######## epw22_issue_arbiter ########
Figure 1. Wires at chosen ports, followed through buffers (epw22_issue_arbiter).
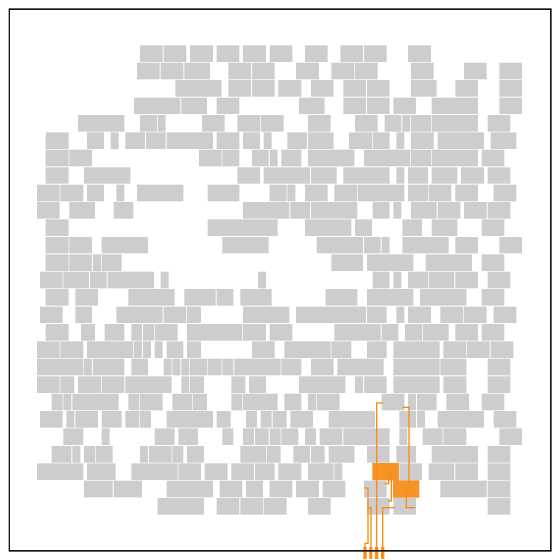

$ cat src/rtl/epw22_issue_arbiter.sv
// Round-robin issue arbiter for the EPW22 op/tag/data bus: accepts whole instructions
// from NUM_REQ requesters, serialises them into 1- or 2-beat bus transfers, and limits in-flight result ops.
module epw22_issue_arbiter #(
  parameter int NUM_REQ    = 2,
  parameter int DATA_WIDTH = 16,
  parameter int TAG_WIDTH  = 2,
  parameter int MAX_OUT    = 4
) (
  input  logic                          clk,
  input  logic                          reset,
  input  logic [NUM_REQ-1:0]            req_valid,
  input  logic [NUM_REQ*4-1:0]          req_op,
  input  logic [NUM_REQ*TAG_WIDTH-1:0]  req_tag,
  input  logic [NUM_REQ*DATA_WIDTH-1:0] req_a,
  input  logic [NUM_REQ*DATA_WIDTH-1:0] req_b,
  output logic [NUM_REQ-1:0]            req_gnt,
  output logic [NUM_REQ-1:0]            req_rej,
  input  logic                          ready,
  input  logic                          valid,
  output logic [3:0]                    op,
  output logic [TAG_WIDTH-1:0]          tag,
  output logic [DATA_WIDTH-1:0]         data,
  output logic [3:0]                    outstanding,
  output logic                          busy,
  output logic [1:0]                    dbg_state
);

  // Handshake: requester i hands over its instruction at a rising edge where
  // req_valid[i] & req_gnt[i]; req_gnt only rises when the bus can take the new beat A.

  localparam int IW = (NUM_REQ > 1) ? $clog2(NUM_REQ) : 1;

  typedef enum logic [1:0] {IDLE = 2'd0, BEAT_A = 2'd1, BEAT_B = 2'd2} state_t;

  function automatic logic op_two(input logic [3:0] o);
    return o inside {4'h3, 4'h4, 4'h8, 4'h9, 4'hA, 4'hC, 4'hD, 4'hE};
  endfunction

  function automatic logic op_rsv(input logic [3:0] o);
    return o inside {4'h0, 4'h5, 4'h6, 4'h7};
  endfunction

  function automatic logic op_res(input logic [3:0] o);
    return o inside {4'h8, 4'h9, 4'hA, 4'hB};
  endfunction

  state_t                  state_q, state_d;
  logic [IW-1:0]           ptr_q, ptr_d;
  logic [3:0]              cnt_q, cnt_d;
  logic [3:0]              cur_op_q;
  logic [TAG_WIDTH-1:0]    cur_tag_q;
  logic [DATA_WIDTH-1:0]   cur_b_q;
  logic [3:0]              op_q, op_d;
  logic [TAG_WIDTH-1:0]    tag_q, tag_d;
  logic [DATA_WIDTH-1:0]   data_q, data_d;

  logic [NUM_REQ-1:0]      elig;
  logic                    found;
  logic [IW-1:0]           sel;
  logic [IW:0]             scan;
  logic [3:0]              sel_op;
  logic [TAG_WIDTH-1:0]    sel_tag;
  logic [DATA_WIDTH-1:0]   sel_a, sel_b;
  logic                    can_accept, accept, new_instr, launch_b;
  logic                    inc, dec;

  // Round-robin search beginning at the pointer, skipping credit-blocked result ops.
  always_comb begin
    elig  = '0;
    found = 1'b0;
    sel   = '0;
    scan  = '0;
    for (int i = 0; i < NUM_REQ; i++) begin
      elig[i] = req_valid[i] &
                ~(op_res(req_op[i*4 +: 4]) & (cnt_q == 4'(MAX_OUT)));
    end
    for (int k = 0; k < NUM_REQ; k++) begin
      scan = {1'b0, ptr_q} + (IW+1)'(k);
      if (scan >= (IW+1)'(NUM_REQ)) scan = scan - (IW+1)'(NUM_REQ);
      if (!found && elig[scan[IW-1:0]]) begin
        found = 1'b1;
        sel   = scan[IW-1:0];
      end
    end
  end

  always_comb begin
    sel_op  = '0;
    sel_tag = '0;
    sel_a   = '0;
    sel_b   = '0;
    for (int i = 0; i < NUM_REQ; i++) begin
      if (sel == IW'(i)) begin
        sel_op  = req_op[i*4 +: 4];
        sel_tag = req_tag[i*TAG_WIDTH +: TAG_WIDTH];
        sel_a   = req_a[i*DATA_WIDTH +: DATA_WIDTH];
        sel_b   = req_b[i*DATA_WIDTH +: DATA_WIDTH];
      end
    end
  end

  // A pending beat B blocks new accepts; everything else only needs ready.
  assign can_accept = ready & ~reset & ~((state_q == BEAT_A) & op_two(cur_op_q));
  assign accept     = can_accept & found;
  assign new_instr  = accept & ~op_rsv(sel_op);
  assign launch_b   = (state_q == BEAT_A) & op_two(cur_op_q) & ready;

  always_comb begin
    req_gnt = '0;
    req_rej = '0;
    for (int i = 0; i < NUM_REQ; i++) begin
      req_gnt[i] = accept & (sel == IW'(i));
      req_rej[i] = accept & (sel == IW'(i)) & op_rsv(sel_op);
    end
  end

  always_comb begin
    ptr_d = ptr_q;
    if (accept) begin
      ptr_d = (sel == IW'(NUM_REQ - 1)) ? '0 : sel + IW'(1);
    end
  end

  assign inc = accept & op_res(sel_op);
  assign dec = valid & (cnt_q != 4'd0);

  always_comb begin
    cnt_d = cnt_q;
    if (inc && !dec)      cnt_d = cnt_q + 4'd1;
    else if (dec && !inc) cnt_d = cnt_q - 4'd1;
  end

  // Next-state logic.
  always_comb begin
    state_d = state_q;
    unique case (state_q)
      IDLE:    if (new_instr) state_d = BEAT_A;
      BEAT_A: begin
        if (op_two(cur_op_q)) begin
          if (ready) state_d = BEAT_B;
        end else begin
          state_d = new_instr ? BEAT_A : IDLE;
        end
      end
      BEAT_B:  state_d = new_instr ? BEAT_A : IDLE;
      default: state_d = IDLE;
    endcase
  end

  // Output logic: the beat to register onto the bus, or NOP.
  always_comb begin
    op_d   = '0;
    tag_d  = '0;
    data_d = '0;
    if (launch_b) begin
      op_d   = cur_op_q;
      tag_d  = cur_tag_q;
      data_d = cur_b_q;
    end else if (new_instr) begin
      op_d   = sel_op;
      tag_d  = sel_tag;
      data_d = sel_a;
    end
  end

  always_ff @(posedge clk) begin
    if (reset) begin
      state_q   <= IDLE;
      ptr_q     <= '0;
      cnt_q     <= '0;
      cur_op_q  <= '0;
      cur_tag_q <= '0;
      cur_b_q   <= '0;
      op_q      <= '0;
      tag_q     <= '0;
      data_q    <= '0;
    end else begin
      state_q <= state_d;
      ptr_q   <= ptr_d;
      cnt_q   <= cnt_d;
      op_q    <= op_d;
      tag_q   <= tag_d;
      data_q  <= data_d;
      if (new_instr) begin
        cur_op_q  <= sel_op;
        cur_tag_q <= sel_tag;
        cur_b_q   <= sel_b;
      end
    end
  end

  assign op          = op_q;
  assign tag         = tag_q;
  assign data        = data_q;
  assign outstanding = cnt_q;
  assign busy        = (state_q != IDLE);
  assign dbg_state   = state_q;

endmodule

$ cat config.mk
export PLATFORM = sky130hd
export DESIGN_NAME = epw22_issue_arbiter
export DESIGN_NICKNAME = d
export VERILOG_FILES = /design/src/rtl/epw22_issue_arbiter.sv
export SDC_FILE = /design/constraint.sdc
export NUM_CORES = 1
export LEC_CHECK = 0
export CAP_MARGIN = 20
export CORE_MARGIN = 4
export CORE_UTILIZATION = 41
export CTS_CLUSTER_SIZE = 14
export DETAILED_ROUTE_END_ITERATION = 16
export GPL_TIMING_DRIVEN = 1
export PLACE_DENSITY = 0.91
export SLEW_MARGIN = 25
export SYNTH_ARGS = -nofsm -noshare
export SYNTH_HDL_FRONTEND = slang
export SYNTH_SLANG_ARGS = --single-unit
$ cat constraint.sdc
create_clock -name clk -period 4 [get_ports clk]
set_input_delay 0.4 -clock clk [delete_from_list [all_inputs] [get_ports clk]]
set_output_delay 0.4 -clock clk [all_outputs]
set_load 0.005 [all_outputs]
######## multicycle_control ########
===== config.mk =====
export PLATFORM = sky130hd
export DESIGN_NAME = multicycle_control
export DESIGN_NICKNAME = d
export VERILOG_FILES = /design/src/rtl/multicycle_control.sv
export SDC_FILE = /design/constraint.sdc
export NUM_CORES = 1
export LEC_CHECK = 0
export CORE_MARGIN = 2
export CORE_UTILIZATION = 37
export CTS_CLUSTER_DIAMETER = 40
export DETAILED_ROUTE_END_ITERATION = 7
export PLACE_DENSITY = 0.79
export SLEW_MARGIN = 20
export SYNTH_ARGS = -nofsm -noshare
export SYNTH_HDL_FRONTEND = slang
export SYNTH_SLANG_ARGS = --single-unit

===== constraint.sdc =====
create_clock -name clk -period 1.9 [get_ports clk]
set_clock_uncertainty 0.2 [all_clocks]
set_input_delay 0.19 -clock clk [delete_from_list [all_inputs] [get_ports clk]]
set_output_delay 0.19 -clock clk [all_outputs]
set_load 0.03 [all_outputs]

===== src/rtl/multicycle_control.sv =====
`timescale 1ns/1ps
// multicycle_control
// -----------------------------------------------------------------------------
// Main control unit for a multicycle MIPS-style datapath. A Moore FSM walks
// each instruction through fetch, decode and the opcode-specific execute and
// write-back steps. Memory steps (FETCH, MEMRD, MEMWR) stall until mem_ready.
//
// Handshake: a memory access is presented for as long as the FSM sits in a
// memory state; it completes, and the FSM advances, in the cycle mem_ready=1.
//
// Optional feature: define MULTICYCLE_JUMP_EN to add the JUMP state for
// opcode 000010. Without it, 000010 is decoded as an illegal opcode.
//
// Ports
//   clk, rst_n         clock, asynchronous active-low reset
//   Opcode[5:0]        instruction-register opcode (stable outside FETCH)
//   mem_ready          memory access completes in the cycle it is 1
//   PCWrite .. ALUSrcA single-bit datapath controls
//   ALUSrcB, ALUOp,    2-bit mux selects (ALUOp 00=add, 01=sub, 10=funct)
//   PCSource
//   illegal_op         one-cycle flag in DECODE for an unsupported opcode
//   state[3:0]         current FSM state, for debug
// -----------------------------------------------------------------------------
module multicycle_control (
  input  logic       clk,
  input  logic       rst_n,
  input  logic [5:0] Opcode,
  input  logic       mem_ready,
  output logic       PCWrite,
  output logic       PCWriteCond,
  output logic       IorD,
  output logic       MemRead,
  output logic       MemWrite,
  output logic       IRWrite,
  output logic       MemtoReg,
  output logic       RegDst,
  output logic       RegWrite,
  output logic       ALUSrcA,
  output logic [1:0] ALUSrcB,
  output logic [1:0] ALUOp,
  output logic [1:0] PCSource,
  output logic       illegal_op,
  output logic [3:0] state
);

  typedef enum logic [3:0] {
    S_FETCH  = 4'd0,
    S_DECODE = 4'd1,
    S_MEMADR = 4'd2,
    S_MEMRD  = 4'd3,
    S_MEMWB  = 4'd4,
    S_MEMWR  = 4'd5,
    S_EXEC   = 4'd6,
    S_ALUWB  = 4'd7,
    S_BRANCH = 4'd8,
    S_ADDIEX = 4'd9,
`ifdef MULTICYCLE_JUMP_EN
    S_ADDIWB = 4'd10,
    S_JUMP   = 4'd11
`else
    S_ADDIWB = 4'd10
`endif
  } state_e;

  localparam logic [5:0] OP_RTYPE = 6'b000000;
  localparam logic [5:0] OP_LW    = 6'b100011;
  localparam logic [5:0] OP_SW    = 6'b101011;
  localparam logic [5:0] OP_BEQ   = 6'b000100;
  localparam logic [5:0] OP_ADDI  = 6'b001000;
`ifdef MULTICYCLE_JUMP_EN
  localparam logic [5:0] OP_J     = 6'b000010;
`endif

  state_e state_q, state_d;
  logic   dec_illegal;

  // Next-state logic. Any encoding not listed (including 11 when the jump
  // feature is absent) falls into the default arm and recovers to FETCH.
  always_comb begin
    state_d     = S_FETCH;
    dec_illegal = 1'b0;
    case (state_q)
      S_FETCH:  state_d = mem_ready ? S_DECODE : S_FETCH;
      S_DECODE: begin
        case (Opcode)
          OP_LW, OP_SW: state_d = S_MEMADR;
          OP_RTYPE:     state_d = S_EXEC;
          OP_BEQ:       state_d = S_BRANCH;
          OP_ADDI:      state_d = S_ADDIEX;
`ifdef MULTICYCLE_JUMP_EN
          OP_J:         state_d = S_JUMP;
`endif
          default: begin
            state_d     = S_FETCH;
            dec_illegal = 1'b1;
          end
        endcase
      end
      S_MEMADR: state_d = (Opcode == OP_LW) ? S_MEMRD : S_MEMWR;
      S_MEMRD:  state_d = mem_ready ? S_MEMWB : S_MEMRD;
      S_MEMWB:  state_d = S_FETCH;
      S_MEMWR:  state_d = mem_ready ? S_FETCH : S_MEMWR;
      S_EXEC:   state_d = S_ALUWB;
      S_ALUWB:  state_d = S_FETCH;
      S_BRANCH: state_d = S_FETCH;
      S_ADDIEX: state_d = S_ADDIWB;
      S_ADDIWB: state_d = S_FETCH;
`ifdef MULTICYCLE_JUMP_EN
      S_JUMP:   state_d = S_FETCH;
`endif
      default:  state_d = S_FETCH;
    endcase
  end

  always_ff @(posedge clk or negedge rst_n) begin
    if (!rst_n) state_q <= S_FETCH;
    else        state_q <= state_d;
  end

  // Output decode. Gated by rst_n so that FETCH's MemRead (and the
  // mem_ready-driven IRWrite/PCWrite) stay low for the whole reset, not just
  // after the first edge.
  always_comb begin
    PCWrite     = 1'b0;
    PCWriteCond = 1'b0;
    IorD        = 1'b0;
    MemRead     = 1'b0;
    MemWrite    = 1'b0;
    IRWrite     = 1'b0;
    MemtoReg    = 1'b0;
    RegDst      = 1'b0;
    RegWrite    = 1'b0;
    ALUSrcA     = 1'b0;
    ALUSrcB     = 2'b00;
    ALUOp       = 2'b00;
    PCSource    = 2'b00;
    illegal_op  = 1'b0;
    if (rst_n) begin
      case (state_q)
        S_FETCH: begin
          MemRead = 1'b1;
          ALUSrcB = 2'b01;
          IRWrite = mem_ready;
          PCWrite = mem_ready;
        end
        S_DECODE: begin
          ALUSrcB    = 2'b11;
          illegal_op = dec_illegal;
        end
        S_MEMADR: begin
          ALUSrcA = 1'b1;
          ALUSrcB = 2'b10;
        end
        S_MEMRD: begin
          MemRead = 1'b1;
          IorD    = 1'b1;
        end
        S_MEMWB: begin
          MemtoReg = 1'b1;
          RegWrite = 1'b1;
        end
        S_MEMWR: begin
          MemWrite = 1'b1;
          IorD     = 1'b1;
        end
        S_EXEC: begin
          ALUSrcA = 1'b1;
          ALUOp   = 2'b10;
        end
        S_ALUWB: begin
          RegDst   = 1'b1;
          RegWrite = 1'b1;
        end
        S_BRANCH: begin
          ALUSrcA     = 1'b1;
          ALUOp       = 2'b01;
          PCWriteCond = 1'b1;
          PCSource    = 2'b01;
        end
        S_ADDIEX: begin
          ALUSrcA = 1'b1;
          ALUSrcB = 2'b10;
        end
        S_ADDIWB: begin
          RegWrite = 1'b1;
        end
`ifdef MULTICYCLE_JUMP_EN
        S_JUMP: begin
          PCWrite  = 1'b1;
          PCSource = 2'b10;
        end
`endif
        default: ;
      endcase
    end
  end

  assign state = state_q;

endmodule


######## sat_counter ########
==> src/rtl/sat_counter.sv <==
// rtl/sat_counter.sv - W-bit up counter that holds at all-ones instead of wrapping
module sat_counter #(
  parameter int W = 8
) (
  input  logic         clk,
  input  logic         reset,
  input  logic         inc,
  output logic [W-1:0] count
);

  localparam logic [W-1:0] MAX = {W{1'b1}};
  localparam logic [W-1:0] ONE = {{(W-1){1'b0}}, 1'b1};

  logic [W-1:0] r_count;

  always_ff @(posedge clk) begin
    if (reset) begin
      r_count <= '0;
    end else if (inc && (r_count != MAX)) begin
      r_count <= r_count + ONE;
    end
  end

  assign count = r_count;

endmodule

==> config.mk <==
export PLATFORM = sky130hd
export DESIGN_NAME = sat_counter
export DESIGN_NICKNAME = d
export VERILOG_FILES = /design/src/rtl/sat_counter.sv
export SDC_FILE = /design/constraint.sdc
export NUM_CORES = 1
export LEC_CHECK = 0
export ABC_CLOCK_PERIOD_IN_PS = 1650
export CAP_MARGIN = 20
export CORE_AREA = 4 4 41 43
export DETAILED_ROUTE_END_ITERATION = 8
export DIE_AREA = 0 0 45 47
export PLACE_DENSITY = 0.62
export SETUP_SLACK_MARGIN = 0.2
export SYNTH_ARGS = -nofsm -noshare
export SYNTH_HDL_FRONTEND = slang
export SYNTH_SLANG_ARGS = --single-unit
==> constraint.sdc <==
create_clock -name clk -period 1.65 [get_ports clk]
set_input_delay 0.33 -clock clk [delete_from_list [all_inputs] [get_ports clk]]
set_output_delay 0.33 -clock clk [all_outputs]
set_load 0.02 [all_outputs]
######## instr_sequencer ########
File: src/rtl/instr_sequencer.sv
// Instruction sequencer: fetch / decode / operand fetch / execute / write-back
// around an external ALU. Optional JZ branch support when SEQ_BRANCH_EN is defined.
module instr_sequencer (
  input  logic        clk,
  input  logic        rst,
  input  logic        run,
  input  logic        halt,
  output logic        mem_req,
  output logic [7:0]  mem_addr,
  input  logic        mem_ack,
  input  logic [31:0] mem_rdata,
  output logic [3:0]  opcode,
  output logic [31:0] data,
  output logic [31:0] acc,
  output logic        execlk,
  input  logic [31:0] acc1,
  output logic [7:0]  pc,
  output logic        busy
);

  localparam logic [2:0] S_IDLE    = 3'd0;
  localparam logic [2:0] S_FETCH   = 3'd1;
  localparam logic [2:0] S_DECODE  = 3'd2;
  localparam logic [2:0] S_OPFETCH = 3'd3;
  localparam logic [2:0] S_EXEC    = 3'd4;
  localparam logic [2:0] S_WB      = 3'd5;

  localparam logic [3:0] OP_HALT = 4'hF;
  localparam logic [3:0] OP_JZ   = 4'hE;

  logic [2:0]  r_state, w_next;
  logic [31:0] r_instr, r_data, r_acc;
  logic [7:0]  r_pc;
  logic [3:0]  r_opcode;
  logic        r_execlk, r_halt;
  logic [3:0]  w_op;
  logic        w_imm, w_jz, w_halt_seen;

  assign w_op        = r_instr[31:28];
  assign w_imm       = r_instr[27];
  // Current-cycle halt counts too, so a request in the last cycle still stops us.
  assign w_halt_seen = r_halt | halt;

`ifdef SEQ_BRANCH_EN
  assign w_jz = (w_op == OP_JZ);
`else
  assign w_jz = 1'b0;
`endif

  always_comb begin
    w_next = r_state;
    case (r_state)
      S_IDLE:    if (run && !halt) w_next = S_FETCH;
      S_FETCH:   if (mem_ack) w_next = S_DECODE;
      S_DECODE: begin
        if (w_op == OP_HALT) w_next = S_IDLE;
        else if (w_jz)       w_next = w_halt_seen ? S_IDLE : S_FETCH;
        else if (w_imm)      w_next = S_EXEC;
        else                 w_next = S_OPFETCH;
      end
      S_OPFETCH: if (mem_ack) w_next = S_EXEC;
      S_EXEC:    w_next = S_WB;
      S_WB:      w_next = w_halt_seen ? S_IDLE : S_FETCH;
      default:   w_next = S_IDLE;
    endcase
  end

  always_ff @(posedge clk or posedge rst) begin
    if (rst) begin
      r_state  <= S_IDLE;
      r_instr  <= '0;
      r_data   <= '0;
      r_acc    <= '0;
      r_pc     <= '0;
      r_opcode <= '0;
      r_execlk <= 1'b0;
      r_halt   <= 1'b0;
    end else begin
      r_state  <= w_next;
      // Registered from next-state so the strobe is exactly the EXEC cycle.
      r_execlk <= (w_next == S_EXEC);
      if (r_state == S_IDLE || w_next == S_IDLE) r_halt <= 1'b0;
      else if (halt)                             r_halt <= 1'b1;
      case (r_state)
        S_FETCH: if (mem_ack) begin
          r_instr <= mem_rdata;
          r_pc    <= r_pc + 8'd1;
        end
        S_DECODE: begin
          r_opcode <= w_op;
          if (w_jz) begin
            if (r_acc == 32'd0) r_pc <= r_instr[7:0];
          end else if (w_op != OP_HALT && w_imm) begin
            r_data <= {8'h00, r_instr[23:0]};
          end
        end
        S_OPFETCH: if (mem_ack) r_data <= mem_rdata;
        S_WB:      r_acc <= acc1;
        default: ;
      endcase
    end
  end

  assign mem_req  = (r_state == S_FETCH) || (r_state == S_OPFETCH);
  assign mem_addr = (r_state == S_OPFETCH) ? r_instr[7:0] : r_pc;
  assign opcode   = r_opcode;
  assign data     = r_data;
  assign acc      = r_acc;
  assign execlk   = r_execlk;
  assign pc       = r_pc;
  assign busy     = (r_state != S_IDLE);

endmodule

File: config.mk
export PLATFORM = sky130hd
export DESIGN_NAME = instr_sequencer
export DESIGN_NICKNAME = d
export VERILOG_FILES = /design/src/rtl/instr_sequencer.sv
export SDC_FILE = /design/constraint.sdc
export NUM_CORES = 1
export LEC_CHECK = 0
export CAP_MARGIN = 20
export CORE_MARGIN = 2
export CORE_UTILIZATION = 50
export CTS_CLUSTER_DIAMETER = 200
export DETAILED_ROUTE_END_ITERATION = 8
export GPL_TIMING_DRIVEN = 0
export PLACE_DENSITY = 0.88
export SETUP_SLACK_MARGIN = 0.3
export SYNTH_ARGS = -nofsm -noshare
export SYNTH_HDL_FRONTEND = slang
export SYNTH_SLANG_ARGS = --single-unit
File: constraint.sdc
create_clock -name clk -period 4.8 [get_ports clk]
set_input_delay 0.48 -clock clk [delete_from_list [all_inputs] [get_ports clk]]
set_output_delay 0.48 -clock clk [all_outputs]
set_load 0.02 [all_outputs]
Figure 2. Clock wires, drivers and flops (sat_counter).
The bar under the picture is 10 um long.
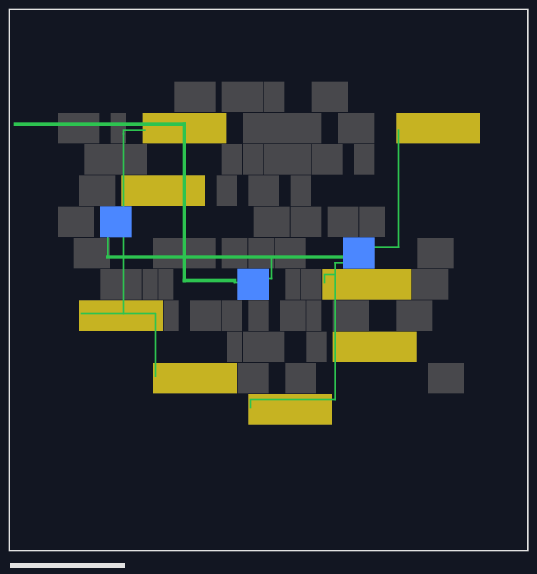
legend:
  blue:
    item: clock-net drivers
    count: 3
  green:
    item: clock wires
    length: 127 um
  yellow:
    item: flip-flops
    count: 8
routed clock nets: 4
Clk pwr share: 37.2%
skew final: 0.00456 ns

==> reports/metrics.yaml, sat_counter <==
clock_network:
  hold_buffers: 0
  cts_setup_buffers: 0
  clkLatencyLatePin_ns: 0.25
flow_run:
  tool_warnings: 26
finish:
  fin_util_pct: 43.8
  n_all_inverters: 1
  flops: 8
  clock_cell_area_share_pct: 3.95
  comb_share_pct: 45.2
  area_delta_synth_final_pct: 32.6
  post_route_cells_drive_above_1_share_pct: 20.0
power_and_ir_drop:
  powerDensity_nw_per_um2: 689
final_timing:
  fin_tns_setup_ns: 0
  slew_violations: 0
  whs_ns: 0.499
  setup_violations: 0
  fmax_mhz: 724
setup_path:
  r2r_end: "count[0]"
  path_buffers: 0
  worstPathCellList: "ha_2 -> and3_4 -> a21boi_4 -> mux2_4"
  cp_slowest_cell: "dfxtp_1"
logic_synthesis:
  yosys_area_um2: 430
  synth_area_um2: 430
  ys_sh_xor_pct: 0
  ys_ff: 8
  synth_cell_type_count: 25
  syn_inst: 46
detailed_routing:
  drc: 0
  detail-route-antenna-nets: 0
  drt-total-wl_um: 929
die:
  dieArea_um2: 2120
  die_height_um: 47
  core-area_um2: 1300
min_path:
  hold_depth: 2
  min-delay-start: "count[3]"
  hp-class: "reg -> reg"
outcome:
  status: "complete, no violations"
global_routing:
  grt_max_degree: 9
[sat_counter: per-layer routing]
layer	global-route usage (%)	share of wire [%]	vias to the layer above
met5	0	0	-
met4	5.26	1.4	0
met3	6.13	8.3	2
met2	16.4	45	11
met1	12.8	45	187
li1	-	-	207
[sat_counter: power by group]
group,internal [W],switching [W]
Sequential,0.000198,0.00000686
Combinational,0.0000216,0.0000199
Clock,0.0000830,0.0000634
Total,0.000303,0.0000902
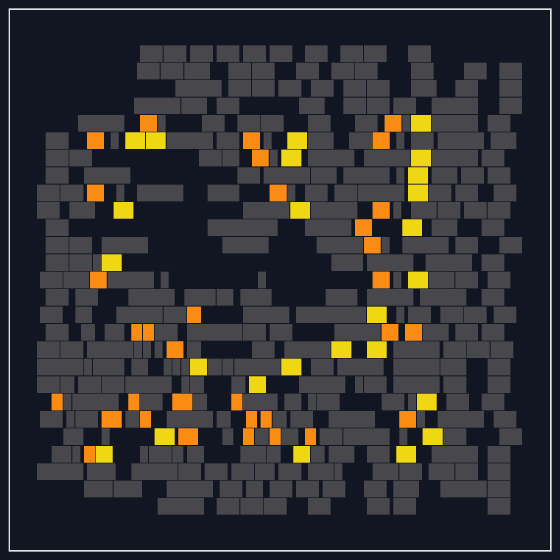
Figure 3: epw22_issue_arbiter, gate-type map.
legend:
  orange:
    family: aoi and oai cells
    cells: 33
    most_used: a211oi_1
  yellow:
    family: non-inverting ao/oa cells
    cells: 25
    most_used: a22o_1

About Figure 1:
legend:
  orange:
    port: req_tag
    bits: 4
    direction: input
    end_cells: 2
    buffers: 4
    wire: 72.9 um
I/O Pins: 115
PortBufs: 114

==> reports/metrics.yaml, epw22_issue_arbiter <==
outcome:
  status: "complete, no violations"
final_timing:
  fmax_mhz: 280
  whs_ns: 0.482
  worst_pin_slew_ns: 0.839
detailed_routing:
  routed.top_layer: "met4"
  detail-route-antenna-nets: 0
  drc: 0
  via_per_inst: 5.14
placed_design:
  gp_congestion: 0.795
  place_worst_setup_slack_ns: 0.379
logic_synthesis:
  yosys_area_um2: 2390
  logic_family: "multiplexers"
  async_flop_share_pct: 0
  yosysTopAreaCell: "dfxtp_1"
power_and_ir_drop:
  seq-power_w: 0.000602
  swShare_pct: 26.5
  internal_power_w: 0.00108
setup_path:
  ff2ff_path_depth: 13
  cp_data_required_time_ns: 4.23
  endpoint_kind: "flip-flop"
finish:
  fin_cells: 417
  num-nonclk-buffers: 119
  fin_util_pct: 66.8
global_routing:
  grt_util_met3_pct: 4.71
  grt_antenna_before_repair: 0
clock_network:
  cts_tree: "done"
min_path:
  min-delay-start: "cur_b_q[9]"
flow_run:
  maxCapViolCount: 0
epw22_issue_arbiter: worst max-delay path: stages, from the launching register on:
cell	delay, ns
dfxtp_1	0.40
or4b_4	0.57
o21ai_1	0.22
and2_2	0.23
mux2_2	0.36
nor3_1	0.18
ha_1	0.24
inv_1	0.10
ha_1	0.28
a21o_1	0.17
a21oi_1	0.21
xnor2_1	0.11
or3_1	0.31
a21oi_1	0.13
epw22_issue_arbiter: sequential cells by signal, indices dropped and copies added (netlist names):
register     cells
dbg_state        2
cur_b_q         16
ptr_q            1
cur_tag_q        2
outstanding      4
cur_op_q         4
op               4
tag              2
data            16
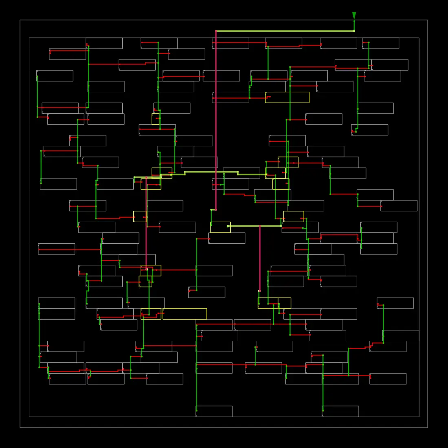
Figure 4: instr_sequencer, clock wiring as the flow saved it.
P_clk: 0.000626 W
CLK BUF: 9
CTS Buf Count: 9
skew final: 0.0186 ns
flop count: 110

==> reports/metrics.yaml, instr_sequencer <==
setup_path:
  startpoint: "r_state[1]"
  r2r_end: "data[1]"
  slowest_delay_ns: 0.54
  path_max_fanout: 10
  crit_end: "mem_addr[5]"
  cp_slowest_cell: "clkdlybuf4s50_1"
  path_buffers: 3
  cpMostUsedCell: "buf_6"
finish:
  layout.comb_gates.multi_input: 183
  n_all_inverters: 9
  area_delta_synth_final_pct: 40.7
  comb_share_pct: 28.5
  logic_area_um2: 1940
  seq_area_share_pct: 40.4
  fin_cells: 621
  fin_util_pct: 73.0
  flop_area_um2: 2750
  dominant_cells: "flip-flops and latches"
placed_design:
  port_buffers: 155
final_timing:
  fin_tns_setup_ns: 0
  fmax_mhz: 350
  grt_setup_unrepaired: "false"
logic_synthesis:
  syn_area_per_cell_um2: 15.1
  yosysWarnings: 0
  yosysTopAreaCell: "dfrtp_1"
  syn_nets: 390
  synth_area_um2: 4840
  top_cells_by_area: "dfrtp_1, mux2_2, mux2_4"
  yosys_area_um2: 4840
  ff_type: "dfrtp_1"
  edf_count: 0
die:
  fp-utilization_pct: 51.9
  taps: 129
  core-area_um2: 9330
  dieArea_um2: 10500
global_routing:
  grt_util_met3_pct: 3.28
  use_met2_pct: 37.0
min_path:
  hold_end: "pc[7]"
  min-delay-start: "pc[7]"
outcome:
  status: "complete, no violations"
detailed_routing:
  drc: 0
  drt_iter0_drc: 46
clock_network:
  postCtsResizedCells: 0
  clkLatencyLatePin_ns: 0.37
flow_run:
  maxCapViolCount: 0
## instr_sequencer: logic make-up after synthesis
group,Yosys count,share of synthesized area (%)
mux,122,31.8
fa+ha+maj,1,0.258
compound gates,16,2.04
flops,110,56.8
simple gates,37,4.73
buf+inv,27,3.07
xor+xnor,7,1.27
## instr_sequencer: where the power goes
part	total, W	internal (W)	switching [W]
clock	0.000626	0.000303	0.000323
sequential	0.00167	0.00138	0.000293
combinational	0.00245	0.00140	0.00105
## instr_sequencer: metal layers
layer	wire length (um)	vias up
met3	377	8
li1	-	1468
met2	5740	79
met5	0	-
met1	4770	1638
met4	99	0
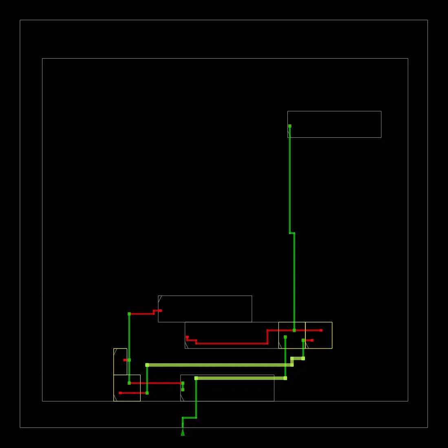
Figure 5: multicycle_control, clock wiring as the flow saved it.
TritonCTS Sinks: 4
CLK BUF: 4

==> reports/metrics.yaml, multicycle_control <==
outcome:
  status: "complete, no violations"
logic_synthesis:
  aoi_share_pct: 18.9
  common_cells: "nor2_1, nor3_1, nand2_1"
  synthSimpleGateAreaFrac_pct: 40.9
  syn_nets: 82
  mux_area_share_pct: 5.84
  synth_area_um2: 536
  top_cells_by_area: "dfrtp_1, nor3_1, nor2_1"
  async_flop_share_pct: 100
  syn_inst: 73
  yosysMostFrequentCell: "nor2_1"
finish:
  largest_reg_flops: 4
  area_delta_synth_final_pct: 93.7
  final_nets: 126
placed_design:
  place_worst_setup_slack_ns: -0.0843
  dpl.cell_count: 116
  dp_hpwl_mm: 1.24
clock_network:
  cts_buffer_depth: 2
  clk_pin_slew_ns: 0.05
global_routing:
  grt_util_met3_pct: 5.60
  met1_usage_pct: 26.2
power_and_ir_drop:
  pwr-share-seq_pct: 16.1
  total_power_w: 0.00102
  seq-power_w: 0.000164
  powerDensity_nw_per_um2: 979
  swShare_pct: 48.9
final_timing:
  fin_tns_setup_ns: 0
  fmax_mhz: 529
setup_path:
  critPathArrivalTime_ns: 1.50
  critical_path_class: "in -> out"
die:
  io_pins: 30
detailed_routing:
  via_per_inst: 5.55
flow_run:
  maxCapViolCount: 0
==> multicycle_control: final cells by class <==
| cell class | instances | share of cell area [%] |
|---|---|---|
| clock buffers | 4 | 2.53 |
| multi-input cells | 59 | 46.7 |
| flip-flops and latches | 4 | 10.1 |
| well taps | 15 | 1.81 |
| inverters | 2 | 0.965 |
| repair buffers | 47 | 37.9 |
==> multicycle_control: critical path: stages <==
cell	delay, ns
clkdlybuf4s50_1	0.43
or3_4	0.44
o21ai_4	0.17
a2111oi_4	0.08
buf_4	0.19

==> notes/layouts.md <==
Pictures saved along the way, in no particular order.

Routed metal, one colour a layer.
image #1
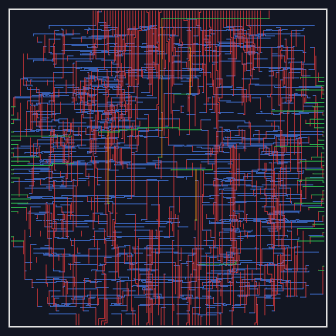
image #2
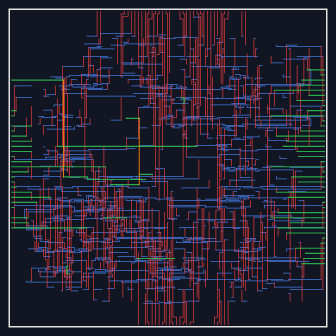
image #3
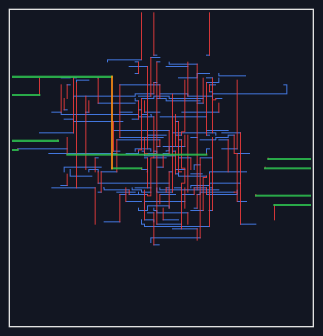
image #4
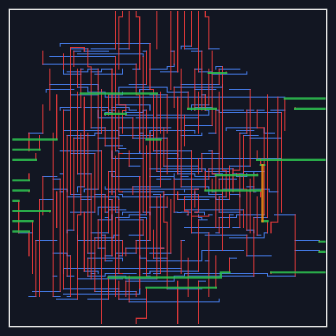
Image #3 is sat_counter.
Image #4 is multicycle_control.
Image #1 is instr_sequencer.
Image #2 is epw22_issue_arbiter.

Key to image #1:
legend:
  blue:
    layer: M1
    wire_length: 4770 um
  green:
    layer: M3
    wire_length: 378 um
  orange:
    layer: M4
    wire_length: 99.3 um
  red:
    layer: M2
    wire_length: 5740 um


######## uart_top ########
Figure 6. Routed metal, one colour a layer (uart_top).
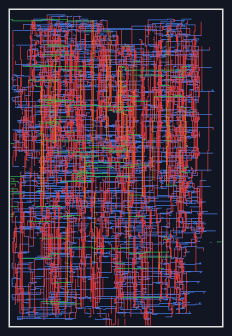

File: src/rtl/uart_pkg.sv
// Shared definitions for the TRSQ8 UART peripheral: register map, STATUS bit
// positions, FSM state encodings and 8N1 framing constants.
package uart_pkg;

  localparam int DATA_BITS = 8;
  localparam int BIT_IDX_W = $clog2(DATA_BITS);

  localparam logic [1:0] REG_DATA   = 2'd0;
  localparam logic [1:0] REG_STATUS = 2'd1;
  localparam logic [1:0] REG_DIV_LO = 2'd2;
  localparam logic [1:0] REG_DIV_HI = 2'd3;

  localparam int ST_TX_FULL   = 0;
  localparam int ST_TX_EMPTY  = 1;
  localparam int ST_RX_VALID  = 2;
  localparam int ST_RX_FULL   = 3;
  localparam int ST_OVERRUN   = 4;
  localparam int ST_FRAME_ERR = 5;
  localparam int ST_TX_BUSY   = 6;

  typedef enum logic [1:0] {
    TX_IDLE,
    TX_START,
    TX_DATA,
    TX_STOP
  } tx_state_e;

  typedef enum logic [1:0] {
    RX_IDLE,
    RX_START,
    RX_DATA,
    RX_STOP
  } rx_state_e;

  // Countdown preload so the start-bit check lands floor((div+1)/2) clocks
  // after the falling edge is seen.
  function automatic logic [15:0] midBitCount(input logic [15:0] div);
    logic [15:0] half;
    half = {1'b0, div[15:1]} + {15'd0, div[0]};
    if (half == 16'd0) begin
      return 16'd0;
    end
    return half - 16'd1;
  endfunction

endpackage

File: src/rtl/uart_fifo.sv
// Small synchronous FIFO with combinational head output. A push into a full
// FIFO is accepted when a pop happens in the same cycle.
module uart_fifo #(
  parameter int WIDTH = 8,
  parameter int AW    = 2
) (
  input  logic             clk,
  input  logic             reset,
  input  logic             push_i,
  input  logic             pop_i,
  input  logic [WIDTH-1:0] din_i,
  output logic [WIDTH-1:0] dout_o,
  output logic             full_o,
  output logic             empty_o
);

  localparam int DEPTH = 1 << AW;

  logic [WIDTH-1:0] mem_q [DEPTH];
  logic [AW:0]      wrPtr_q;
  logic [AW:0]      rdPtr_q;
  logic             doPush;
  logic             doPop;

  // Pointers carry one extra wrap bit to tell full from empty.
  assign empty_o = (wrPtr_q == rdPtr_q);
  assign full_o  = (wrPtr_q[AW] != rdPtr_q[AW]) &&
                   (wrPtr_q[AW-1:0] == rdPtr_q[AW-1:0]);
  assign doPop   = pop_i && !empty_o;
  assign doPush  = push_i && (!full_o || doPop);
  assign dout_o  = mem_q[rdPtr_q[AW-1:0]];

  always_ff @(posedge clk or posedge reset) begin
    if (reset) begin
      wrPtr_q <= '0;
      rdPtr_q <= '0;
    end else begin
      if (doPush) begin
        wrPtr_q <= wrPtr_q + (AW+1)'(1);
      end
      if (doPop) begin
        rdPtr_q <= rdPtr_q + (AW+1)'(1);
      end
    end
  end

  always_ff @(posedge clk) begin
    if (doPush) begin
      mem_q[wrPtr_q[AW-1:0]] <= din_i;
    end
  end

endmodule

File: src/rtl/uart_top.sv
// Memory-mapped 8N1 UART for the TRSQ8 peripheral bus: register decode,
// TX/RX FIFOs, and the transmit and receive bit-timing state machines.
module uart_top
  import uart_pkg::*;
#(
  parameter int          ADDR_LSB          = 0,
  parameter int          OPT_MEM_ADDR_BITS = 1,
  parameter int          FIFO_AW           = 2,
  parameter logic [15:0] DEFAULT_DIV       = 16'd867
) (
  input  logic       clk,
  input  logic       reset,
  input  logic [7:0] addr,
  input  logic [7:0] din,
  output logic [7:0] dout,
  input  logic       wr_en,
  input  logic       rd_en,
  output logic       tx,
  input  logic       rx
);

  logic [OPT_MEM_ADDR_BITS:0] regSel;
  logic                       unusedAddr;
  logic wrData, wrStatus, wrDivLo, wrDivHi, rdData;

  logic [15:0] div_q;
  logic        overrun_q, overrun_d;
  logic        frameErr_q, frameErr_d;
  logic [7:0]  status;

  logic       txFull, txEmpty, txPop;
  logic [7:0] txFifoDout;
  tx_state_e  txState_q, txState_d;
  logic [15:0] txCnt_q, txCnt_d, txDiv_q, txDiv_d;
  logic [BIT_IDX_W-1:0] txBit_q, txBit_d;
  logic [7:0] txShift_q, txShift_d;
  logic       tx_q, txLine;

  logic       rxFull, rxEmpty, rxPop, rxPush, frameSet, overrunSet;
  logic [7:0] rxFifoDout;
  logic       rxMeta_q, rxSync_q, rxPrev_q, rxFall;
  rx_state_e  rxState_q, rxState_d;
  logic [15:0] rxCnt_q, rxCnt_d, rxDiv_q, rxDiv_d;
  logic [BIT_IDX_W-1:0] rxBit_q, rxBit_d;
  logic [7:0] rxShift_q, rxShift_d;

  assign regSel     = addr[ADDR_LSB+OPT_MEM_ADDR_BITS:ADDR_LSB];
  assign unusedAddr = ^addr;
  assign wrData     = wr_en && (regSel == REG_DATA);
  assign wrStatus   = wr_en && (regSel == REG_STATUS);
  assign wrDivLo    = wr_en && (regSel == REG_DIV_LO);
  assign wrDivHi    = wr_en && (regSel == REG_DIV_HI);
  assign rdData     = rd_en && (regSel == REG_DATA);

  assign rxPop      = rdData && !rxEmpty;
  assign overrunSet = rxPush && rxFull && !rxPop;
  // Sticky flags: a new event in the same cycle as a W1C keeps the flag set.
  assign overrun_d  = (overrun_q && !(wrStatus && din[ST_OVERRUN])) || overrunSet;
  assign frameErr_d = (frameErr_q && !(wrStatus && din[ST_FRAME_ERR])) || frameSet;

  always_ff @(posedge clk or posedge reset) begin
    if (reset) begin
      div_q      <= DEFAULT_DIV;
      overrun_q  <= 1'b0;
      frameErr_q <= 1'b0;
    end else begin
      if (wrDivLo) begin
        div_q[7:0] <= din;
      end
      if (wrDivHi) begin
        div_q[15:8] <= din;
      end
      overrun_q  <= overrun_d;
      frameErr_q <= frameErr_d;
    end
  end

  always_comb begin
    status               = 8'h00;
    status[ST_TX_FULL]   = txFull;
    status[ST_TX_EMPTY]  = txEmpty;
    status[ST_RX_VALID]  = !rxEmpty;
    status[ST_RX_FULL]   = rxFull;
    status[ST_OVERRUN]   = overrun_q;
    status[ST_FRAME_ERR] = frameErr_q;
    status[ST_TX_BUSY]   = (txState_q != TX_IDLE);
  end

  always_comb begin
    dout = 8'h00;
    case (regSel)
      REG_DATA:   dout = rxEmpty ? 8'h00 : rxFifoDout;
      REG_STATUS: dout = status;
      REG_DIV_LO: dout = div_q[7:0];
      REG_DIV_HI: dout = div_q[15:8];
      default:    dout = 8'h00;
    endcase
  end

  uart_fifo #(.WIDTH(8), .AW(FIFO_AW)) u_txFifo (
    .clk    (clk),
    .reset  (reset),
    .push_i (wrData),
    .pop_i  (txPop),
    .din_i  (din),
    .dout_o (txFifoDout),
    .full_o (txFull),
    .empty_o(txEmpty)
  );

  uart_fifo #(.WIDTH(8), .AW(FIFO_AW)) u_rxFifo (
    .clk    (clk),
    .reset  (reset),
    .push_i (rxPush),
    .pop_i  (rxPop),
    .din_i  (rxShift_q),
    .dout_o (rxFifoDout),
    .full_o (rxFull),
    .empty_o(rxEmpty)
  );

  always_ff @(posedge clk or posedge reset) begin
    if (reset) begin
      txState_q <= TX_IDLE;
      txCnt_q   <= 16'd0;
      txDiv_q   <= 16'd0;
      txBit_q   <= '0;
      txShift_q <= 8'h00;
      tx_q      <= 1'b1;
    end else begin
      txState_q <= txState_d;
      txCnt_q   <= txCnt_d;
      txDiv_q   <= txDiv_d;
      txBit_q   <= txBit_d;
      txShift_q <= txShift_d;
      tx_q      <= txLine;
    end
  end

  // Each state holds for div+1 clocks; the stop bit chains straight into the
  // next start bit when more data is queued.
  always_comb begin
    txState_d = txState_q;
    txCnt_d   = txCnt_q;
    txDiv_d   = txDiv_q;
    txBit_d   = txBit_q;
    txShift_d = txShift_q;
    txPop     = 1'b0;
    case (txState_q)
      TX_IDLE: begin
        if (!txEmpty) begin
          txPop     = 1'b1;
          txShift_d = txFifoDout;
          txDiv_d   = div_q;
          txCnt_d   = div_q;
          txState_d = TX_START;
        end
      end
      TX_START: begin
        if (txCnt_q == 16'd0) begin
          txCnt_d   = txDiv_q;
          txBit_d   = '0;
          txState_d = TX_DATA;
        end else begin
          txCnt_d = txCnt_q - 16'd1;
        end
      end
      TX_DATA: begin
        if (txCnt_q == 16'd0) begin
          txCnt_d   = txDiv_q;
          txShift_d = {1'b0, txShift_q[7:1]};
          if (txBit_q == BIT_IDX_W'(DATA_BITS - 1)) begin
            txState_d = TX_STOP;
          end else begin
            txBit_d = txBit_q + BIT_IDX_W'(1);
          end
        end else begin
          txCnt_d = txCnt_q - 16'd1;
        end
      end
      TX_STOP: begin
        if (txCnt_q == 16'd0) begin
          if (!txEmpty) begin
            txPop     = 1'b1;
            txShift_d = txFifoDout;
            txDiv_d   = div_q;
            txCnt_d   = div_q;
            txState_d = TX_START;
          end else begin
            txState_d = TX_IDLE;
          end
        end else begin
          txCnt_d = txCnt_q - 16'd1;
        end
      end
      default: txState_d = TX_IDLE;
    endcase
  end

  always_comb begin
    txLine = 1'b1;
    if (txState_q == TX_START) begin
      txLine = 1'b0;
    end else if (txState_q == TX_DATA) begin
      txLine = txShift_q[0];
    end
  end

  assign tx = tx_q;

  // rxPrev_q trails the synchroniser by one clock to expose the falling edge.
  always_ff @(posedge clk or posedge reset) begin
    if (reset) begin
      rxMeta_q  <= 1'b1;
      rxSync_q  <= 1'b1;
      rxPrev_q  <= 1'b1;
      rxState_q <= RX_IDLE;
      rxCnt_q   <= 16'd0;
      rxDiv_q   <= 16'd0;
      rxBit_q   <= '0;
      rxShift_q <= 8'h00;
    end else begin
      rxMeta_q  <= rx;
      rxSync_q  <= rxMeta_q;
      rxPrev_q  <= rxSync_q;
      rxState_q <= rxState_d;
      rxCnt_q   <= rxCnt_d;
      rxDiv_q   <= rxDiv_d;
      rxBit_q   <= rxBit_d;
      rxShift_q <= rxShift_d;
    end
  end

  assign rxFall = rxPrev_q && !rxSync_q;

  // A framing error returns to IDLE; re-arming needs a fresh falling edge,
  // so a line stuck low after a bad stop bit is ignored until it goes high.
  always_comb begin
    rxState_d = rxState_q;
    rxCnt_d   = rxCnt_q;
    rxDiv_d   = rxDiv_q;
    rxBit_d   = rxBit_q;
    rxShift_d = rxShift_q;
    rxPush    = 1'b0;
    frameSet  = 1'b0;
    case (rxState_q)
      RX_IDLE: begin
        if (rxFall) begin
          rxDiv_d   = div_q;
          rxCnt_d   = midBitCount(div_q);
          rxState_d = RX_START;
        end
      end
      RX_START: begin
        if (rxCnt_q == 16'd0) begin
          if (rxSync_q) begin
            rxState_d = RX_IDLE;
          end else begin
            rxCnt_d   = rxDiv_q;
            rxBit_d   = '0;
            rxState_d = RX_DATA;
          end
        end else begin
          rxCnt_d = rxCnt_q - 16'd1;
        end
      end
      RX_DATA: begin
        if (rxCnt_q == 16'd0) begin
          rxCnt_d   = rxDiv_q;
          rxShift_d = {rxSync_q, rxShift_q[7:1]};
          if (rxBit_q == BIT_IDX_W'(DATA_BITS - 1)) begin
            rxState_d = RX_STOP;
          end else begin
            rxBit_d = rxBit_q + BIT_IDX_W'(1);
          end
        end else begin
          rxCnt_d = rxCnt_q - 16'd1;
        end
      end
      RX_STOP: begin
        if (rxCnt_q == 16'd0) begin
          rxState_d = RX_IDLE;
          if (rxSync_q) begin
            rxPush = 1'b1;
          end else begin
            frameSet = 1'b1;
          end
        end else begin
          rxCnt_d = rxCnt_q - 16'd1;
        end
      end
      default: rxState_d = RX_IDLE;
    endcase
  end

endmodule

File: config.mk
export PLATFORM = sky130hd
export DESIGN_NAME = uart_top
export DESIGN_NICKNAME = d
export VERILOG_FILES = /design/src/rtl/uart_pkg.sv /design/src/rtl/uart_fifo.sv /design/src/rtl/uart_top.sv
export SDC_FILE = /design/constraint.sdc
export NUM_CORES = 1
export LEC_CHECK = 0
export ABC_AREA = 1
export CORE_ASPECT_RATIO = 1.5
export CORE_UTILIZATION = 55
export DETAILED_ROUTE_END_ITERATION = 12
export GPL_TIMING_DRIVEN = 0
export PLACE_DENSITY_LB_ADDON = 0.15
export SLEW_MARGIN = 15
export SYNTH_ARGS = -nofsm -noshare
export SYNTH_HDL_FRONTEND = slang
export SYNTH_SLANG_ARGS = --single-unit
File: constraint.sdc
create_clock -name clk -period 4.5 [get_ports clk]
set_clock_uncertainty 0.05 [all_clocks]
set_input_delay 1.125 -clock clk [delete_from_list [all_inputs] [get_ports clk]]
set_output_delay 1.125 -clock clk [all_outputs]
set_load 0.05 [all_outputs]
######## fetch_stage ########
$ cat src/rtl/fetch_pkg.sv
// Shared types and constants for the instruction fetch stage.
package fetch_pkg;

    localparam int INSTR_W = 32;
    localparam int ADDR_W  = 32;

    localparam logic [ADDR_W-1:0] DEF_RESET_PC  = 32'h0000_0000;
    localparam int                DEF_ADDR_STEP = 4;

    typedef enum logic [1:0] {
        IDLE = 2'd0,
        WAIT = 2'd1,
        HOLD = 2'd2
    } fetch_state_t;

endpackage

$ cat src/rtl/fetch_stage.sv
// Instruction fetch stage: drives an external PC register and a variable-latency
// instruction memory, and hands fetched words to decode through a valid/ready pair.
module fetch_stage
    import fetch_pkg::*;
#(
    parameter logic [ADDR_W-1:0] RESET_PC  = DEF_RESET_PC,
    parameter int                ADDR_STEP = DEF_ADDR_STEP
) (
    input  logic               clk,
    input  logic               rst,
    input  logic [ADDR_W-1:0]  pc_in,
    output logic [ADDR_W-1:0]  pc_next,
    output logic               pc_load,
    input  logic               redirect,
    input  logic [ADDR_W-1:0]  redirect_target,
    output logic               imem_req,
    output logic [ADDR_W-1:0]  imem_addr,
    input  logic               imem_ack,
    input  logic [INSTR_W-1:0] imem_rdata,
    output logic [INSTR_W-1:0] ir_out,
    output logic [ADDR_W-1:0]  ir_pc,
    output logic               ir_valid,
    input  logic               ir_ready
);

    fetch_state_t       r_state;
    fetch_state_t       w_state_next;
    logic               r_squash;
    logic               w_squash_next;
    logic [ADDR_W-1:0]  r_fetch_addr;
    logic [ADDR_W-1:0]  w_fetch_addr_next;
    logic [INSTR_W-1:0] r_ir_out;
    logic [INSTR_W-1:0] w_ir_out_next;
    logic [ADDR_W-1:0]  r_ir_pc;
    logic [ADDR_W-1:0]  w_ir_pc_next;
    logic [ADDR_W-1:0]  w_seq_addr;

    // Wraps naturally at 2^32.
    assign w_seq_addr = r_fetch_addr + ADDR_W'(ADDR_STEP);

    always_comb begin
        w_state_next      = r_state;
        w_squash_next     = r_squash;
        w_fetch_addr_next = r_fetch_addr;
        w_ir_out_next     = r_ir_out;
        w_ir_pc_next      = r_ir_pc;
        pc_load           = 1'b0;
        pc_next           = pc_in;

        case (r_state)
            IDLE: begin
                // The address latched here predates any same-cycle redirect, so mark it stale.
                w_fetch_addr_next = pc_in;
                w_squash_next     = redirect;
                w_state_next      = WAIT;
            end
            WAIT: begin
                if (imem_ack) begin
                    if (redirect || r_squash) begin
                        w_squash_next = 1'b0;
                        w_state_next  = IDLE;
                    end else begin
                        pc_load       = 1'b1;
                        pc_next       = w_seq_addr;
                        w_ir_out_next = imem_rdata;
                        w_ir_pc_next  = r_fetch_addr;
                        w_state_next  = HOLD;
                    end
                end else if (redirect) begin
                    w_squash_next = 1'b1;
                end
            end
            HOLD: begin
                if (redirect) begin
                    w_state_next = IDLE;
                end else if (ir_ready) begin
                    w_fetch_addr_next = pc_in;
                    w_state_next      = WAIT;
                end
            end
            default: begin
                w_squash_next = 1'b0;
                w_state_next  = IDLE;
            end
        endcase

        if (redirect) begin
            pc_load = 1'b1;
            pc_next = redirect_target;
        end

        if (rst) begin
            pc_load = 1'b0;
            pc_next = RESET_PC;
        end
    end

    always_ff @(posedge clk) begin
        if (rst) begin
            r_state      <= IDLE;
            r_squash     <= 1'b0;
            r_fetch_addr <= RESET_PC;
            r_ir_out     <= '0;
            r_ir_pc      <= RESET_PC;
        end else begin
            r_state      <= w_state_next;
            r_squash     <= w_squash_next;
            r_fetch_addr <= w_fetch_addr_next;
            r_ir_out     <= w_ir_out_next;
            r_ir_pc      <= w_ir_pc_next;
        end
    end

    assign imem_req  = (r_state == WAIT) && !rst;
    assign imem_addr = r_fetch_addr;
    assign ir_valid  = (r_state == HOLD) && !rst;
    assign ir_out    = r_ir_out;
    assign ir_pc     = r_ir_pc;

endmodule
$ cat config.mk
export PLATFORM = sky130hd
export DESIGN_NAME = fetch_stage
export DESIGN_NICKNAME = d
export VERILOG_FILES = /design/src/rtl/fetch_pkg.sv /design/src/rtl/fetch_stage.sv
export SDC_FILE = /design/constraint.sdc
export NUM_CORES = 1
export LEC_CHECK = 0
export CORE_UTILIZATION = 37
export CTS_CLUSTER_DIAMETER = 50
export CTS_CLUSTER_SIZE = 8
export DETAILED_ROUTE_END_ITERATION = 10
export GPL_ROUTABILITY_DRIVEN = 0
export GPL_TIMING_DRIVEN = 0
export HOLD_SLACK_MARGIN = 0.12
export PLACE_DENSITY = 0.81
export SYNTH_ARGS = -nofsm -noshare
export SYNTH_HDL_FRONTEND = slang
export SYNTH_SLANG_ARGS = --single-unit
$ cat constraint.sdc
create_clock -name clk -period 2.35 [get_ports clk]
set_input_delay 0.47 -clock clk [delete_from_list [all_inputs] [get_ports clk]]
set_output_delay 0.47 -clock clk [all_outputs]
set_load 0.1 [all_outputs]
######## can_ifc_apb_seq ########
**src/rtl/can_ifc_apb_seq.sv**
```systemverilog
// APB slave that splits one 32-bit APB access into up to four byte-wide CAN
// register strobes, with configurable read latency, strobe masking and error reporting.
module can_ifc_apb_seq #(
  parameter int PACKED    = 1,
  parameter int REG_COUNT = 256,
  parameter int REG_AW    = 8,
  parameter int RD_LAT    = 1,
  parameter int USE_PSTRB = 1,
  parameter int PRIV_ONLY = 0
) (
  input  logic              aclk,
  input  logic              arstn,
  input  logic [31:0]       s_apb_paddr,
  input  logic              s_apb_psel,
  input  logic              s_apb_penable,
  input  logic              s_apb_pwrite,
  input  logic [31:0]       s_apb_pwdata,
  input  logic [3:0]        s_apb_pstrb,
  input  logic [2:0]        s_apb_pprot,
  output logic [31:0]       s_apb_prdata,
  output logic              s_apb_pready,
  output logic              s_apb_pslverr,
  output logic              reg_rst_o,
  output logic              reg_re_o,
  output logic              reg_we_o,
  output logic [REG_AW-1:0] reg_addr_o,
  output logic [7:0]        reg_data_in_o,
  input  logic [7:0]        reg_data_out_i,
  output logic [1:0]        fsm_state
);

  localparam logic [1:0] S_IDLE   = 2'd0;
  localparam logic [1:0] S_STROBE = 2'd1;
  localparam logic [1:0] S_WAIT   = 2'd2;
  localparam logic [1:0] S_DONE   = 2'd3;

  // APB handshake: a transfer starts on psel & ~penable; this block alone decides
  // completion by raising pready for exactly one cycle in DONE.
  logic [1:0]        state;
  logic [REG_AW+1:0] base;
  logic              write;
  logic [31:0]       wdata;
  logic [31:0]       rdata;
  logic [3:0]        mask;
  logic              err;
  logic [1:0]        wcnt;
  logic [1:0]        rst_sync;

  logic [REG_AW-1:0] word;
  logic [REG_AW+1:0] new_base;
  logic [3:0]        strb_eff;
  logic [3:0]        new_mask;
  logic              bad;
  logic [1:0]        lane;
  logic [3:0]        rest;
  logic [REG_AW+1:0] lane_idx;
  logic              strobing;
  logic              unused_bits;

  assign word        = s_apb_paddr[REG_AW+1:2];
  assign unused_bits = ^{s_apb_paddr[31:REG_AW+2], s_apb_paddr[1:0], s_apb_pprot[2:1]};

  always_comb begin
    new_base = (PACKED != 0) ? {word, 2'b00} : {2'b00, word};
    strb_eff = (USE_PSTRB != 0) ? s_apb_pstrb : 4'hF;
    if (s_apb_pwrite) new_mask = (PACKED != 0) ? strb_eff : {3'b000, strb_eff[0]};
    else              new_mask = (PACKED != 0) ? 4'hF : 4'h1;
    for (int i = 0; i < 4; i++)
      if (32'(new_base) + 32'(i) >= 32'(REG_COUNT)) new_mask[i] = 1'b0;
    bad = (32'(new_base) >= 32'(REG_COUNT)) || ((PRIV_ONLY != 0) && !s_apb_pprot[0]);
  end

  // Lowest pending lane is serviced first; it stays selected until captured.
  always_comb begin
    if (mask[0])      lane = 2'd0;
    else if (mask[1]) lane = 2'd1;
    else if (mask[2]) lane = 2'd2;
    else              lane = 2'd3;
    rest     = mask & ~(4'b0001 << lane);
    lane_idx = base + (REG_AW + 2)'(lane);
  end

  always_ff @(posedge aclk or negedge arstn) begin
    if (!arstn) begin
      state <= S_IDLE;
      base  <= '0;
      write <= 1'b0;
      wdata <= '0;
      rdata <= '0;
      mask  <= '0;
      err   <= 1'b0;
      wcnt  <= '0;
    end else begin
      case (state)
        S_IDLE: begin
          if (s_apb_psel && !s_apb_penable) begin
            base  <= new_base;
            write <= s_apb_pwrite;
            wdata <= s_apb_pwdata;
            rdata <= '0;
            wcnt  <= '0;
            err   <= bad;
            mask  <= bad ? 4'h0 : new_mask;
            state <= (bad || new_mask == 4'h0) ? S_DONE : S_STROBE;
          end
        end
        S_STROBE: begin
          if (!s_apb_psel) begin
            state <= S_IDLE;
          end else if (write || RD_LAT == 0) begin
            if (!write) rdata[{lane, 3'b000} +: 8] <= reg_data_out_i;
            mask  <= rest;
            state <= (rest == 4'h0) ? S_DONE : S_STROBE;
          end else begin
            wcnt  <= '0;
            state <= S_WAIT;
          end
        end
        S_WAIT: begin
          if (!s_apb_psel) begin
            state <= S_IDLE;
          end else if (wcnt == 2'(RD_LAT - 1)) begin
            rdata[{lane, 3'b000} +: 8] <= reg_data_out_i;
            mask  <= rest;
            state <= (rest == 4'h0) ? S_DONE : S_STROBE;
          end else begin
            wcnt <= wcnt + 2'd1;
          end
        end
        default: state <= S_IDLE;
      endcase
    end
  end

  // Register-file reset: asserted immediately, released two clocks after arstn rises.
  always_ff @(posedge aclk or negedge arstn) begin
    if (!arstn) rst_sync <= 2'b00;
    else        rst_sync <= {rst_sync[0], 1'b1};
  end

  assign reg_rst_o     = ~rst_sync[1];
  assign strobing      = (state == S_STROBE) && s_apb_psel;
  assign reg_we_o      = strobing && write;
  assign reg_re_o      = strobing && !write;
  assign reg_addr_o    = (state == S_STROBE || state == S_WAIT) ? lane_idx[REG_AW-1:0] : '0;
  assign reg_data_in_o = reg_we_o ? wdata[{lane, 3'b000} +: 8] : 8'h00;
  assign s_apb_pready  = (state == S_DONE);
  assign s_apb_pslverr = s_apb_pready && err;
  assign s_apb_prdata  = s_apb_pready ? rdata : 32'h0;
  assign fsm_state     = state;

endmodule

```
**config.mk**
```make
export PLATFORM = sky130hd
export DESIGN_NAME = can_ifc_apb_seq
export DESIGN_NICKNAME = d
export VERILOG_FILES = /design/src/rtl/can_ifc_apb_seq.sv
export SDC_FILE = /design/constraint.sdc
export NUM_CORES = 1
export LEC_CHECK = 0
export CAP_MARGIN = 20
export CORE_ASPECT_RATIO = 1.2
export CORE_MARGIN = 3
export CORE_UTILIZATION = 44
export CTS_CLUSTER_SIZE = 30
export DETAILED_ROUTE_END_ITERATION = 10
export PLACE_DENSITY = 0.87
export SLEW_MARGIN = 20
export SYNTH_ARGS = -nofsm -noshare
export SYNTH_HDL_FRONTEND = slang
export SYNTH_SLANG_ARGS = --single-unit
```
**constraint.sdc**
```tcl
create_clock -name aclk -period 3.1 [get_ports aclk]
set_input_delay 0.62 -clock aclk [delete_from_list [all_inputs] [get_ports aclk]]
set_output_delay 0.62 -clock aclk [all_outputs]
set_load 0.03 [all_outputs]
```
Figure 7. Clock wiring as the flow saved it (can_ifc_apb_seq).
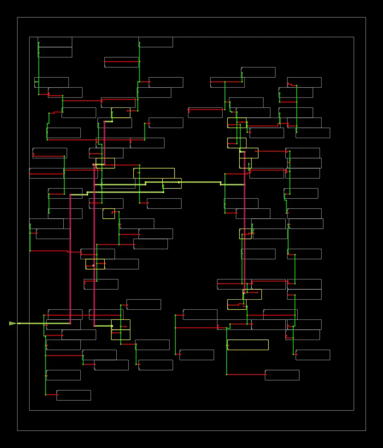
CLK BUF: 11
P_clk: 0.000892 W
CTS Buf Count: 9
skew final: 0.00710 ns
flop count: 82

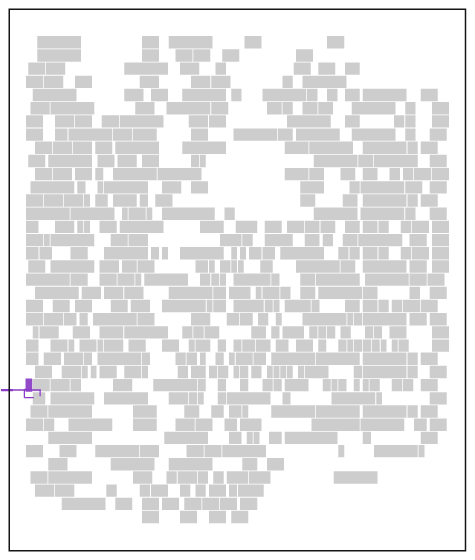
Figure 8: can_ifc_apb_seq, wires at chosen ports, followed through buffers.
legend:
  purple:
    port: reg_we_o
    bits: 1
    direction: output
    end_cells: 1
    buffers: 1
    wire: 11.6 um
I/O Pins: 139
PortBufs: 111

==> reports/metrics.yaml, can_ifc_apb_seq <==
logic_synthesis:
  synthSimpleGateAreaFrac_pct: 14.7
  aoi_share_pct: 13.2
  mux_area_share_pct: 15.3
  ys_sh_adder_pct: 2.15
  yosysWarnings: 0
  synth_area_um2: 4070
  yosysMostFrequentCell: "dfrtp_1"
  ys_sh_xor_pct: 0
  syn_inst: 363
  ys_ff: 82
  logic_family: "multiplexers"
  synth_stat.cells: 363
  syn_nets: 454
finish:
  flop_area_um2: 2050
  dominant_cells: "flip-flops and latches"
  final_nets: 565
  clock_cell_area_share_pct: 4.29
  fin_cells: 596
  seq_area_share_pct: 37.1
clock_network:
  cts.htree.levels: 3
  root_buffer: "clkbuf_8"
  cts.sinks: 82
  clkLatencyLatePin_ns: 0.35
power_and_ir_drop:
  powerDensity_nw_per_um2: 845
  max-vdd-ir-drop_mv: 0.523
final_timing:
  hold_viol: 0
  finalCritPeriodShare_pct: 95.1
setup_path:
  cp_top_family: "buffers and inverters"
  worstPathCellList: "inv_1 -> ha_1 -> and3_1 -> clkdlybuf4s50_1"
  ff2ff_path_depth: 6
  r2r_start: "fsm_state[0]"
  r2r_setup_slack_ns: 0.69
  cp_slowest_cell: "clkdlybuf4s50_1"
  endpoint_kind: "output port"
min_path:
  hp-class: "in -> async"
global_routing:
  grtUsageTotal_pct: 18.9
detailed_routing:
  vias: 3200
  detail-route-antenna-nets: 0
  drt-total-wl_mm: 9.75
placed_design:
  place_worst_setup_slack_ns: 0.368
outcome:
  status: "complete, no violations"
die:
  dieArea_um2: 10400
==> can_ifc_apb_seq: worst min path at each step <==
stage,to,depth (start not counted)
3_3_place_gp,rst_sync[1],0
5_1_grt,rst_sync[1],1
3_5_place_dp,rst_sync[1],0
4_1_cts,rst_sync[1],0
6_report,rdata[2],1
2_1_floorplan,base[2],0
==> can_ifc_apb_seq: flip-flops by register name, indices dropped and copies added, names as in the netlist <==
register,flops
wdata,32
base,6
rst_sync,2
fsm_state,2
wcnt,2
err,1
rdata,32
write,1
mask,4
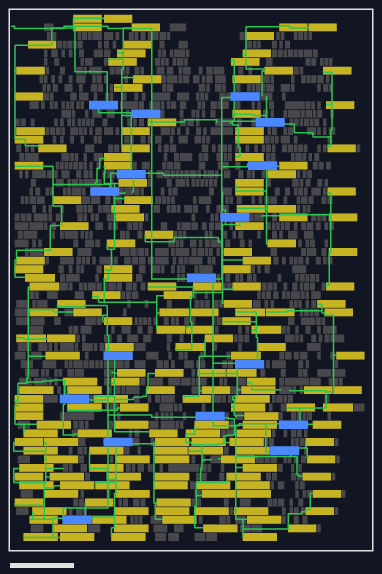
Figure 9: uart_top, clock wires, drivers and flops.
The bar under the picture is 20 um long.
legend:
  green:
    item: clock wires
    length: 2260 um
  yellow:
    item: flip-flops
    count: 188
  blue:
    item: clock-net drivers
    count: 17
flops lie: widely spread

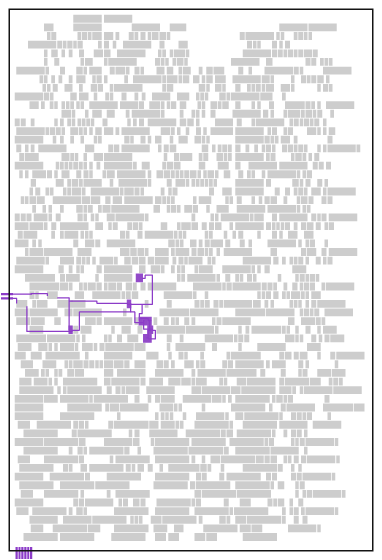
Figure 10: uart_top, wires at chosen ports, followed through buffers.
legend:
  purple:
    port: addr
    bits: 8
    direction: input
    end_cells: 8
    buffers: 2
    wire: 156 um
I/O Pins: 30
PortBufs: 23

Notes on Figure 6 above:
legend:
  green:
    layer: M3
    wire_length: 1010 um
  blue:
    layer: M1
    wire_length: 10700 um
  red:
    layer: M2
    wire_length: 13300 um
  orange:
    layer: M4
    wire_length: 941 um

==> reports/metrics.yaml, uart_top <==
outcome:
  status: "complete, no violations"
placed_design:
  placed_cell_area_um2: 10900
final_timing:
  fmax_mhz: 242
  setup_violations: 0
  grt_setup_unrepaired: "false"
  worst_pin_slew_ns: 0.854
setup_path:
  r2r_end: "u_rxFifo.mem_q[0][2]"
  r2r_setup_slack_ns: 1.47
  slowest_delay_ns: 0.63
  endpoint_kind: "output port"
  path_max_fanout: 8
  path_buffers: 2
  cp_slowest_cell: "clkdlybuf4s50_1"
  ff2ff_path_depth: 8
logic_synthesis:
  ys_ff: 188
  aoi_share_pct: 15.4
  edf_count: 64
  ys_sh_xor_pct: 3.38
  logic_family: "simple AND/OR/NAND/NOR gates"
  synth_stat.cells: 1212
  synthSimpleGateAreaFrac_pct: 22.0
  mux_area_share_pct: 0.870
finish:
  clock_cell_area_share_pct: 5.21
  dominant_cells: "flip-flops and latches"
  n_all_inverters: 113
  buffer_area_share_pct: 4.21
  final_area_um2: 11600
  fin_util_pct: 62.6
  num-nonclk-buffers: 69
  num_antenna_cells: 0
  layout.cells.most_common: "nand2_1"
  seq_area_share_pct: 43.6
power_and_ir_drop:
  pwr-share-seq_pct: 33.1
  p_switching_w: 0.00343
  max-vdd-ir-drop_mv: 0.327
  internal_power_w: 0.00420
  leakage_nw: 5.23
  combinationalPower_w: 0.00356
  swShare_pct: 44.9
clock_network:
  clkLatencyLatePin_ns: 0.45
  cts_buffers: 17
  root_buffer: "clkbuf_16"
  hold_buffers: 0
global_routing:
  grt_pass1_wl_mm: 42.4
detailed_routing:
  drt-total-wl_mm: 26.0
  detail-route-antenna-nets: 0
  routed.top_layer: "met4"
min_path:
  hp-class: "reg -> reg"
flow_run:
  tool_warnings: 47
  maxCapViolCount: 0
[uart_top: synth_stat cells, drive strengths merged (7+ instances only)]
cell / instances / area [um2]
inv: 112 / 420
nor3: 7 / 35.0
o211ai: 13 / 97.6
nand4: 17 / 106
o21ai: 171 / 860
nor2: 122 / 537
buf: 16 / 100
clkbuf: 29 / 109
xor2: 27 / 236
a21oi: 41 / 239
or2: 7 / 43.8
ha: 30 / 375
dfstp: 10 / 263
edfxtp: 64 / 1920
nand2: 297 / 1180
dfrtp: 114 / 2850
nand3: 54 / 318
mux2: 8 / 90.1
o22ai: 27 / 169
xnor2: 13 / 114
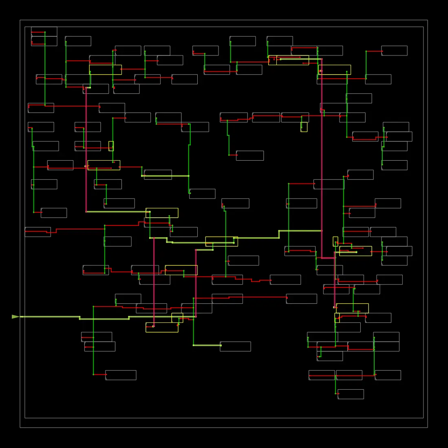
Figure 11: fetch_stage, clock wiring as the flow saved it.
TritonCTS Sinks: 99
CLK BUF: 13
P_clk: 0.00146 W

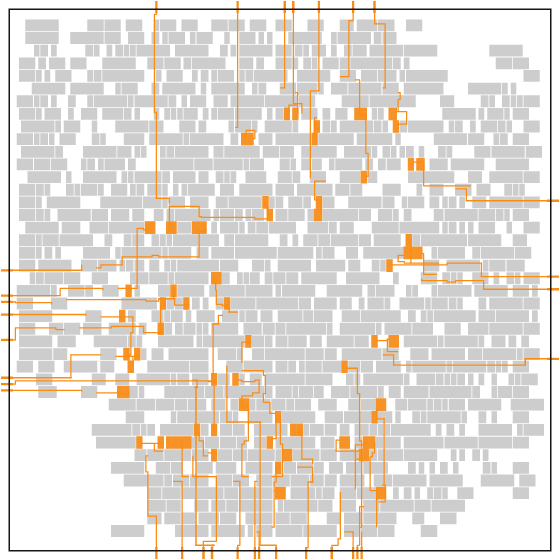
Figure 12: fetch_stage, wires at chosen ports, followed through buffers.
legend:
  orange:
    port: pc_in
    bits: 32
    direction: input
    end_cells: 65
    buffers: 32
    wire: 1300 um
I/O Pins: 232
PortBufs: 230

==> reports/metrics.yaml, fetch_stage <==
outcome:
  status: "finished, violations left"
  failed_checks: "setup timing"
detailed_routing:
  dr.pass1.iters: 5
  wl_met2_mm: 10.4
  via_per_inst: 5.48
  avgRoutedWirePerCell_um: 19.3
  drc: 0
  detail-route-antenna-nets: 0
finish:
  n_all_inverters: 7
  num-nonclk-buffers: 335
  logic_area_um2: 3400
  clock_cell_area_share_pct: 3.00
clock_network:
  cts_buffer_depth: 2
  clk_pin_slew_ns: 0.07
  clkLatencyLatePin_ns: 0.36
setup_path:
  cp.depth: 10
  cp_data_required_time_ns: 1.88
final_timing:
  setup_violations: 32
  worst_slack_ns: -0.641
  finalCritPeriodShare_pct: 127
  timing.slew.headroom_pct: 30.5
logic_synthesis:
  ff_type: "dfxtp_1"
  common_cells: "nand2_1, a21oi_1, dfxtp_1"
  syn_area_per_cell_um2: 7.17
  syn_inst: 673
  synthSimpleGateAreaFrac_pct: 29.3
  yosysWarnings: 0
power_and_ir_drop:
  pwr-share-clk_pct: 28.0
  top_power_group: "combinational logic"
  seq-power_w: 0.00184
global_routing:
  grtUsageTotal_pct: 30.8
  top_usage_layer: "met2"
placed_design:
  dp_hpwl_mm: 14.4
-- fetch_stage: stage by stage --
step,setup WS (ns),cell area [um2],utilization (%),cells
2_1_floorplan,-0.915,5370,-,673
3_3_place_gp,-1.84,7890,62.3,1075
3_5_place_dp,-1.82,7890,62.3,1075
4_1_cts,-0.499,8970,70.8,1121
5_1_grt,-0.691,9370,73.9,1143
6_report,-0.641,9370,73.9,1143

==> gallery <==
Gate-type map.
picture 1
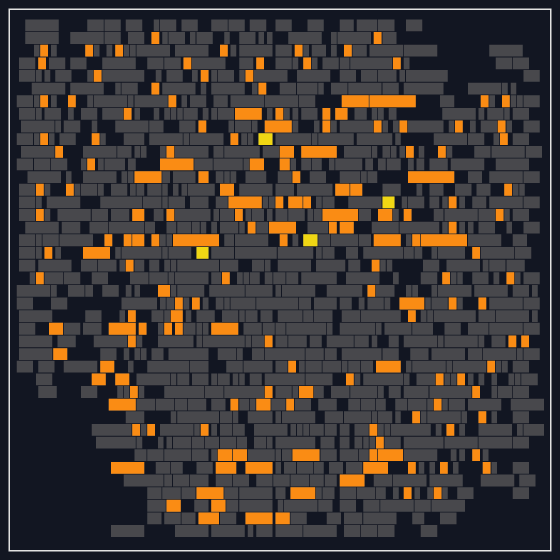
picture 2
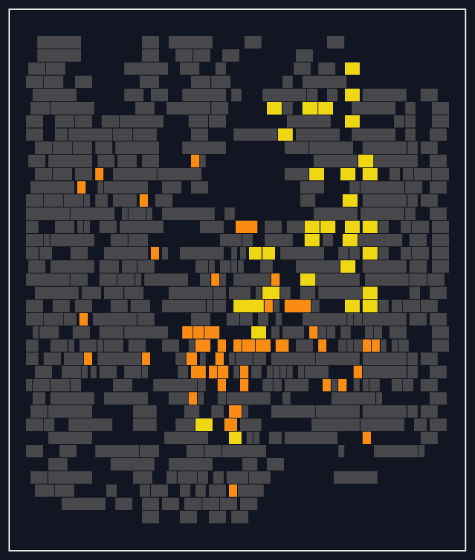
picture 3
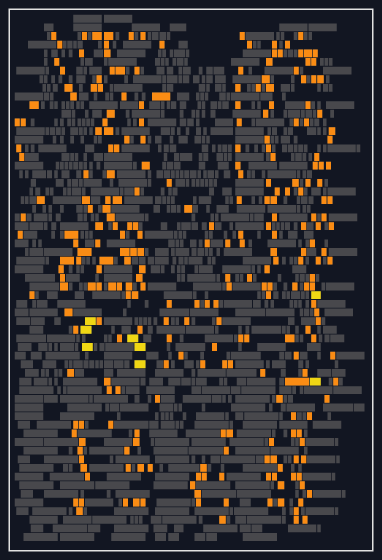
Picture 2 is can_ifc_apb_seq.
Picture 1 is fetch_stage.
Picture 3 is uart_top.
Of these, fewest cells: picture 2


######## biquad8_coeff_loader ########
Figure 13. Clock wiring as the flow saved it (biquad8_coeff_loader).
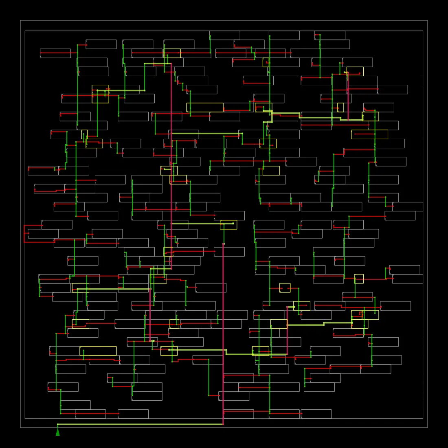

$ cat src/rtl/biquad8_coeff_loader.sv
// Coefficient writer for biquad8_pole_iir: register-bus shadow bank, snapshot on commit,
// serial shift into the DSP B-cascade (coeff_wr_o) followed by a single coeff_update_o load pulse.
module biquad8_coeff_loader #(
  parameter int NCOEFF     = 4,
  parameter int ADDR_BITS  = 2,
  parameter int COEFF_BITS = 18,
  parameter int WR_GAP     = 0
) (
  input  logic                  clk,
  input  logic                  rst_n,
  input  logic                  cfg_wr,
  input  logic [ADDR_BITS-1:0]  cfg_addr,
  input  logic [COEFF_BITS-1:0] cfg_dat,
  output logic [COEFF_BITS-1:0] cfg_rdat,
  input  logic                  cfg_commit,
  output logic                  busy,
  output logic                  done,
  output logic [COEFF_BITS-1:0] coeff_dat_o,
  output logic                  coeff_wr_o,
  output logic                  coeff_update_o
);

  localparam int CNT_BITS = (NCOEFF > 1) ? $clog2(NCOEFF) : 1;

  localparam logic [1:0] S_IDLE   = 2'd0;
  localparam logic [1:0] S_SHIFT  = 2'd1;
  localparam logic [1:0] S_GAP    = 2'd2;
  localparam logic [1:0] S_UPDATE = 2'd3;

  logic [1:0]            state;
  logic [CNT_BITS-1:0]   cnt;
  logic [3:0]            gap_cnt;
  logic                  pending;
  logic                  start;
  logic [COEFF_BITS-1:0] shadow      [NCOEFF];
  logic [COEFF_BITS-1:0] shadow_next [NCOEFF];
  logic [COEFF_BITS-1:0] snapshot    [NCOEFF];
  logic [COEFF_BITS-1:0] rd_val;
  logic [COEFF_BITS-1:0] shift_val;

  // shadow_next folds in a same-cycle cfg_wr so a commit snapshot sees it (write-through).
  // Address decode by comparison means out-of-range addresses simply match nothing.
  always_comb begin
    rd_val    = '0;
    shift_val = '0;
    for (int k = 0; k < NCOEFF; k++) begin
      shadow_next[k] = shadow[k];
      if (cfg_wr && cfg_addr == ADDR_BITS'(k)) shadow_next[k] = cfg_dat;
      if (cfg_addr == ADDR_BITS'(k)) rd_val = shadow[k];
      if (cnt == CNT_BITS'(k)) shift_val = snapshot[k];
    end
  end

  // A new load begins from IDLE, or straight out of UPDATE when a commit is queued.
  assign start = ((state == S_IDLE) || (state == S_UPDATE)) && (cfg_commit || pending);

  // NOTE: the shadow bank is a register array with a real reset because readback and
  // an early commit must see zeros; it is not meant to map onto a RAM macro.
  always_ff @(posedge clk or negedge rst_n) begin
    if (!rst_n) begin
      cfg_rdat <= '0;
      for (int k = 0; k < NCOEFF; k++) shadow[k] <= '0;
    end else begin
      cfg_rdat <= rd_val;
      for (int k = 0; k < NCOEFF; k++) shadow[k] <= shadow_next[k];
    end
  end

  always_ff @(posedge clk or negedge rst_n) begin
    if (!rst_n) begin
      state          <= S_IDLE;
      cnt            <= '0;
      gap_cnt        <= '0;
      pending        <= 1'b0;
      busy           <= 1'b0;
      done           <= 1'b0;
      coeff_dat_o    <= '0;
      coeff_wr_o     <= 1'b0;
      coeff_update_o <= 1'b0;
      for (int k = 0; k < NCOEFF; k++) snapshot[k] <= '0;
    end else begin
      coeff_wr_o     <= 1'b0;
      coeff_dat_o    <= '0;
      coeff_update_o <= 1'b0;
      done           <= 1'b0;
      busy           <= (state != S_IDLE);

      if (cfg_commit && (state == S_SHIFT || state == S_GAP)) pending <= 1'b1;

      case (state)
        S_SHIFT: begin
          coeff_wr_o  <= 1'b1;
          coeff_dat_o <= shift_val;
          if (cnt == '0) begin
            state <= S_UPDATE;
          end else begin
            cnt <= cnt - 1'b1;
            if (WR_GAP > 0) begin
              state   <= S_GAP;
              gap_cnt <= 4'(WR_GAP - 1);
            end
          end
        end
        S_GAP: begin
          if (gap_cnt == '0) state   <= S_SHIFT;
          else               gap_cnt <= gap_cnt - 1'b1;
        end
        S_UPDATE: begin
          coeff_update_o <= 1'b1;
          done           <= 1'b1;
          state          <= S_IDLE;
        end
        default: state <= S_IDLE;
      endcase

      if (start) begin
        for (int k = 0; k < NCOEFF; k++) snapshot[k] <= shadow_next[k];
        cnt     <= CNT_BITS'(NCOEFF - 1);
        pending <= 1'b0;
        state   <= S_SHIFT;
      end
    end
  end

endmodule

$ cat config.mk
export PLATFORM = sky130hd
export DESIGN_NAME = biquad8_coeff_loader
export DESIGN_NICKNAME = d
export VERILOG_FILES = /design/src/rtl/biquad8_coeff_loader.sv
export SDC_FILE = /design/constraint.sdc
export NUM_CORES = 1
export LEC_CHECK = 0
export CAP_MARGIN = 20
export CORE_UTILIZATION = 54
export CTS_BUF_LIST = sky130_fd_sc_hd__clkbuf_4 sky130_fd_sc_hd__clkbuf_8
export DETAILED_ROUTE_END_ITERATION = 8
export PLACE_DENSITY = 0.78
export SYNTH_ARGS = -nofsm -noshare
export SYNTH_HDL_FRONTEND = slang
export SYNTH_SLANG_ARGS = --single-unit
$ cat constraint.sdc
create_clock -name clk -period 1.9 [get_ports clk]
set_input_delay 0.19 -clock clk [delete_from_list [all_inputs] [get_ports clk]]
set_output_delay 0.19 -clock clk [all_outputs]
set_load 0.02 [all_outputs]
######## pe_relay_rr4 ########
File: config.mk
export PLATFORM = sky130hd
export DESIGN_NAME = pe_relay_rr4
export DESIGN_NICKNAME = d
export VERILOG_FILES = /design/src/rtl/pe_relay_rr4.sv
export SDC_FILE = /design/constraint.sdc
export NUM_CORES = 2
export LEC_CHECK = 0
export CAP_MARGIN = 20
export CORE_AREA = 2 2 435 437
export CTS_BUF_LIST = sky130_fd_sc_hd__clkbuf_4
export DETAILED_ROUTE_END_ITERATION = 12
export DIE_AREA = 0 0 437 439
export PLACE_DENSITY_LB_ADDON = 0.12
export SYNTH_ARGS = -nofsm -noshare
export SYNTH_HDL_FRONTEND = slang
export SYNTH_SLANG_ARGS = --single-unit
File: constraint.sdc
create_clock -name clk -period 5.2 [get_ports clk]
set_input_delay 0.52 -clock clk [delete_from_list [all_inputs] [get_ports clk]]
set_output_delay 0.52 -clock clk [all_outputs]
set_load 0.01 [all_outputs]
File: src/rtl/pe_relay_rr4.sv
// Relay PE that forwards words between the four mesh neighbours (0=E,1=W,2=N,3=S).
// Each input has a small FIFO; each output has a round-robin arbiter feeding a registered stage.
module pe_relay_rr4 #(
    parameter int DATA_WIDTH = 130,
    parameter int FIFO_AW    = 2
) (
    input  logic                  clk,
    input  logic                  reset,
    input  logic                  ap_start,
    input  logic [7:0]            cfg_route,
    input  logic [DATA_WIDTH-1:0] in_from_east,
    input  logic [DATA_WIDTH-1:0] in_from_west,
    input  logic [DATA_WIDTH-1:0] in_from_north,
    input  logic [DATA_WIDTH-1:0] in_from_south,
    input  logic [3:0]            in_valid,
    output logic [3:0]            in_ready,
    output logic [DATA_WIDTH-1:0] out_to_east,
    output logic [DATA_WIDTH-1:0] out_to_west,
    output logic [DATA_WIDTH-1:0] out_to_north,
    output logic [DATA_WIDTH-1:0] out_to_south,
    output logic [3:0]            out_valid,
    input  logic [3:0]            out_ready,
    output logic                  busy
);
    localparam int DEPTH = 1 << FIFO_AW;
    localparam logic [FIFO_AW:0] DEPTH_W = (FIFO_AW + 1)'(DEPTH);

    typedef enum logic [1:0] {IDLE, RUN, DRAIN} state_t;

    state_t                state_q, state_d;
    logic [7:0]            route_q, route_d;

    logic [DATA_WIDTH-1:0] in_data [4];
    logic [DATA_WIDTH-1:0] head [4];
    logic [FIFO_AW:0]      count_q [4];
    logic [FIFO_AW-1:0]    wr_ptr_q [4];
    logic [FIFO_AW-1:0]    rd_ptr_q [4];
    logic [3:0]            push, pop, empty, full;

    logic [1:0]            rr_q [4];
    logic [1:0]            rr_d [4];
    logic [DATA_WIDTH-1:0] out_data_q [4];
    logic [DATA_WIDTH-1:0] out_data_d [4];
    logic [3:0]            out_valid_q, out_valid_d;

    logic                  found;
    logic [1:0]            win, idx;

    assign in_data[0] = in_from_east;
    assign in_data[1] = in_from_west;
    assign in_data[2] = in_from_north;
    assign in_data[3] = in_from_south;

    always_ff @(posedge clk) begin
        if (!reset) begin
            state_q <= IDLE;
            route_q <= '0;
        end else begin
            state_q <= state_d;
            route_q <= route_d;
        end
    end

    // The route table is only captured on the IDLE->RUN edge; DRAIN->RUN keeps it.
    always_comb begin
        state_d = state_q;
        route_d = route_q;
        case (state_q)
            IDLE: begin
                if (ap_start) begin
                    state_d = RUN;
                    route_d = cfg_route;
                end
            end
            RUN: begin
                if (!ap_start) state_d = DRAIN;
            end
            DRAIN: begin
                if (ap_start)
                    state_d = RUN;
                else if (empty == 4'hF && out_valid_q == 4'h0)
                    state_d = IDLE;
            end
            default: state_d = IDLE;
        endcase
    end

    always_comb begin
        busy = (state_q != IDLE);
        for (int d = 0; d < 4; d++)
            in_ready[d] = (state_q == RUN) && !full[d];
    end

    for (genvar gi = 0; gi < 4; gi++) begin : g_fifo
        logic [DATA_WIDTH-1:0] mem_q [DEPTH];

        assign empty[gi] = (count_q[gi] == '0);
        assign full[gi]  = (count_q[gi] == DEPTH_W);
        assign push[gi]  = in_valid[gi] && in_ready[gi];
        assign head[gi]  = mem_q[rd_ptr_q[gi]];

        always_ff @(posedge clk) begin
            if (push[gi]) mem_q[wr_ptr_q[gi]] <= in_data[gi];
        end

        always_ff @(posedge clk) begin
            if (!reset) begin
                count_q[gi]  <= '0;
                wr_ptr_q[gi] <= '0;
                rd_ptr_q[gi] <= '0;
            end else begin
                if (push[gi]) wr_ptr_q[gi] <= wr_ptr_q[gi] + 1'b1;
                if (pop[gi])  rd_ptr_q[gi] <= rd_ptr_q[gi] + 1'b1;
                case ({push[gi], pop[gi]})
                    2'b10:   count_q[gi] <= count_q[gi] + 1'b1;
                    2'b01:   count_q[gi] <= count_q[gi] - 1'b1;
                    default: count_q[gi] <= count_q[gi];
                endcase
            end
        end
    end

    // Each input maps to exactly one output, so at most one arbiter can pop a given FIFO.
    always_comb begin
        pop   = '0;
        found = 1'b0;
        win   = '0;
        idx   = '0;
        for (int o = 0; o < 4; o++) begin
            out_valid_d[o] = out_valid_q[o];
            out_data_d[o]  = out_data_q[o];
            rr_d[o]        = rr_q[o];
            found          = 1'b0;
            win            = rr_q[o];
            for (int k = 0; k < 4; k++) begin
                idx = rr_q[o] + 2'(k);
                if (!found && !empty[idx] && route_q[{idx, 1'b0} +: 2] == 2'(o)) begin
                    found = 1'b1;
                    win   = idx;
                end
            end
            if (!out_valid_q[o] || out_ready[o]) begin
                if (found) begin
                    pop[win]       = 1'b1;
                    out_valid_d[o] = 1'b1;
                    out_data_d[o]  = head[win];
                    rr_d[o]        = win + 2'd1;
                end else begin
                    out_valid_d[o] = 1'b0;
                end
            end
        end
    end

    always_ff @(posedge clk) begin
        if (!reset) begin
            out_valid_q <= '0;
            for (int o = 0; o < 4; o++) begin
                out_data_q[o] <= '0;
                rr_q[o]       <= '0;
            end
        end else begin
            out_valid_q <= out_valid_d;
            for (int o = 0; o < 4; o++) begin
                out_data_q[o] <= out_data_d[o];
                rr_q[o]       <= rr_d[o];
            end
        end
    end

    assign out_to_east  = out_data_q[0];
    assign out_to_west  = out_data_q[1];
    assign out_to_north = out_data_q[2];
    assign out_to_south = out_data_q[3];
    assign out_valid    = out_valid_q;
endmodule
######## gray_updown_counter ########
`src/rtl/gray_pkg.sv`:
```
// Gray-code helpers shared by counters and CDC pointer synchronisers.
// Latency: pure functions, no state.
// Backpressure: not applicable.
package gray_pkg;

  localparam int GRAY_MIN_WIDTH = 4;
  localparam int GRAY_MAX_WIDTH = 64;

  // Binary to Gray: each bit is the XOR of itself and its left neighbour.
  function automatic logic [63:0] bin2gray(input logic [63:0] b);
    return b ^ (b >> 1);
  endfunction

  // Gray to binary: each binary bit is the XOR of all Gray bits at or above it.
  // Narrower values are zero-extended by the caller, which leaves the low bits exact.
  function automatic logic [63:0] gray2bin(input logic [63:0] g);
    logic [63:0] b;
    b[63] = g[63];
    for (int i = 62; i >= 0; i--) begin
      b[i] = b[i+1] ^ g[i];
    end
    return b;
  endfunction

  // Parity of a Gray code equals the LSB of its binary value.
  function automatic logic gray_parity(input logic [63:0] g);
    return ^g;
  endfunction

endpackage

```
`src/rtl/gray_step.sv`:
```
// One natural Gray-code step (up or down) driven by the hidden parity bit.
// Latency: combinational.
// Backpressure: none; the caller decides whether to commit the result.
module gray_step #(
  parameter int WIDTH = 32
) (
  input  logic [WIDTH-1:0] cur,
  input  logic             parity,
  input  logic             up,
  output logic [WIDTH-1:0] nxt,
  output logic             nat_wrap
);

  // Isolate the lowest set bit as a one-hot mask (cur & -cur).
  logic [WIDTH-1:0] low_set;
  assign low_set = cur & (~cur + WIDTH'(1));

  // Even parity going up (odd going down) flips bit0; otherwise flip the bit left of the
  // lowest set bit. A lowest set bit at the MSB only occurs at the natural max going up,
  // where flipping the MSB itself rolls over to zero.
  always_comb begin
    nxt      = cur;
    nat_wrap = 1'b0;
    if (up ^ parity) begin
      nxt = cur ^ WIDTH'(1);
    end else if (low_set[WIDTH-1]) begin
      nxt      = cur ^ low_set;
      nat_wrap = up;
    end else begin
      nxt = cur ^ (low_set << 1);
    end
  end

endmodule

```
`src/rtl/gray_updown_counter.sv`:
```
// Native Gray up/down counter with programmable wrap point, sync load and wrap pulse.
// Latency: one cycle from rst/load/enable to cnt and wrap.
// Backpressure: none; steps on every enabled cycle. GRAY_CNT_BIN_OUT_EN adds the cnt_bin port.
module gray_updown_counter
  import gray_pkg::*;
#(
  parameter int               WIDTH       = 32,
  parameter logic [WIDTH-1:0] RESET_VALUE = '0
) (
  input  logic             clk,
  input  logic             rst,
  input  logic             enable,
  input  logic             up,
  input  logic             load,
  input  logic [WIDTH-1:0] load_gray,
  input  logic [WIDTH-1:0] wrap_gray,
  output logic [WIDTH-1:0] cnt,
  output logic             wrap
`ifdef GRAY_CNT_BIN_OUT_EN
  ,
  output logic [WIDTH-1:0] cnt_bin
`else
`endif
);

  if (WIDTH < GRAY_MIN_WIDTH || WIDTH > GRAY_MAX_WIDTH) begin : g_width_check
    $error("gray_updown_counter: WIDTH %0d outside supported range 4..64", WIDTH);
  end

  logic [WIDTH-1:0] cnt_q, cnt_d;
  logic             parity_q, parity_d;
  logic             wrap_q, wrap_d;
  logic [WIDTH-1:0] step_nxt;
  logic             step_wrap;

  gray_step #(.WIDTH(WIDTH)) u_step (
    .cur      (cnt_q),
    .parity   (parity_q),
    .up       (up),
    .nxt      (step_nxt),
    .nat_wrap (step_wrap)
  );

  // Next state: load beats enable; the terminal compares beat the natural step.
  always_comb begin
    cnt_d    = cnt_q;
    parity_d = parity_q;
    wrap_d   = 1'b0;
    if (load) begin
      cnt_d    = load_gray;
      parity_d = gray_parity(64'(load_gray));
    end else if (enable) begin
      if (up && (cnt_q == wrap_gray)) begin
        cnt_d    = '0;
        parity_d = 1'b0;
        wrap_d   = 1'b1;
      end else if (!up && (cnt_q == '0)) begin
        cnt_d    = wrap_gray;
        parity_d = gray_parity(64'(wrap_gray));
        wrap_d   = 1'b1;
      end else begin
        cnt_d    = step_nxt;
        wrap_d   = step_wrap;
        parity_d = step_wrap ? gray_parity(64'(step_nxt)) : ~parity_q;
      end
    end
  end

  // State registers with synchronous reset to the configured Gray value.
  always_ff @(posedge clk) begin
    if (rst) begin
      cnt_q    <= RESET_VALUE;
      parity_q <= gray_parity(64'(RESET_VALUE));
      wrap_q   <= 1'b0;
    end else begin
      cnt_q    <= cnt_d;
      parity_q <= parity_d;
      wrap_q   <= wrap_d;
    end
  end

  assign cnt  = cnt_q;
  assign wrap = wrap_q;

`ifdef GRAY_CNT_BIN_OUT_EN
  assign cnt_bin = WIDTH'(gray2bin(64'(cnt_q)));
`else
`endif

endmodule

```
`config.mk`:
```
export PLATFORM = sky130hd
export DESIGN_NAME = gray_updown_counter
export DESIGN_NICKNAME = d
export VERILOG_FILES = /design/src/rtl/gray_pkg.sv /design/src/rtl/gray_step.sv /design/src/rtl/gray_updown_counter.sv
export SDC_FILE = /design/constraint.sdc
export NUM_CORES = 1
export LEC_CHECK = 0
export CORE_MARGIN = 1
export CORE_UTILIZATION = 46
export CTS_BUF_LIST = sky130_fd_sc_hd__clkbuf_4 sky130_fd_sc_hd__clkbuf_8 sky130_fd_sc_hd__clkbuf_16
export CTS_CLUSTER_SIZE = 10
export DETAILED_ROUTE_END_ITERATION = 10
export PLACE_DENSITY = 0.78
export REMOVE_ABC_BUFFERS = 1
export SLEW_MARGIN = 0
export SYNTH_ARGS = -nofsm -noshare
export SYNTH_HDL_FRONTEND = slang
export SYNTH_HIERARCHICAL = 1
export SYNTH_SLANG_ARGS = --single-unit
export TNS_END_PERCENT = 30
```
`constraint.sdc`:
```
create_clock -name clk -period 3.2 [get_ports clk]
set_clock_uncertainty 0.2 [all_clocks]
set_input_delay 0.48 -clock clk [delete_from_list [all_inputs] [get_ports clk]]
set_output_delay 0.48 -clock clk [all_outputs]
set_load 0.02 [all_outputs]
```
######## univ_shift_seq_register_flat ########
<file path="src/rtl/univ_shift_seq_register_if.sv">
// univ_shift_seq_register_if: request/status bus of the sequenced universal shift register
interface univ_shift_seq_register_if #(
   parameter int WIDTH = 8,
   parameter int CNT_W = $clog2(WIDTH) + 1
);
   logic             start;
   logic [2:0]       op;
   logic [CNT_W-1:0] amt;
   logic [WIDTH-1:0] d;
   logic             si;
   logic [WIDTH-1:0] q;
   logic             shout;
   logic             busy;
   logic             done;
   modport master (output start, op, amt, d, si, input q, shout, busy, done);
   modport slave  (input start, op, amt, d, si, output q, shout, busy, done);
endinterface

</file>
<file path="src/rtl/univ_shift_seq_register.sv">
// univ_shift_seq_register: universal shift/rotate register that executes
// multi-bit shifts one bit per clock under a start/busy/done handshake.
module univ_shift_seq_register #(
   parameter int WIDTH = 8,
   parameter int CNT_W = $clog2(WIDTH) + 1
) (
   input logic                     clk,
   input logic                     rst_n,
   univ_shift_seq_register_if.slave bus
);
   typedef enum logic [1:0] {IDLE, RUN, DONE} state_t;
   typedef enum logic [2:0] {OP_HOLD, OP_SHL, OP_SHR, OP_ROL, OP_ROR, OP_ASR, OP_LOAD, OP_CLR} op_t;
   localparam logic [CNT_W-1:0] W_C   = CNT_W'(WIDTH);
   localparam logic [CNT_W-1:0] ONE_C = CNT_W'(1);
   state_t           state_q, state_d;
   op_t              op_q, op_d;
   logic [CNT_W-1:0] cnt_q, cnt_d;
   logic [WIDTH-1:0] data_q, data_d;
   logic             si_q, si_d;
   logic [WIDTH-1:0] q_q, q_d;
   logic             shout_q, shout_d;
   logic [WIDTH-1:0] step_q;
   logic             step_sh;
   logic             is_shift;
   assign is_shift = (bus.op != 3'd0) && (bus.op < 3'd6);
   always_comb begin
      step_q  = q_q;
      step_sh = shout_q;
      case (op_q)
         OP_SHL:  begin step_q = {q_q[WIDTH-2:0], si_q};         step_sh = q_q[WIDTH-1]; end
         OP_SHR:  begin step_q = {si_q, q_q[WIDTH-1:1]};         step_sh = q_q[0];       end
         OP_ROL:  begin step_q = {q_q[WIDTH-2:0], q_q[WIDTH-1]}; step_sh = q_q[WIDTH-1]; end
         OP_ROR:  begin step_q = {q_q[0], q_q[WIDTH-1:1]};       step_sh = q_q[0];       end
         OP_ASR:  begin step_q = {q_q[WIDTH-1], q_q[WIDTH-1:1]}; step_sh = q_q[0];       end
         OP_LOAD: step_q = data_q;
         OP_CLR:  step_q = '0;
         default: ;
      endcase
   end
   // A shift by zero is captured as HOLD so it runs one step without touching shout.
   always_comb begin
      state_d = state_q;
      op_d    = op_q;
      cnt_d   = cnt_q;
      data_d  = data_q;
      si_d    = si_q;
      q_d     = q_q;
      shout_d = shout_q;
      case (state_q)
         IDLE: if (bus.start) begin
            op_d    = (is_shift && bus.amt == '0) ? OP_HOLD : op_t'(bus.op);
            cnt_d   = !is_shift ? ONE_C : bus.amt > W_C ? W_C : bus.amt == '0 ? ONE_C : bus.amt;
            data_d  = bus.d;
            si_d    = bus.si;
            state_d = RUN;
         end
         RUN: begin
            q_d     = step_q;
            shout_d = step_sh;
            cnt_d   = cnt_q - ONE_C;
            state_d = cnt_q == ONE_C ? DONE : RUN;
         end
         default: state_d = IDLE;
      endcase
   end
   always_ff @(posedge clk or negedge rst_n) begin
      if (!rst_n) begin
         state_q <= IDLE;
         op_q    <= OP_HOLD;
         cnt_q   <= '0;
         data_q  <= '0;
         si_q    <= 1'b0;
         q_q     <= '0;
         shout_q <= 1'b0;
      end else begin
         state_q <= state_d;
         op_q    <= op_d;
         cnt_q   <= cnt_d;
         data_q  <= data_d;
         si_q    <= si_d;
         q_q     <= q_d;
         shout_q <= shout_d;
      end
   end
   assign bus.q     = q_q;
   assign bus.shout = shout_q;
   assign bus.busy  = state_q == RUN;
   assign bus.done  = state_q == DONE;
endmodule

</file>
<file path="src/flat_wrapper.sv">
// flat-port wrapper written by rule: the top's interface ports become plain ports
module univ_shift_seq_register_flat 
#(
   parameter int WIDTH = 8,
   parameter int CNT_W = $clog2(WIDTH) + 1
)
  (clk, rst_n, bus_start, bus_op, bus_amt, bus_d, bus_si, bus_q, bus_shout, bus_busy, bus_done);
  univ_shift_seq_register_if #(.WIDTH(WIDTH), .CNT_W(CNT_W)) bus_i ();
  input logic clk;
  input logic rst_n;
  input wire logic [$bits(bus_i.start)-1:0] bus_start;
  input wire logic [$bits(bus_i.op)-1:0] bus_op;
  input wire logic [$bits(bus_i.amt)-1:0] bus_amt;
  input wire logic [$bits(bus_i.d)-1:0] bus_d;
  input wire logic [$bits(bus_i.si)-1:0] bus_si;
  output wire logic [$bits(bus_i.q)-1:0] bus_q;
  output wire logic [$bits(bus_i.shout)-1:0] bus_shout;
  output wire logic [$bits(bus_i.busy)-1:0] bus_busy;
  output wire logic [$bits(bus_i.done)-1:0] bus_done;
  assign bus_i.start = bus_start;
  assign bus_i.op = bus_op;
  assign bus_i.amt = bus_amt;
  assign bus_i.d = bus_d;
  assign bus_i.si = bus_si;
  assign bus_q = bus_i.q;
  assign bus_shout = bus_i.shout;
  assign bus_busy = bus_i.busy;
  assign bus_done = bus_i.done;
  univ_shift_seq_register #(.WIDTH(WIDTH), .CNT_W(CNT_W)) u_core (.clk(clk), .rst_n(rst_n), .bus(bus_i));
endmodule
</file>
<file path="config.mk">
export PLATFORM = sky130hd
export DESIGN_NAME = univ_shift_seq_register_flat
export DESIGN_NICKNAME = d
export VERILOG_FILES = /design/src/rtl/univ_shift_seq_register_if.sv /design/src/rtl/univ_shift_seq_register.sv /design/src/flat_wrapper.sv
export SDC_FILE = /design/constraint.sdc
export NUM_CORES = 1
export LEC_CHECK = 0
export ABC_AREA = 1
export CORE_AREA = 2 2 55 57
export CTS_BUF_LIST = sky130_fd_sc_hd__clkbuf_2 sky130_fd_sc_hd__clkbuf_4 sky130_fd_sc_hd__clkbuf_8
export DETAILED_ROUTE_END_ITERATION = 8
export DIE_AREA = 0 0 57 59
export HOLD_SLACK_MARGIN = 0.08
export MAX_ROUTING_LAYER = met4
export PLACE_DENSITY = 0.95
export SLEW_MARGIN = 20
export SYNTH_ARGS = -nofsm -noshare
export SYNTH_HDL_FRONTEND = slang
export SYNTH_SLANG_ARGS = --single-unit
</file>
<file path="constraint.sdc">
create_clock -name clk -period 3.45 [get_ports clk]
set_input_delay 1.035 -clock clk [delete_from_list [all_inputs] [get_ports clk]]
set_output_delay 1.035 -clock clk [all_outputs]
set_load 0.005 [all_outputs]
</file>
######## ps2_kbd_ctrl ########
File: config.mk
export PLATFORM = sky130hd
export DESIGN_NAME = ps2_kbd_ctrl
export DESIGN_NICKNAME = d
export VERILOG_FILES = /design/src/rtl/ps2_kbd_pkg.sv /design/src/rtl/ps2_event_fifo.sv /design/src/rtl/ps2_kbd_ctrl.sv
export SDC_FILE = /design/constraint.sdc
export NUM_CORES = 1
export LEC_CHECK = 0
export CORE_MARGIN = 2
export CORE_UTILIZATION = 60
export DETAILED_ROUTE_END_ITERATION = 10
export GPL_TIMING_DRIVEN = 0
export PLACE_DENSITY = 0.89
export SKIP_LAST_GASP = 1
export SYNTH_ARGS = -nofsm -noshare
export SYNTH_HDL_FRONTEND = slang
export SYNTH_SLANG_ARGS = --single-unit
export TNS_END_PERCENT = 50
File: constraint.sdc
create_clock -name clk -period 3.2 [get_ports clk]
set_input_delay 0.8 -clock clk [delete_from_list [all_inputs] [get_ports clk]]
set_output_delay 0.8 -clock clk [all_outputs]
set_load 0.03 [all_outputs]
File: src/rtl/ps2_kbd_pkg.sv
// ps2_kbd_pkg: shared types and constants for the PS/2 keyboard event controller
package ps2_kbd_pkg;
  typedef enum logic [1:0] {IDLE, EXT, REL, EXT_REL} kbd_state_t;
  localparam logic [7:0] PS2_EXT_PREFIX = 8'hE0;
  localparam logic [7:0] PS2_BRK_PREFIX = 8'hF0;
  typedef struct packed {
    logic       released;
    logic       extended;
    logic [7:0] code;
  } kbd_event_t;
endpackage

File: src/rtl/ps2_event_fifo.sv
// ps2_event_fifo: synchronous FIFO with push/pop, full/empty flags and occupancy count
module ps2_event_fifo #(
  parameter int DEPTH = 8,
  parameter int W = 10,
  localparam int AW = $clog2(DEPTH)
) (
  input  logic         clk,
  input  logic         reset_i,
  input  logic         push_i,
  input  logic [W-1:0] data_i,
  input  logic         pop_i,
  output logic [W-1:0] data_o,
  output logic         full_o,
  output logic         empty_o,
  output logic [AW:0]  count_o
);
  logic [W-1:0] mem_q [DEPTH];
  logic [AW-1:0] wr_q, wr_d, rd_q, rd_d;
  logic [AW:0] cnt_q, cnt_d;
  logic do_push, do_pop;
  assign empty_o = cnt_q == '0;
  assign full_o = cnt_q == (AW+1)'(DEPTH);
  assign count_o = cnt_q;
  assign data_o = empty_o ? '0 : mem_q[rd_q];
  // a pop frees the slot the simultaneous push lands in, so a full FIFO still accepts
  always_comb begin
    do_pop = pop_i & ~empty_o;
    do_push = push_i & (~full_o | do_pop);
    wr_d = do_push ? wr_q + 1'b1 : wr_q;
    rd_d = do_pop ? rd_q + 1'b1 : rd_q;
    cnt_d = cnt_q + (AW+1)'(do_push) - (AW+1)'(do_pop);
  end
  always_ff @(posedge clk or posedge reset_i) begin
    if (reset_i) begin
      wr_q <= '0;
      rd_q <= '0;
      cnt_q <= '0;
    end else begin
      wr_q <= wr_d;
      rd_q <= rd_d;
      cnt_q <= cnt_d;
    end
  end
  always_ff @(posedge clk) begin
    if (do_push) mem_q[wr_q] <= data_i;
  end
endmodule

File: src/rtl/ps2_kbd_ctrl.sv
// ps2_kbd_ctrl: folds E0/F0 scan-code prefixes into key events and queues them for the CPU
module ps2_kbd_ctrl
  import ps2_kbd_pkg::*;
#(
  parameter int DEPTH = 8
) (
  input  logic                     clk,
  input  logic                     reset_i,
  input  logic [7:0]               code_i,
  input  logic                     strobe_i,
  input  logic                     err_i,
  output logic [9:0]               event_o,
  output logic                     valid_o,
  input  logic                     ready_i,
  output logic [$clog2(DEPTH):0]   count_o,
  output logic                     overflow_o,
  output logic                     err_o,
  input  logic                     clear_i
);
  kbd_state_t state_q, state_d;
  kbd_event_t ev;
  logic push, full, empty, drop;
  logic err_q, err_d, ovf_q, ovf_d;
  always_ff @(posedge clk or posedge reset_i) begin
    if (reset_i) state_q <= IDLE;
    else state_q <= state_d;
  end
  // repeated prefixes are absorbed; only E0 after F0 upgrades to the combined state
  always_comb begin
    state_d = state_q;
    if (err_i) state_d = IDLE;
    else if (strobe_i)
      state_d = code_i == PS2_EXT_PREFIX ? (state_q == IDLE ? EXT : state_q == REL ? EXT_REL : state_q)
              : code_i == PS2_BRK_PREFIX ? (state_q == IDLE ? REL : state_q == EXT ? EXT_REL : state_q)
              : IDLE;
  end
  always_comb begin
    push = strobe_i & ~err_i & code_i != PS2_EXT_PREFIX & code_i != PS2_BRK_PREFIX;
    ev.released = state_q == REL || state_q == EXT_REL;
    ev.extended = state_q == EXT || state_q == EXT_REL;
    ev.code = code_i;
    drop = push & full & ~ready_i;
    err_d = err_i | (err_q & ~clear_i);
    ovf_d = drop | (ovf_q & ~clear_i);
  end
  always_ff @(posedge clk or posedge reset_i) begin
    if (reset_i) begin
      err_q <= 1'b0;
      ovf_q <= 1'b0;
    end else begin
      err_q <= err_d;
      ovf_q <= ovf_d;
    end
  end
  ps2_event_fifo #(.DEPTH(DEPTH), .W(10)) u_fifo (
    .clk(clk),
    .reset_i(reset_i),
    .push_i(push),
    .data_i(ev),
    .pop_i(ready_i),
    .data_o(event_o),
    .full_o(full),
    .empty_o(empty),
    .count_o(count_o)
  );
  assign valid_o = ~empty;
  assign err_o = err_q;
  assign overflow_o = ovf_q;
endmodule

Figure 14. Clock wiring as the flow saved it (univ_shift_seq_register_flat).
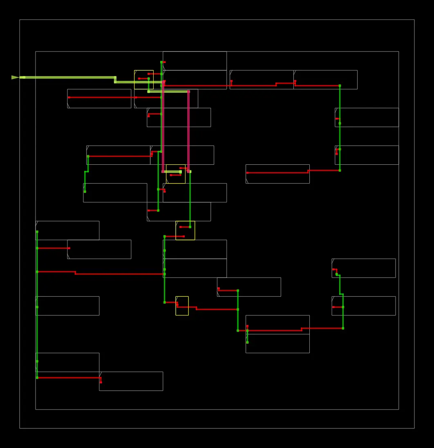
clk latency of the worst-skew pair: 0.32 ns
TritonCTS Sinks: 27
P_clk: 0.000138 W
CLK BUF: 3

==> reports/metrics.yaml, univ_shift_seq_register_flat <==
detailed_routing:
  detail-route-antenna-nets: 0
  dr.pass1.iters: 4
  avgRoutedWirePerCell_um: 10.6
  m1WireLength_mm: 1.41
  drc: 0
  wl_met2_mm: 1.36
global_routing:
  met1_usage_pct: 25.3
  top_usage_layer: "met2"
  grt_pass1_vias: 1316
finish:
  num-nonclk-buffers: 31
  fin_cells: 276
  flop_area_um2: 676
  num_antenna_cells: 0
  buffer_area_share_pct: 16.6
  clock_cell_area_share_pct: 1.49
  dominant_cells: "combinational gates"
  seq_area_share_pct: 36.7
  fin_util_pct: 68.0
  post_route_cells_drive_above_1_share_pct: 7.76
  fill_cells: 233
final_timing:
  finalCritPeriodShare_pct: 75.5
  period_minus_slack_ns: 2.60
  fmax_mhz: 384
  timing.slew.headroom_pct: 76.3
setup_path:
  worstSetupStartpointType: "flip-flop"
  path_max_fanout: 7
  r2r_start: "u_core.state_q[1]"
  cp_slowest_cell: "clkdlybuf4s50_1"
  cp_data_required_time_ns: 2.41
  critical_path_class: "reg -> out"
  r2r_end: "u_core.si_q"
  slowest_delay_ns: 0.50
  critPathArrivalTime_ns: 1.57
  r2r_setup_slack_ns: 2.02
  worstPathCellList: "inv_1 -> nand2_2 -> clkinv_4 -> clkdlybuf4s50_1"
placed_design:
  placed_cell_area_um2: 1810
  port_buffers: 29
  place_worst_setup_slack_ns: 1.03
  dp_hpwl_mm: 2.24
min_path:
  hp-class: "reg -> reg"
  min-delay-start: "u_core.bus.shout"
logic_synthesis:
  syn_area_per_cell_um2: 7.01
  synth_cell_type_count: 21
  ys_sh_adder_pct: 1.68
  synth_area_um2: 1490
  common_cells: "nand2_1, nor2_1, dfrtp_1"
  syn_nets: 234
  top_cells_by_area: "dfrtp_1, nand2_1, nor2_1"
  synth_seq_share_pct: 45.2
outcome:
  status: "complete, no violations"
power_and_ir_drop:
  pwr-share-seq_pct: 36.8
  seq-power_w: 0.000618
  total_power_w: 0.00168
  p_switching_w: 0.000765
  powerDensity_nw_per_um2: 913
  top_power_group: "combinational logic"
  pwr-share-clk_pct: 8.2
clock_network:
  clk_pin_slew_ns: 0.15
  root_buffer: "clkbuf_4"
  cts_tree: "done"
  cts_buffers: 3
die:
  io_pins: 30
  fp-utilization_pct: 55.1
  die_w_um: 57
## univ_shift_seq_register_flat: cell usage in the layout (no fill, tap or decap), types with 2 or more instances in the layout
cell type,count
a21oi_1,2
buf_4,2
clkbuf_4,3
clkdlybuf4s50_1,29
dfrtp_1,27
ha_1,2
inv_1,14
inv_2,3
nand2_1,86
nand2_2,5
nand3_1,21
nand4_1,5
nor2_1,31
nor2_2,2
o21ai_0,6
## univ_shift_seq_register_flat: critical path: cells and delay by family (launching register included)
kind | cells | cell delay (ns)
simple gates | 1 | 0.14
flops | 1 | 0.40
buf+inv | 3 | 0.72
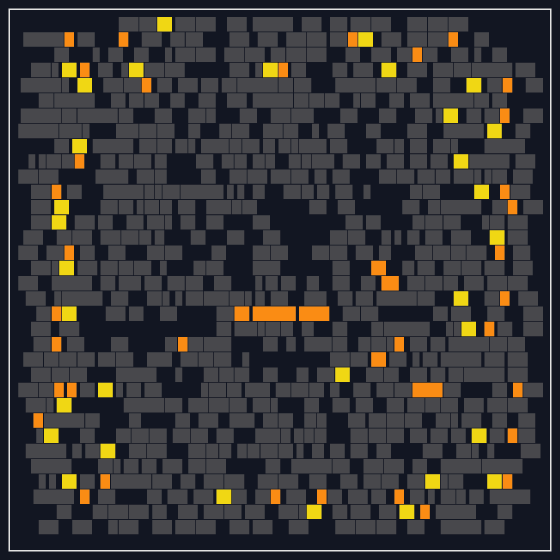
Figure 15: gray_updown_counter, gate-type map.
legend:
  yellow:
    family: non-inverting ao/oa cells
    cells: 32
    most_used: o21a_1
    where: widely spread
  orange:
    family: aoi and oai cells
    cells: 41
    most_used: a21oi_1
    where: widely spread

==> reports/metrics.yaml, gray_updown_counter <==
finish:
  post_route_cells_drive_above_1_share_pct: 18.1
  fill_cells: 784
  fin_cells: 786
  seq_area_share_pct: 11.4
  n_all_inverters: 8
  num-nonclk-buffers: 199
global_routing:
  met1_usage_pct: 46.3
  use_met2_pct: 53.0
  grtUsageTotal_pct: 34.3
  grt_max_degree: 40
  grt_pass1_wl_mm: 23.2
placed_design:
  gp_congestion: 0.986
final_timing:
  worst_pin_slew_ns: 0.689
  worst_slack_ns: -0.217
  finalCritPeriodShare_pct: 107
  setup_violations: 1
  slew_violations: 0
power_and_ir_drop:
  pwr-share-seq_pct: 21.2
  powerDensity_nw_per_um2: 379
  power_clock_w: 0.000333
die:
  dieArea_um2: 9290
  rows: 34
  taps: 108
  io_pins: 102
  die_w_um: 96.4
setup_path:
  cpMostUsedCell: "xnor2_1"
  path_max_fanout: 5
  ff2ff_path_depth: 11
  crit_end: "parity_q"
clock_network:
  cts_buffer_depth: 2
  cts_buffers: 5
  postCtsResizedCells: 6
detailed_routing:
  vias: 4422
logic_synthesis:
  synth_seq_share_pct: 16.6
  ys_sh_xor_pct: 33.3
  logic_family: "XOR/XNOR gates"
  edf_count: 0
  yosysWarnings: 6
  synth_area_um2: 4100
  yosysMostFrequentCell: "xnor2_1"
  synth_stat.cells: 497
  ys_ff: 34
  syn_inst: 497
outcome:
  failed_checks: "setup timing"
  status: "finished, violations left"
==> gray_updown_counter: per-stage QoR <==
stage	utilization (%)	setup slack (ns)	TNS [ns]	cell area [um2]
final	69.0	-0.217	-0.217	5990
after global routing	69.0	-0.353	-0.353	5990
after CTS	68.6	-0.218	-0.218	5950
after detailed placement	67.2	-0.376	-0.376	5830
after global placement	67.2	-0.394	-0.394	5830
after floorplan	-	-0.466	-11.89	3930
==> gray_updown_counter: sequential cells by signal (all words and copies together) (netlist names) <==
name,flops
wrap,1
parity_q,1
cnt,32
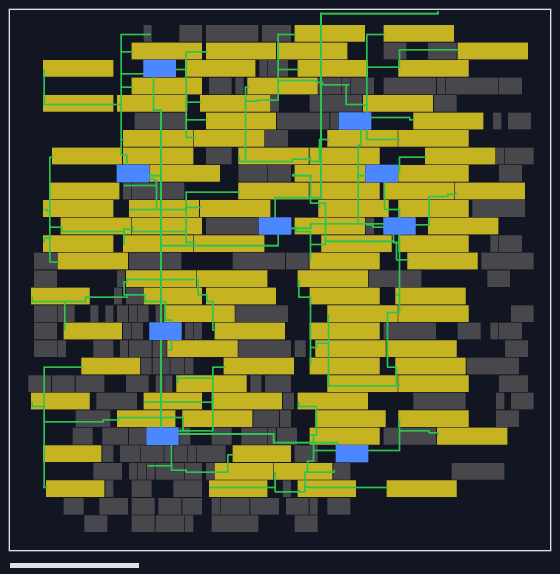
Figure 16: ps2_kbd_ctrl, clock wires, drivers and flops.
The bar under the picture is 20 um long.
legend:
  green:
    item: clock wires
    length: 922 um
  yellow:
    item: flip-flops
    count: 94
  blue:
    item: clock-net drivers
    count: 9
flops lie: widely spread

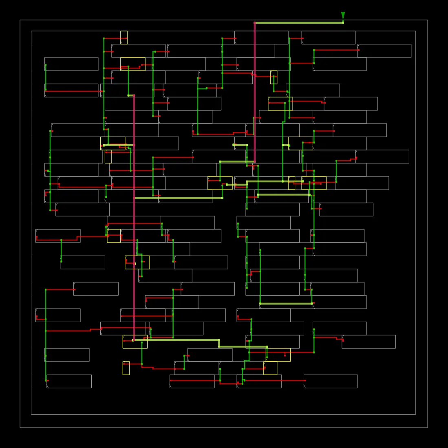
Figure 17: ps2_kbd_ctrl, clock wiring as the flow saved it.
flop count: 94
CTS Buf Count: 9
clk latency of the worst-skew pair: 0.35 ns

==> reports/metrics.yaml, ps2_kbd_ctrl <==
finish:
  layout_top_cells: "edfxtp_1, clkdlybuf4s50_1, mux4_2"
  dominant_cells: "flip-flops and latches"
  clock_cell_area_share_pct: 3.56
  fin_util_pct: 71.0
  buffer_area_share_pct: 8.27
setup_path:
  cp_top_family: "buffers and inverters"
  critPathArrivalTime_ns: 2.39
final_timing:
  fin_tns_setup_ns: 0
logic_synthesis:
  syn_nets: 229
  mux_area_share_pct: 15.1
  synth_stat.cells: 206
  synthSimpleGateAreaFrac_pct: 4.51
  synth_seq_share_pct: 71.9
clock_network:
  cts.htree.levels: 3
  cts_tree: "done"
power_and_ir_drop:
  total_power_w: 0.00384
  leakage_nw: 1.61
flow_run:
  tool_warnings: 29
die:
  dieArea_um2: 7030
  die_height_um: 83.9
outcome:
  status: "complete, no violations"
detailed_routing:
  wl_met2_mm: 3.62
  dr_wl_met3_um: 416
[ps2_kbd_ctrl: repair_timing]
| action | 4_1_cts | 5_1_grt |
|---|---|---|
| gates cloned | 0 | 0 |
| gates resized | 9 | 6 |
| pin swaps | 0 | 0 |
| setup endpoints to repair | 11 | 10 |
[ps2_kbd_ctrl: power by group]
part / leakage [nW] / switching [W] / internal [W]
logic: 0.647 / 0.000869 / 0.000735
clock network: 0.0721 / 0.000376 / 0.000275
registers: 0.895 / 0.000103 / 0.00148
total: 1.61 / 0.00135 / 0.00250
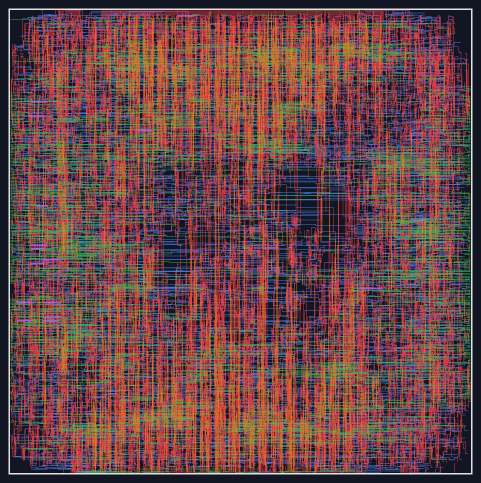
Figure 18: pe_relay_rr4, routed metal, one colour a layer.
legend:
  blue:
    layer: M1
    wire_length: 132 mm
  red:
    layer: M2
    wire_length: 185 mm
  purple:
    layer: M5
    wire_length: 216 um
  orange:
    layer: M4
    wire_length: 31.9 mm
  green:
    layer: M3
    wire_length: 49.6 mm

==> reports/metrics.yaml, pe_relay_rr4 <==
global_routing:
  met1_usage_pct: 49.5
  top_usage_layer: "met2"
  grt_antenna_before_repair: 109
  grtUsageTotal_pct: 41.2
  grt_pass1_vias: 80000
logic_synthesis:
  synth_stat.cells: 6922
  common_cells: "edfxtp_1, nand2_1, mux2i_1"
  logic_family: "multiplexers"
  synth_area_um2: 110000
  mux_area_share_pct: 17.9
  top_cells_by_area: "edfxtp_1, mux4_2, dfxtp_1"
  yosysWarnings: 0
  syn_nets: 7511
  yosys_area_um2: 110000
  ys_sh_xor_pct: 0.0799
  edf_count: 2108
  syn_inst: 6922
  synthSimpleGateAreaFrac_pct: 5.87
  async_flop_share_pct: 0
  syn_area_per_cell_um2: 15.8
die:
  dieArea_um2: 192000
  rows: 159
  die_height_um: 439
flow_run:
  maxCapViolCount: 0
  tool_warnings: 98
finish:
  fin_cells: 12000
  buffer_area_share_pct: 13.0
  layout_top_cells: "edfxtp_1, clkbuf_4, clkdlybuf4s50_1"
  flops: 2650
  logic_area_um2: 33400
  fin_util_pct: 73.8
  final_area_um2: 138000
  fill_cells: 11800
  n_clock_buffer: 1095
setup_path:
  cp_top_family: "AND-OR/OR-AND gates"
  cp_slowest_cell: "a211oi_2"
  slowest_delay_ns: 0.47
  ff2ff_path_depth: 20
  critical_path_class: "reg -> reg"
detailed_routing:
  vias: 79200
  drc: 0
  avgRoutedWirePerCell_um: 33.2
  detail-route-antenna-nets: 0
  drt-total-wl_mm: 399
  dr.pass1.iters: 10
  routed.top_layer: "met5"
clock_network:
  cts_setup_buffers: 0
  cts_buffers: 683
  cts_tree: "done"
  postCtsResizedCells: 0
  hold_buffers: 537
min_path:
  hold_end: "g_fifo[0].mem_q[1][85]"
power_and_ir_drop:
  total_power_w: 0.0675
  internal_power_w: 0.0442
final_timing:
  finalCritPeriodShare_pct: 85.1
  hold_viol: 0
  grt_setup_unrepaired: "false"
  fin_tns_setup_ns: 0
  whs_ns: 0.203
placed_design:
  dpl.cell_count: 10100
  port_buffers: 1067
  placed_cell_area_um2: 123000
outcome:
  status: "complete, no violations"
pe_relay_rr4: flip-flops by register name, indices dropped and copies added, names as in the netlist:
signal	cells
out_data_q	520
rr_q	8
g_fifo.mem_q	2080
wr_ptr_q	8
route_q	8
state_q	2
out_valid	4
rd_ptr_q	8
count_q	12
pe_relay_rr4: power groups by stage:
stage	Clock (W)	Sequential, W	Combinational [W]
global route	0.0199	0.0258	0.0240
detailed placement	0	0.0261	0.0220
floorplan	0	0.0261	0.0133
finish	0.0186	0.0258	0.0231
global placement	0	0.0261	0.0216
CTS	0.0187	0.0257	0.0225
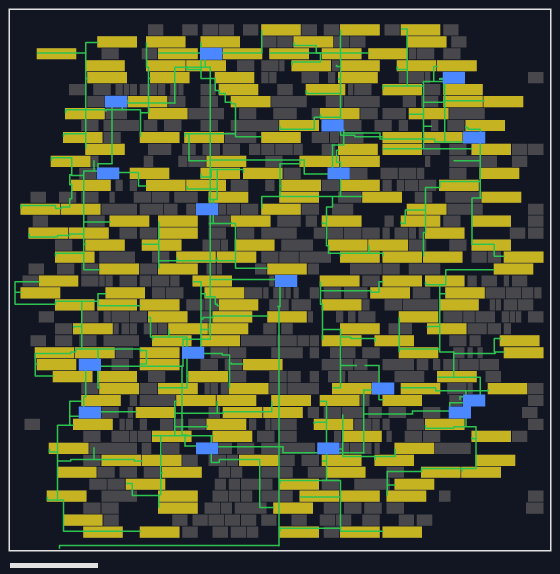
Figure 19: biquad8_coeff_loader, clock wires, drivers and flops.
The bar under the picture is 20 um long.
legend:
  yellow:
    item: flip-flops
    count: 192
  green:
    item: clock wires
    length: 2040 um
  blue:
    item: clock-net drivers
    count: 17
routed clock nets: 18
skew final: 0.00929 ns
clk latency of the worst-skew pair: 0.47 ns
Clk pwr share: 19.1%
P_clk: 0.00284 W

About Figure 13:
TritonCTS Sinks: 192
CLK BUF: 23

==> reports/metrics.yaml, biquad8_coeff_loader <==
finish:
  layout.comb_gates.multi_input: 291
  n_all_inverters: 8
  area_delta_synth_final_pct: 20.4
  final_area_um2: 9500
  num_antenna_cells: 0
final_timing:
  worst_slack_ns: 0.119
  setup_violations: 0
power_and_ir_drop:
  total_power_w: 0.0149
  powerDensity_nw_per_um2: 1570
flow_run:
  maxCapViolCount: 0
placed_design:
  dpl.cell_count: 768
setup_path:
  path_buffers: 1
  endpoint_kind: "flip-flop"
  r2r_start: "gap_cnt[0]"
  cp_slowest_cell: "or3b_2"
  ff2ff_path_depth: 5
detailed_routing:
  drc: 0
  drt_iter0_drc: 249
  drt-total-wl_mm: 16.3
  avgRoutedWirePerCell_um: 20.3
global_routing:
  top_usage_layer: "met2"
  grt-ovfl-total: 0
  grt_max_degree: 43
logic_synthesis:
  ys_sh_xor_pct: 0.222
  ys_ff: 192
  ff_type: "dfrtp_1"
clock_network:
  cts_buffers: 17
  cts.htree.levels: 4
  clk_pin_slew_ns: 0.09
outcome:
  status: "complete, no violations"
die:
  fp-utilization_pct: 56.2
[biquad8_coeff_loader: state kept, by name (all words and copies together), names as in the netlist]
signal,count
state,2
shadow,72
gap_cnt,4
snapshot,72
coeff_dat_o,18
cnt,2
busy,1
cfg_rdat,18
coeff_update_o,1
pending,1
coeff_wr_o,1
[biquad8_coeff_loader: repair_timing]
item | 4_1_cts | 5_1_grt
gates resized | 0 | 1
hold buffers | 1 | 0
endpoints found under the hold margin | 44 | 0
endpoints found under the setup margin | 0 | 1
buffers inserted | 0 | 0

==> gallery <==
Wires at chosen ports, followed through buffers.
shot_01.png
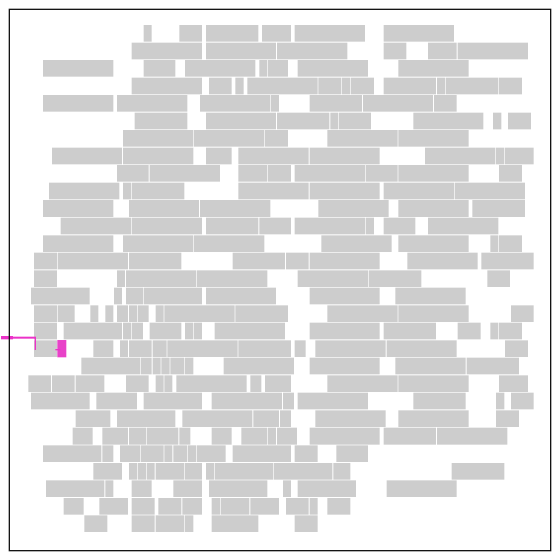
shot_02.png
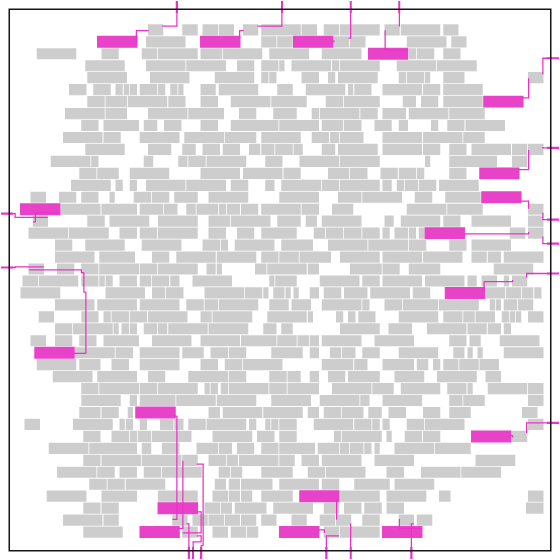
shot_03.png
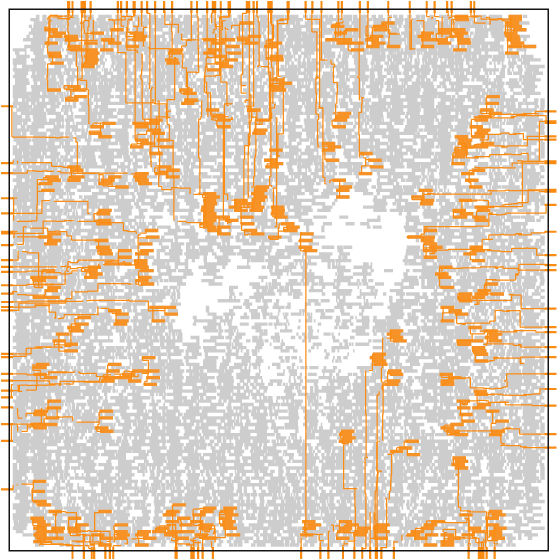
shot_04.png
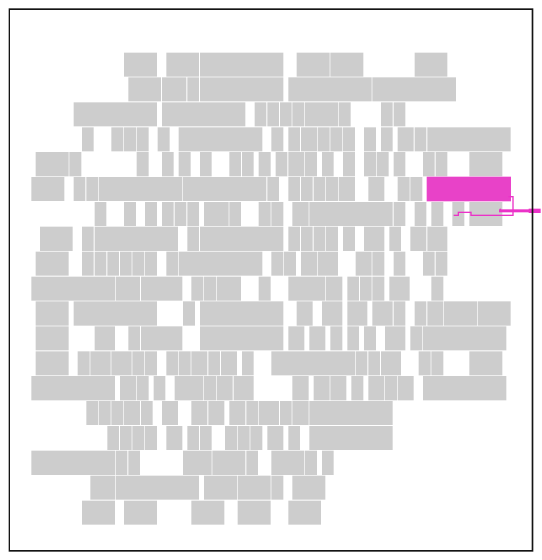
shot_05.png
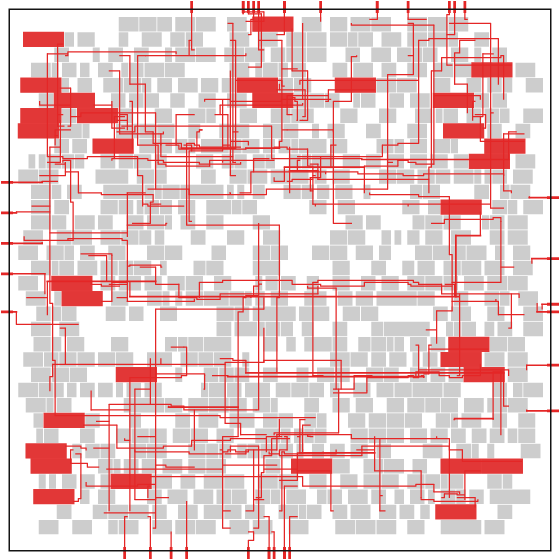
- shot_04.png = univ_shift_seq_register_flat
- shot_03.png = pe_relay_rr4
- shot_01.png = ps2_kbd_ctrl
- shot_02.png = biquad8_coeff_loader
- shot_05.png = gray_updown_counter
Of these, most cells: shot_03.png
Of these, fewest cells: shot_04.png



==> gallery <==
Clock wires, drivers and flops.
panel A
The bar under the picture is 100 um long.
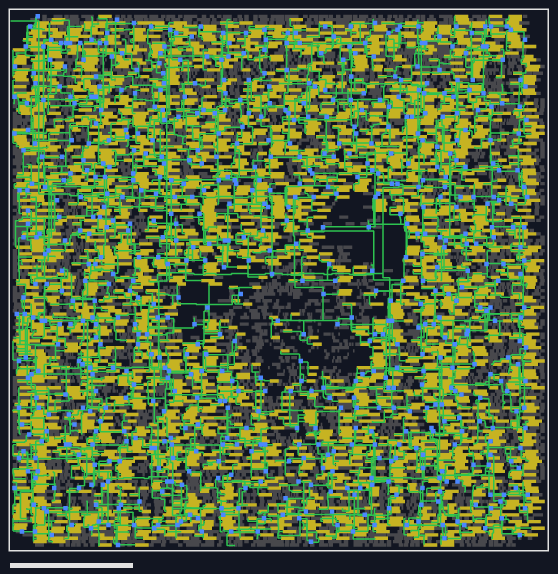
panel B
The bar under the picture is 20 um long.
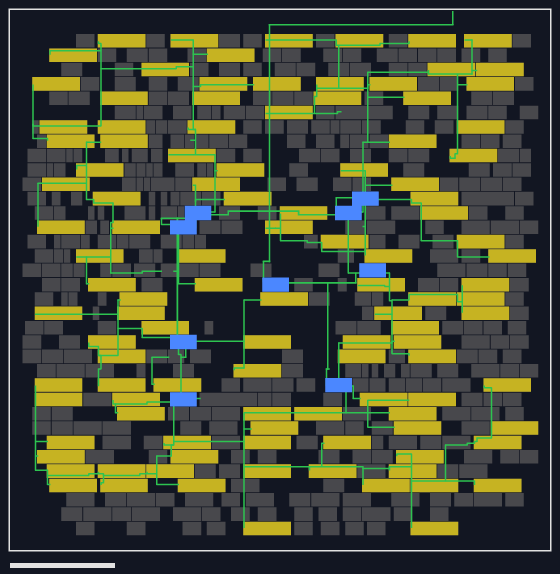
panel C
The bar under the picture is 20 um long.
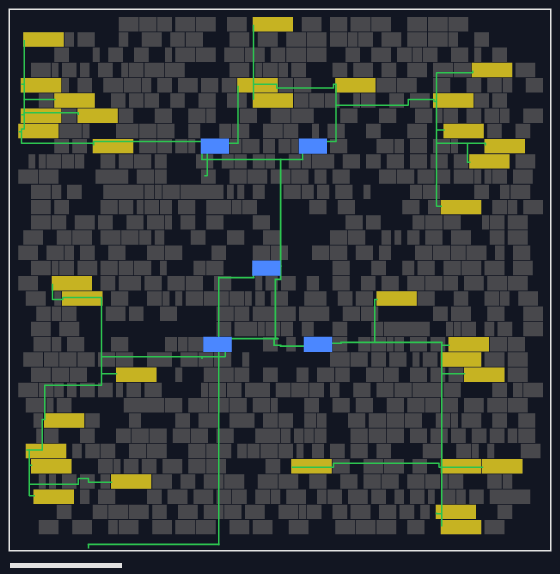
panel D
The bar under the picture is 20 um long.
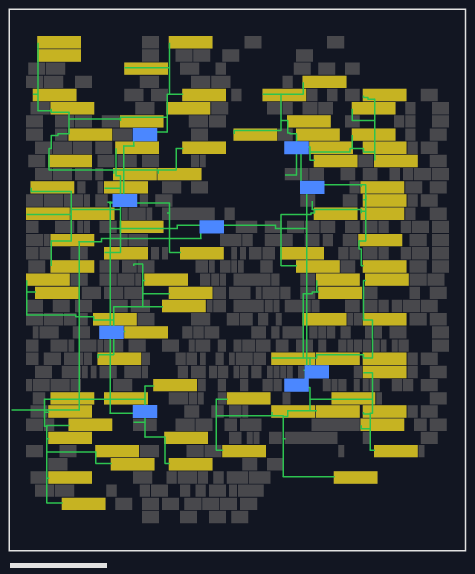
panel E
The bar under the picture is 10 um long.
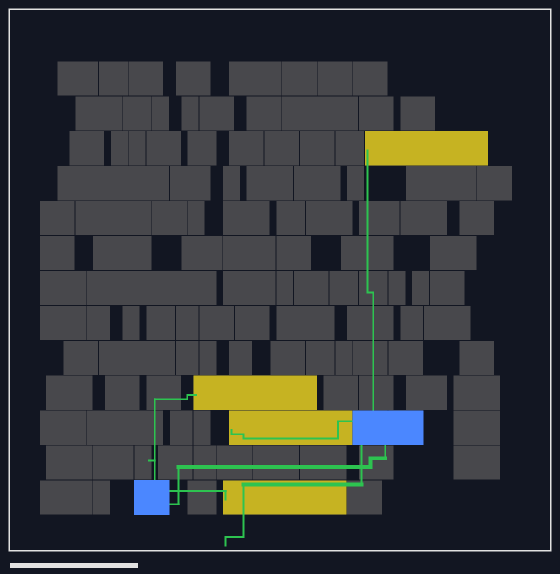
panel F
The bar under the picture is 20 um long.
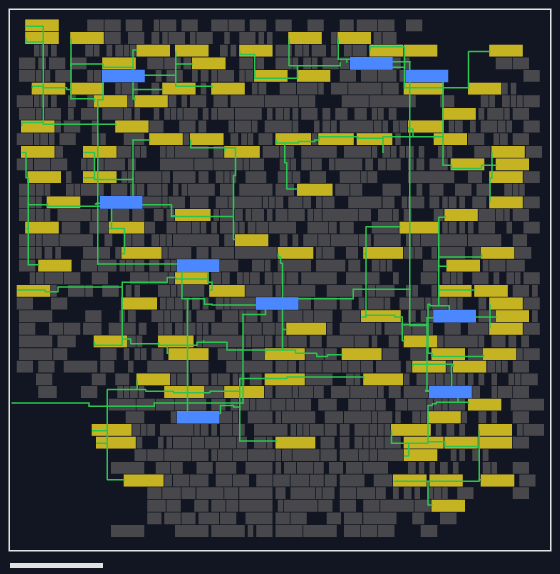
| picture | from |
|---|---|
| panel A | pe_relay_rr4 |
| panel B | instr_sequencer |
| panel F | fetch_stage |
| panel C | gray_updown_counter |
| panel E | multicycle_control |
| panel D | can_ifc_apb_seq |

Key to panel E:
legend:
  blue:
    item: clock-net drivers
    count: 3
  yellow:
    item: flip-flops
    count: 4
  green:
    item: clock wires
    length: 99.5 um
routed clock nets: 4


## Gallery

Gate-type map.
Plate I
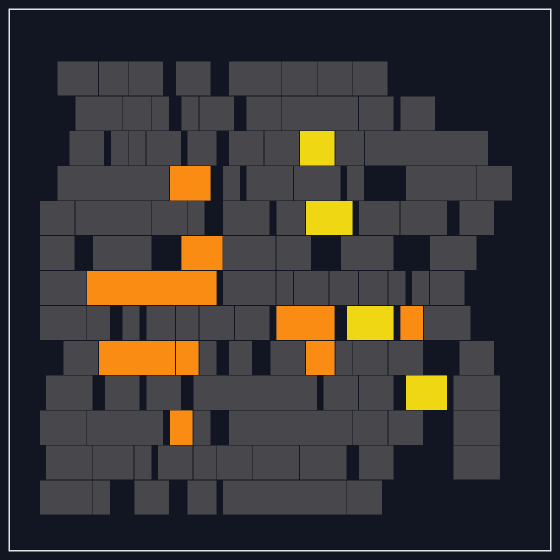
Plate II
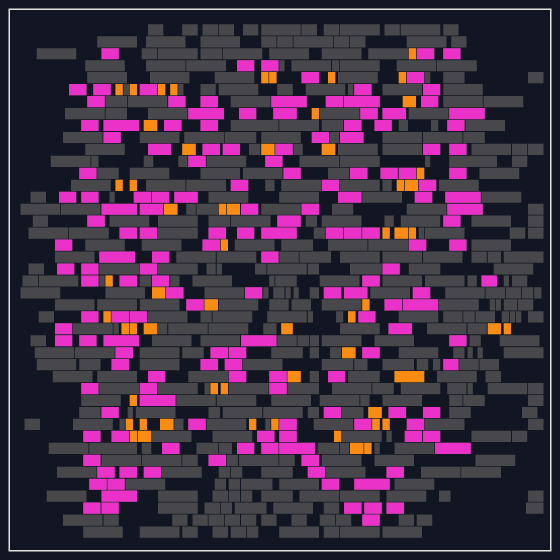
Plate III
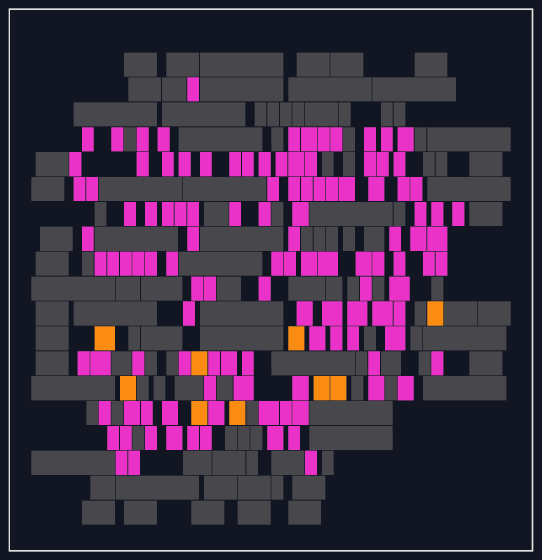
Plate IV
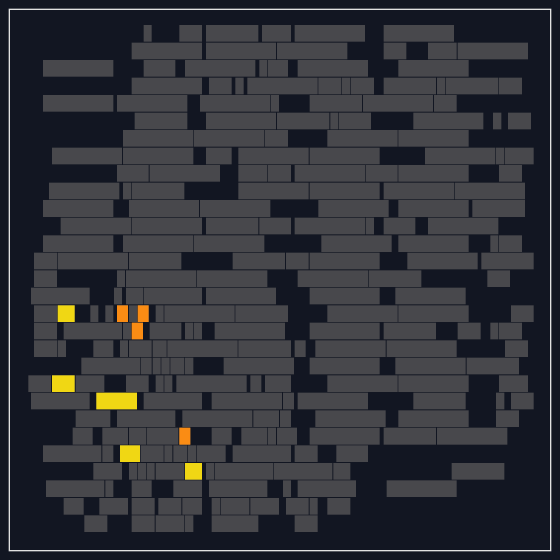
Plate V
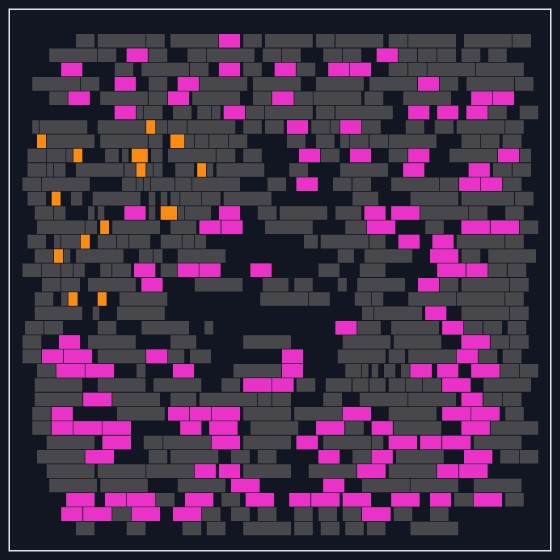
For multicycle_control, see Plate I.
For biquad8_coeff_loader, see Plate II.
For ps2_kbd_ctrl, see Plate IV.
For univ_shift_seq_register_flat, see Plate III.
For instr_sequencer, see Plate V.
Of these, most cells: Plate II
Of these, fewest cells: Plate I

Power figures rest on the tool's default switching activity, not on a simulated workload.
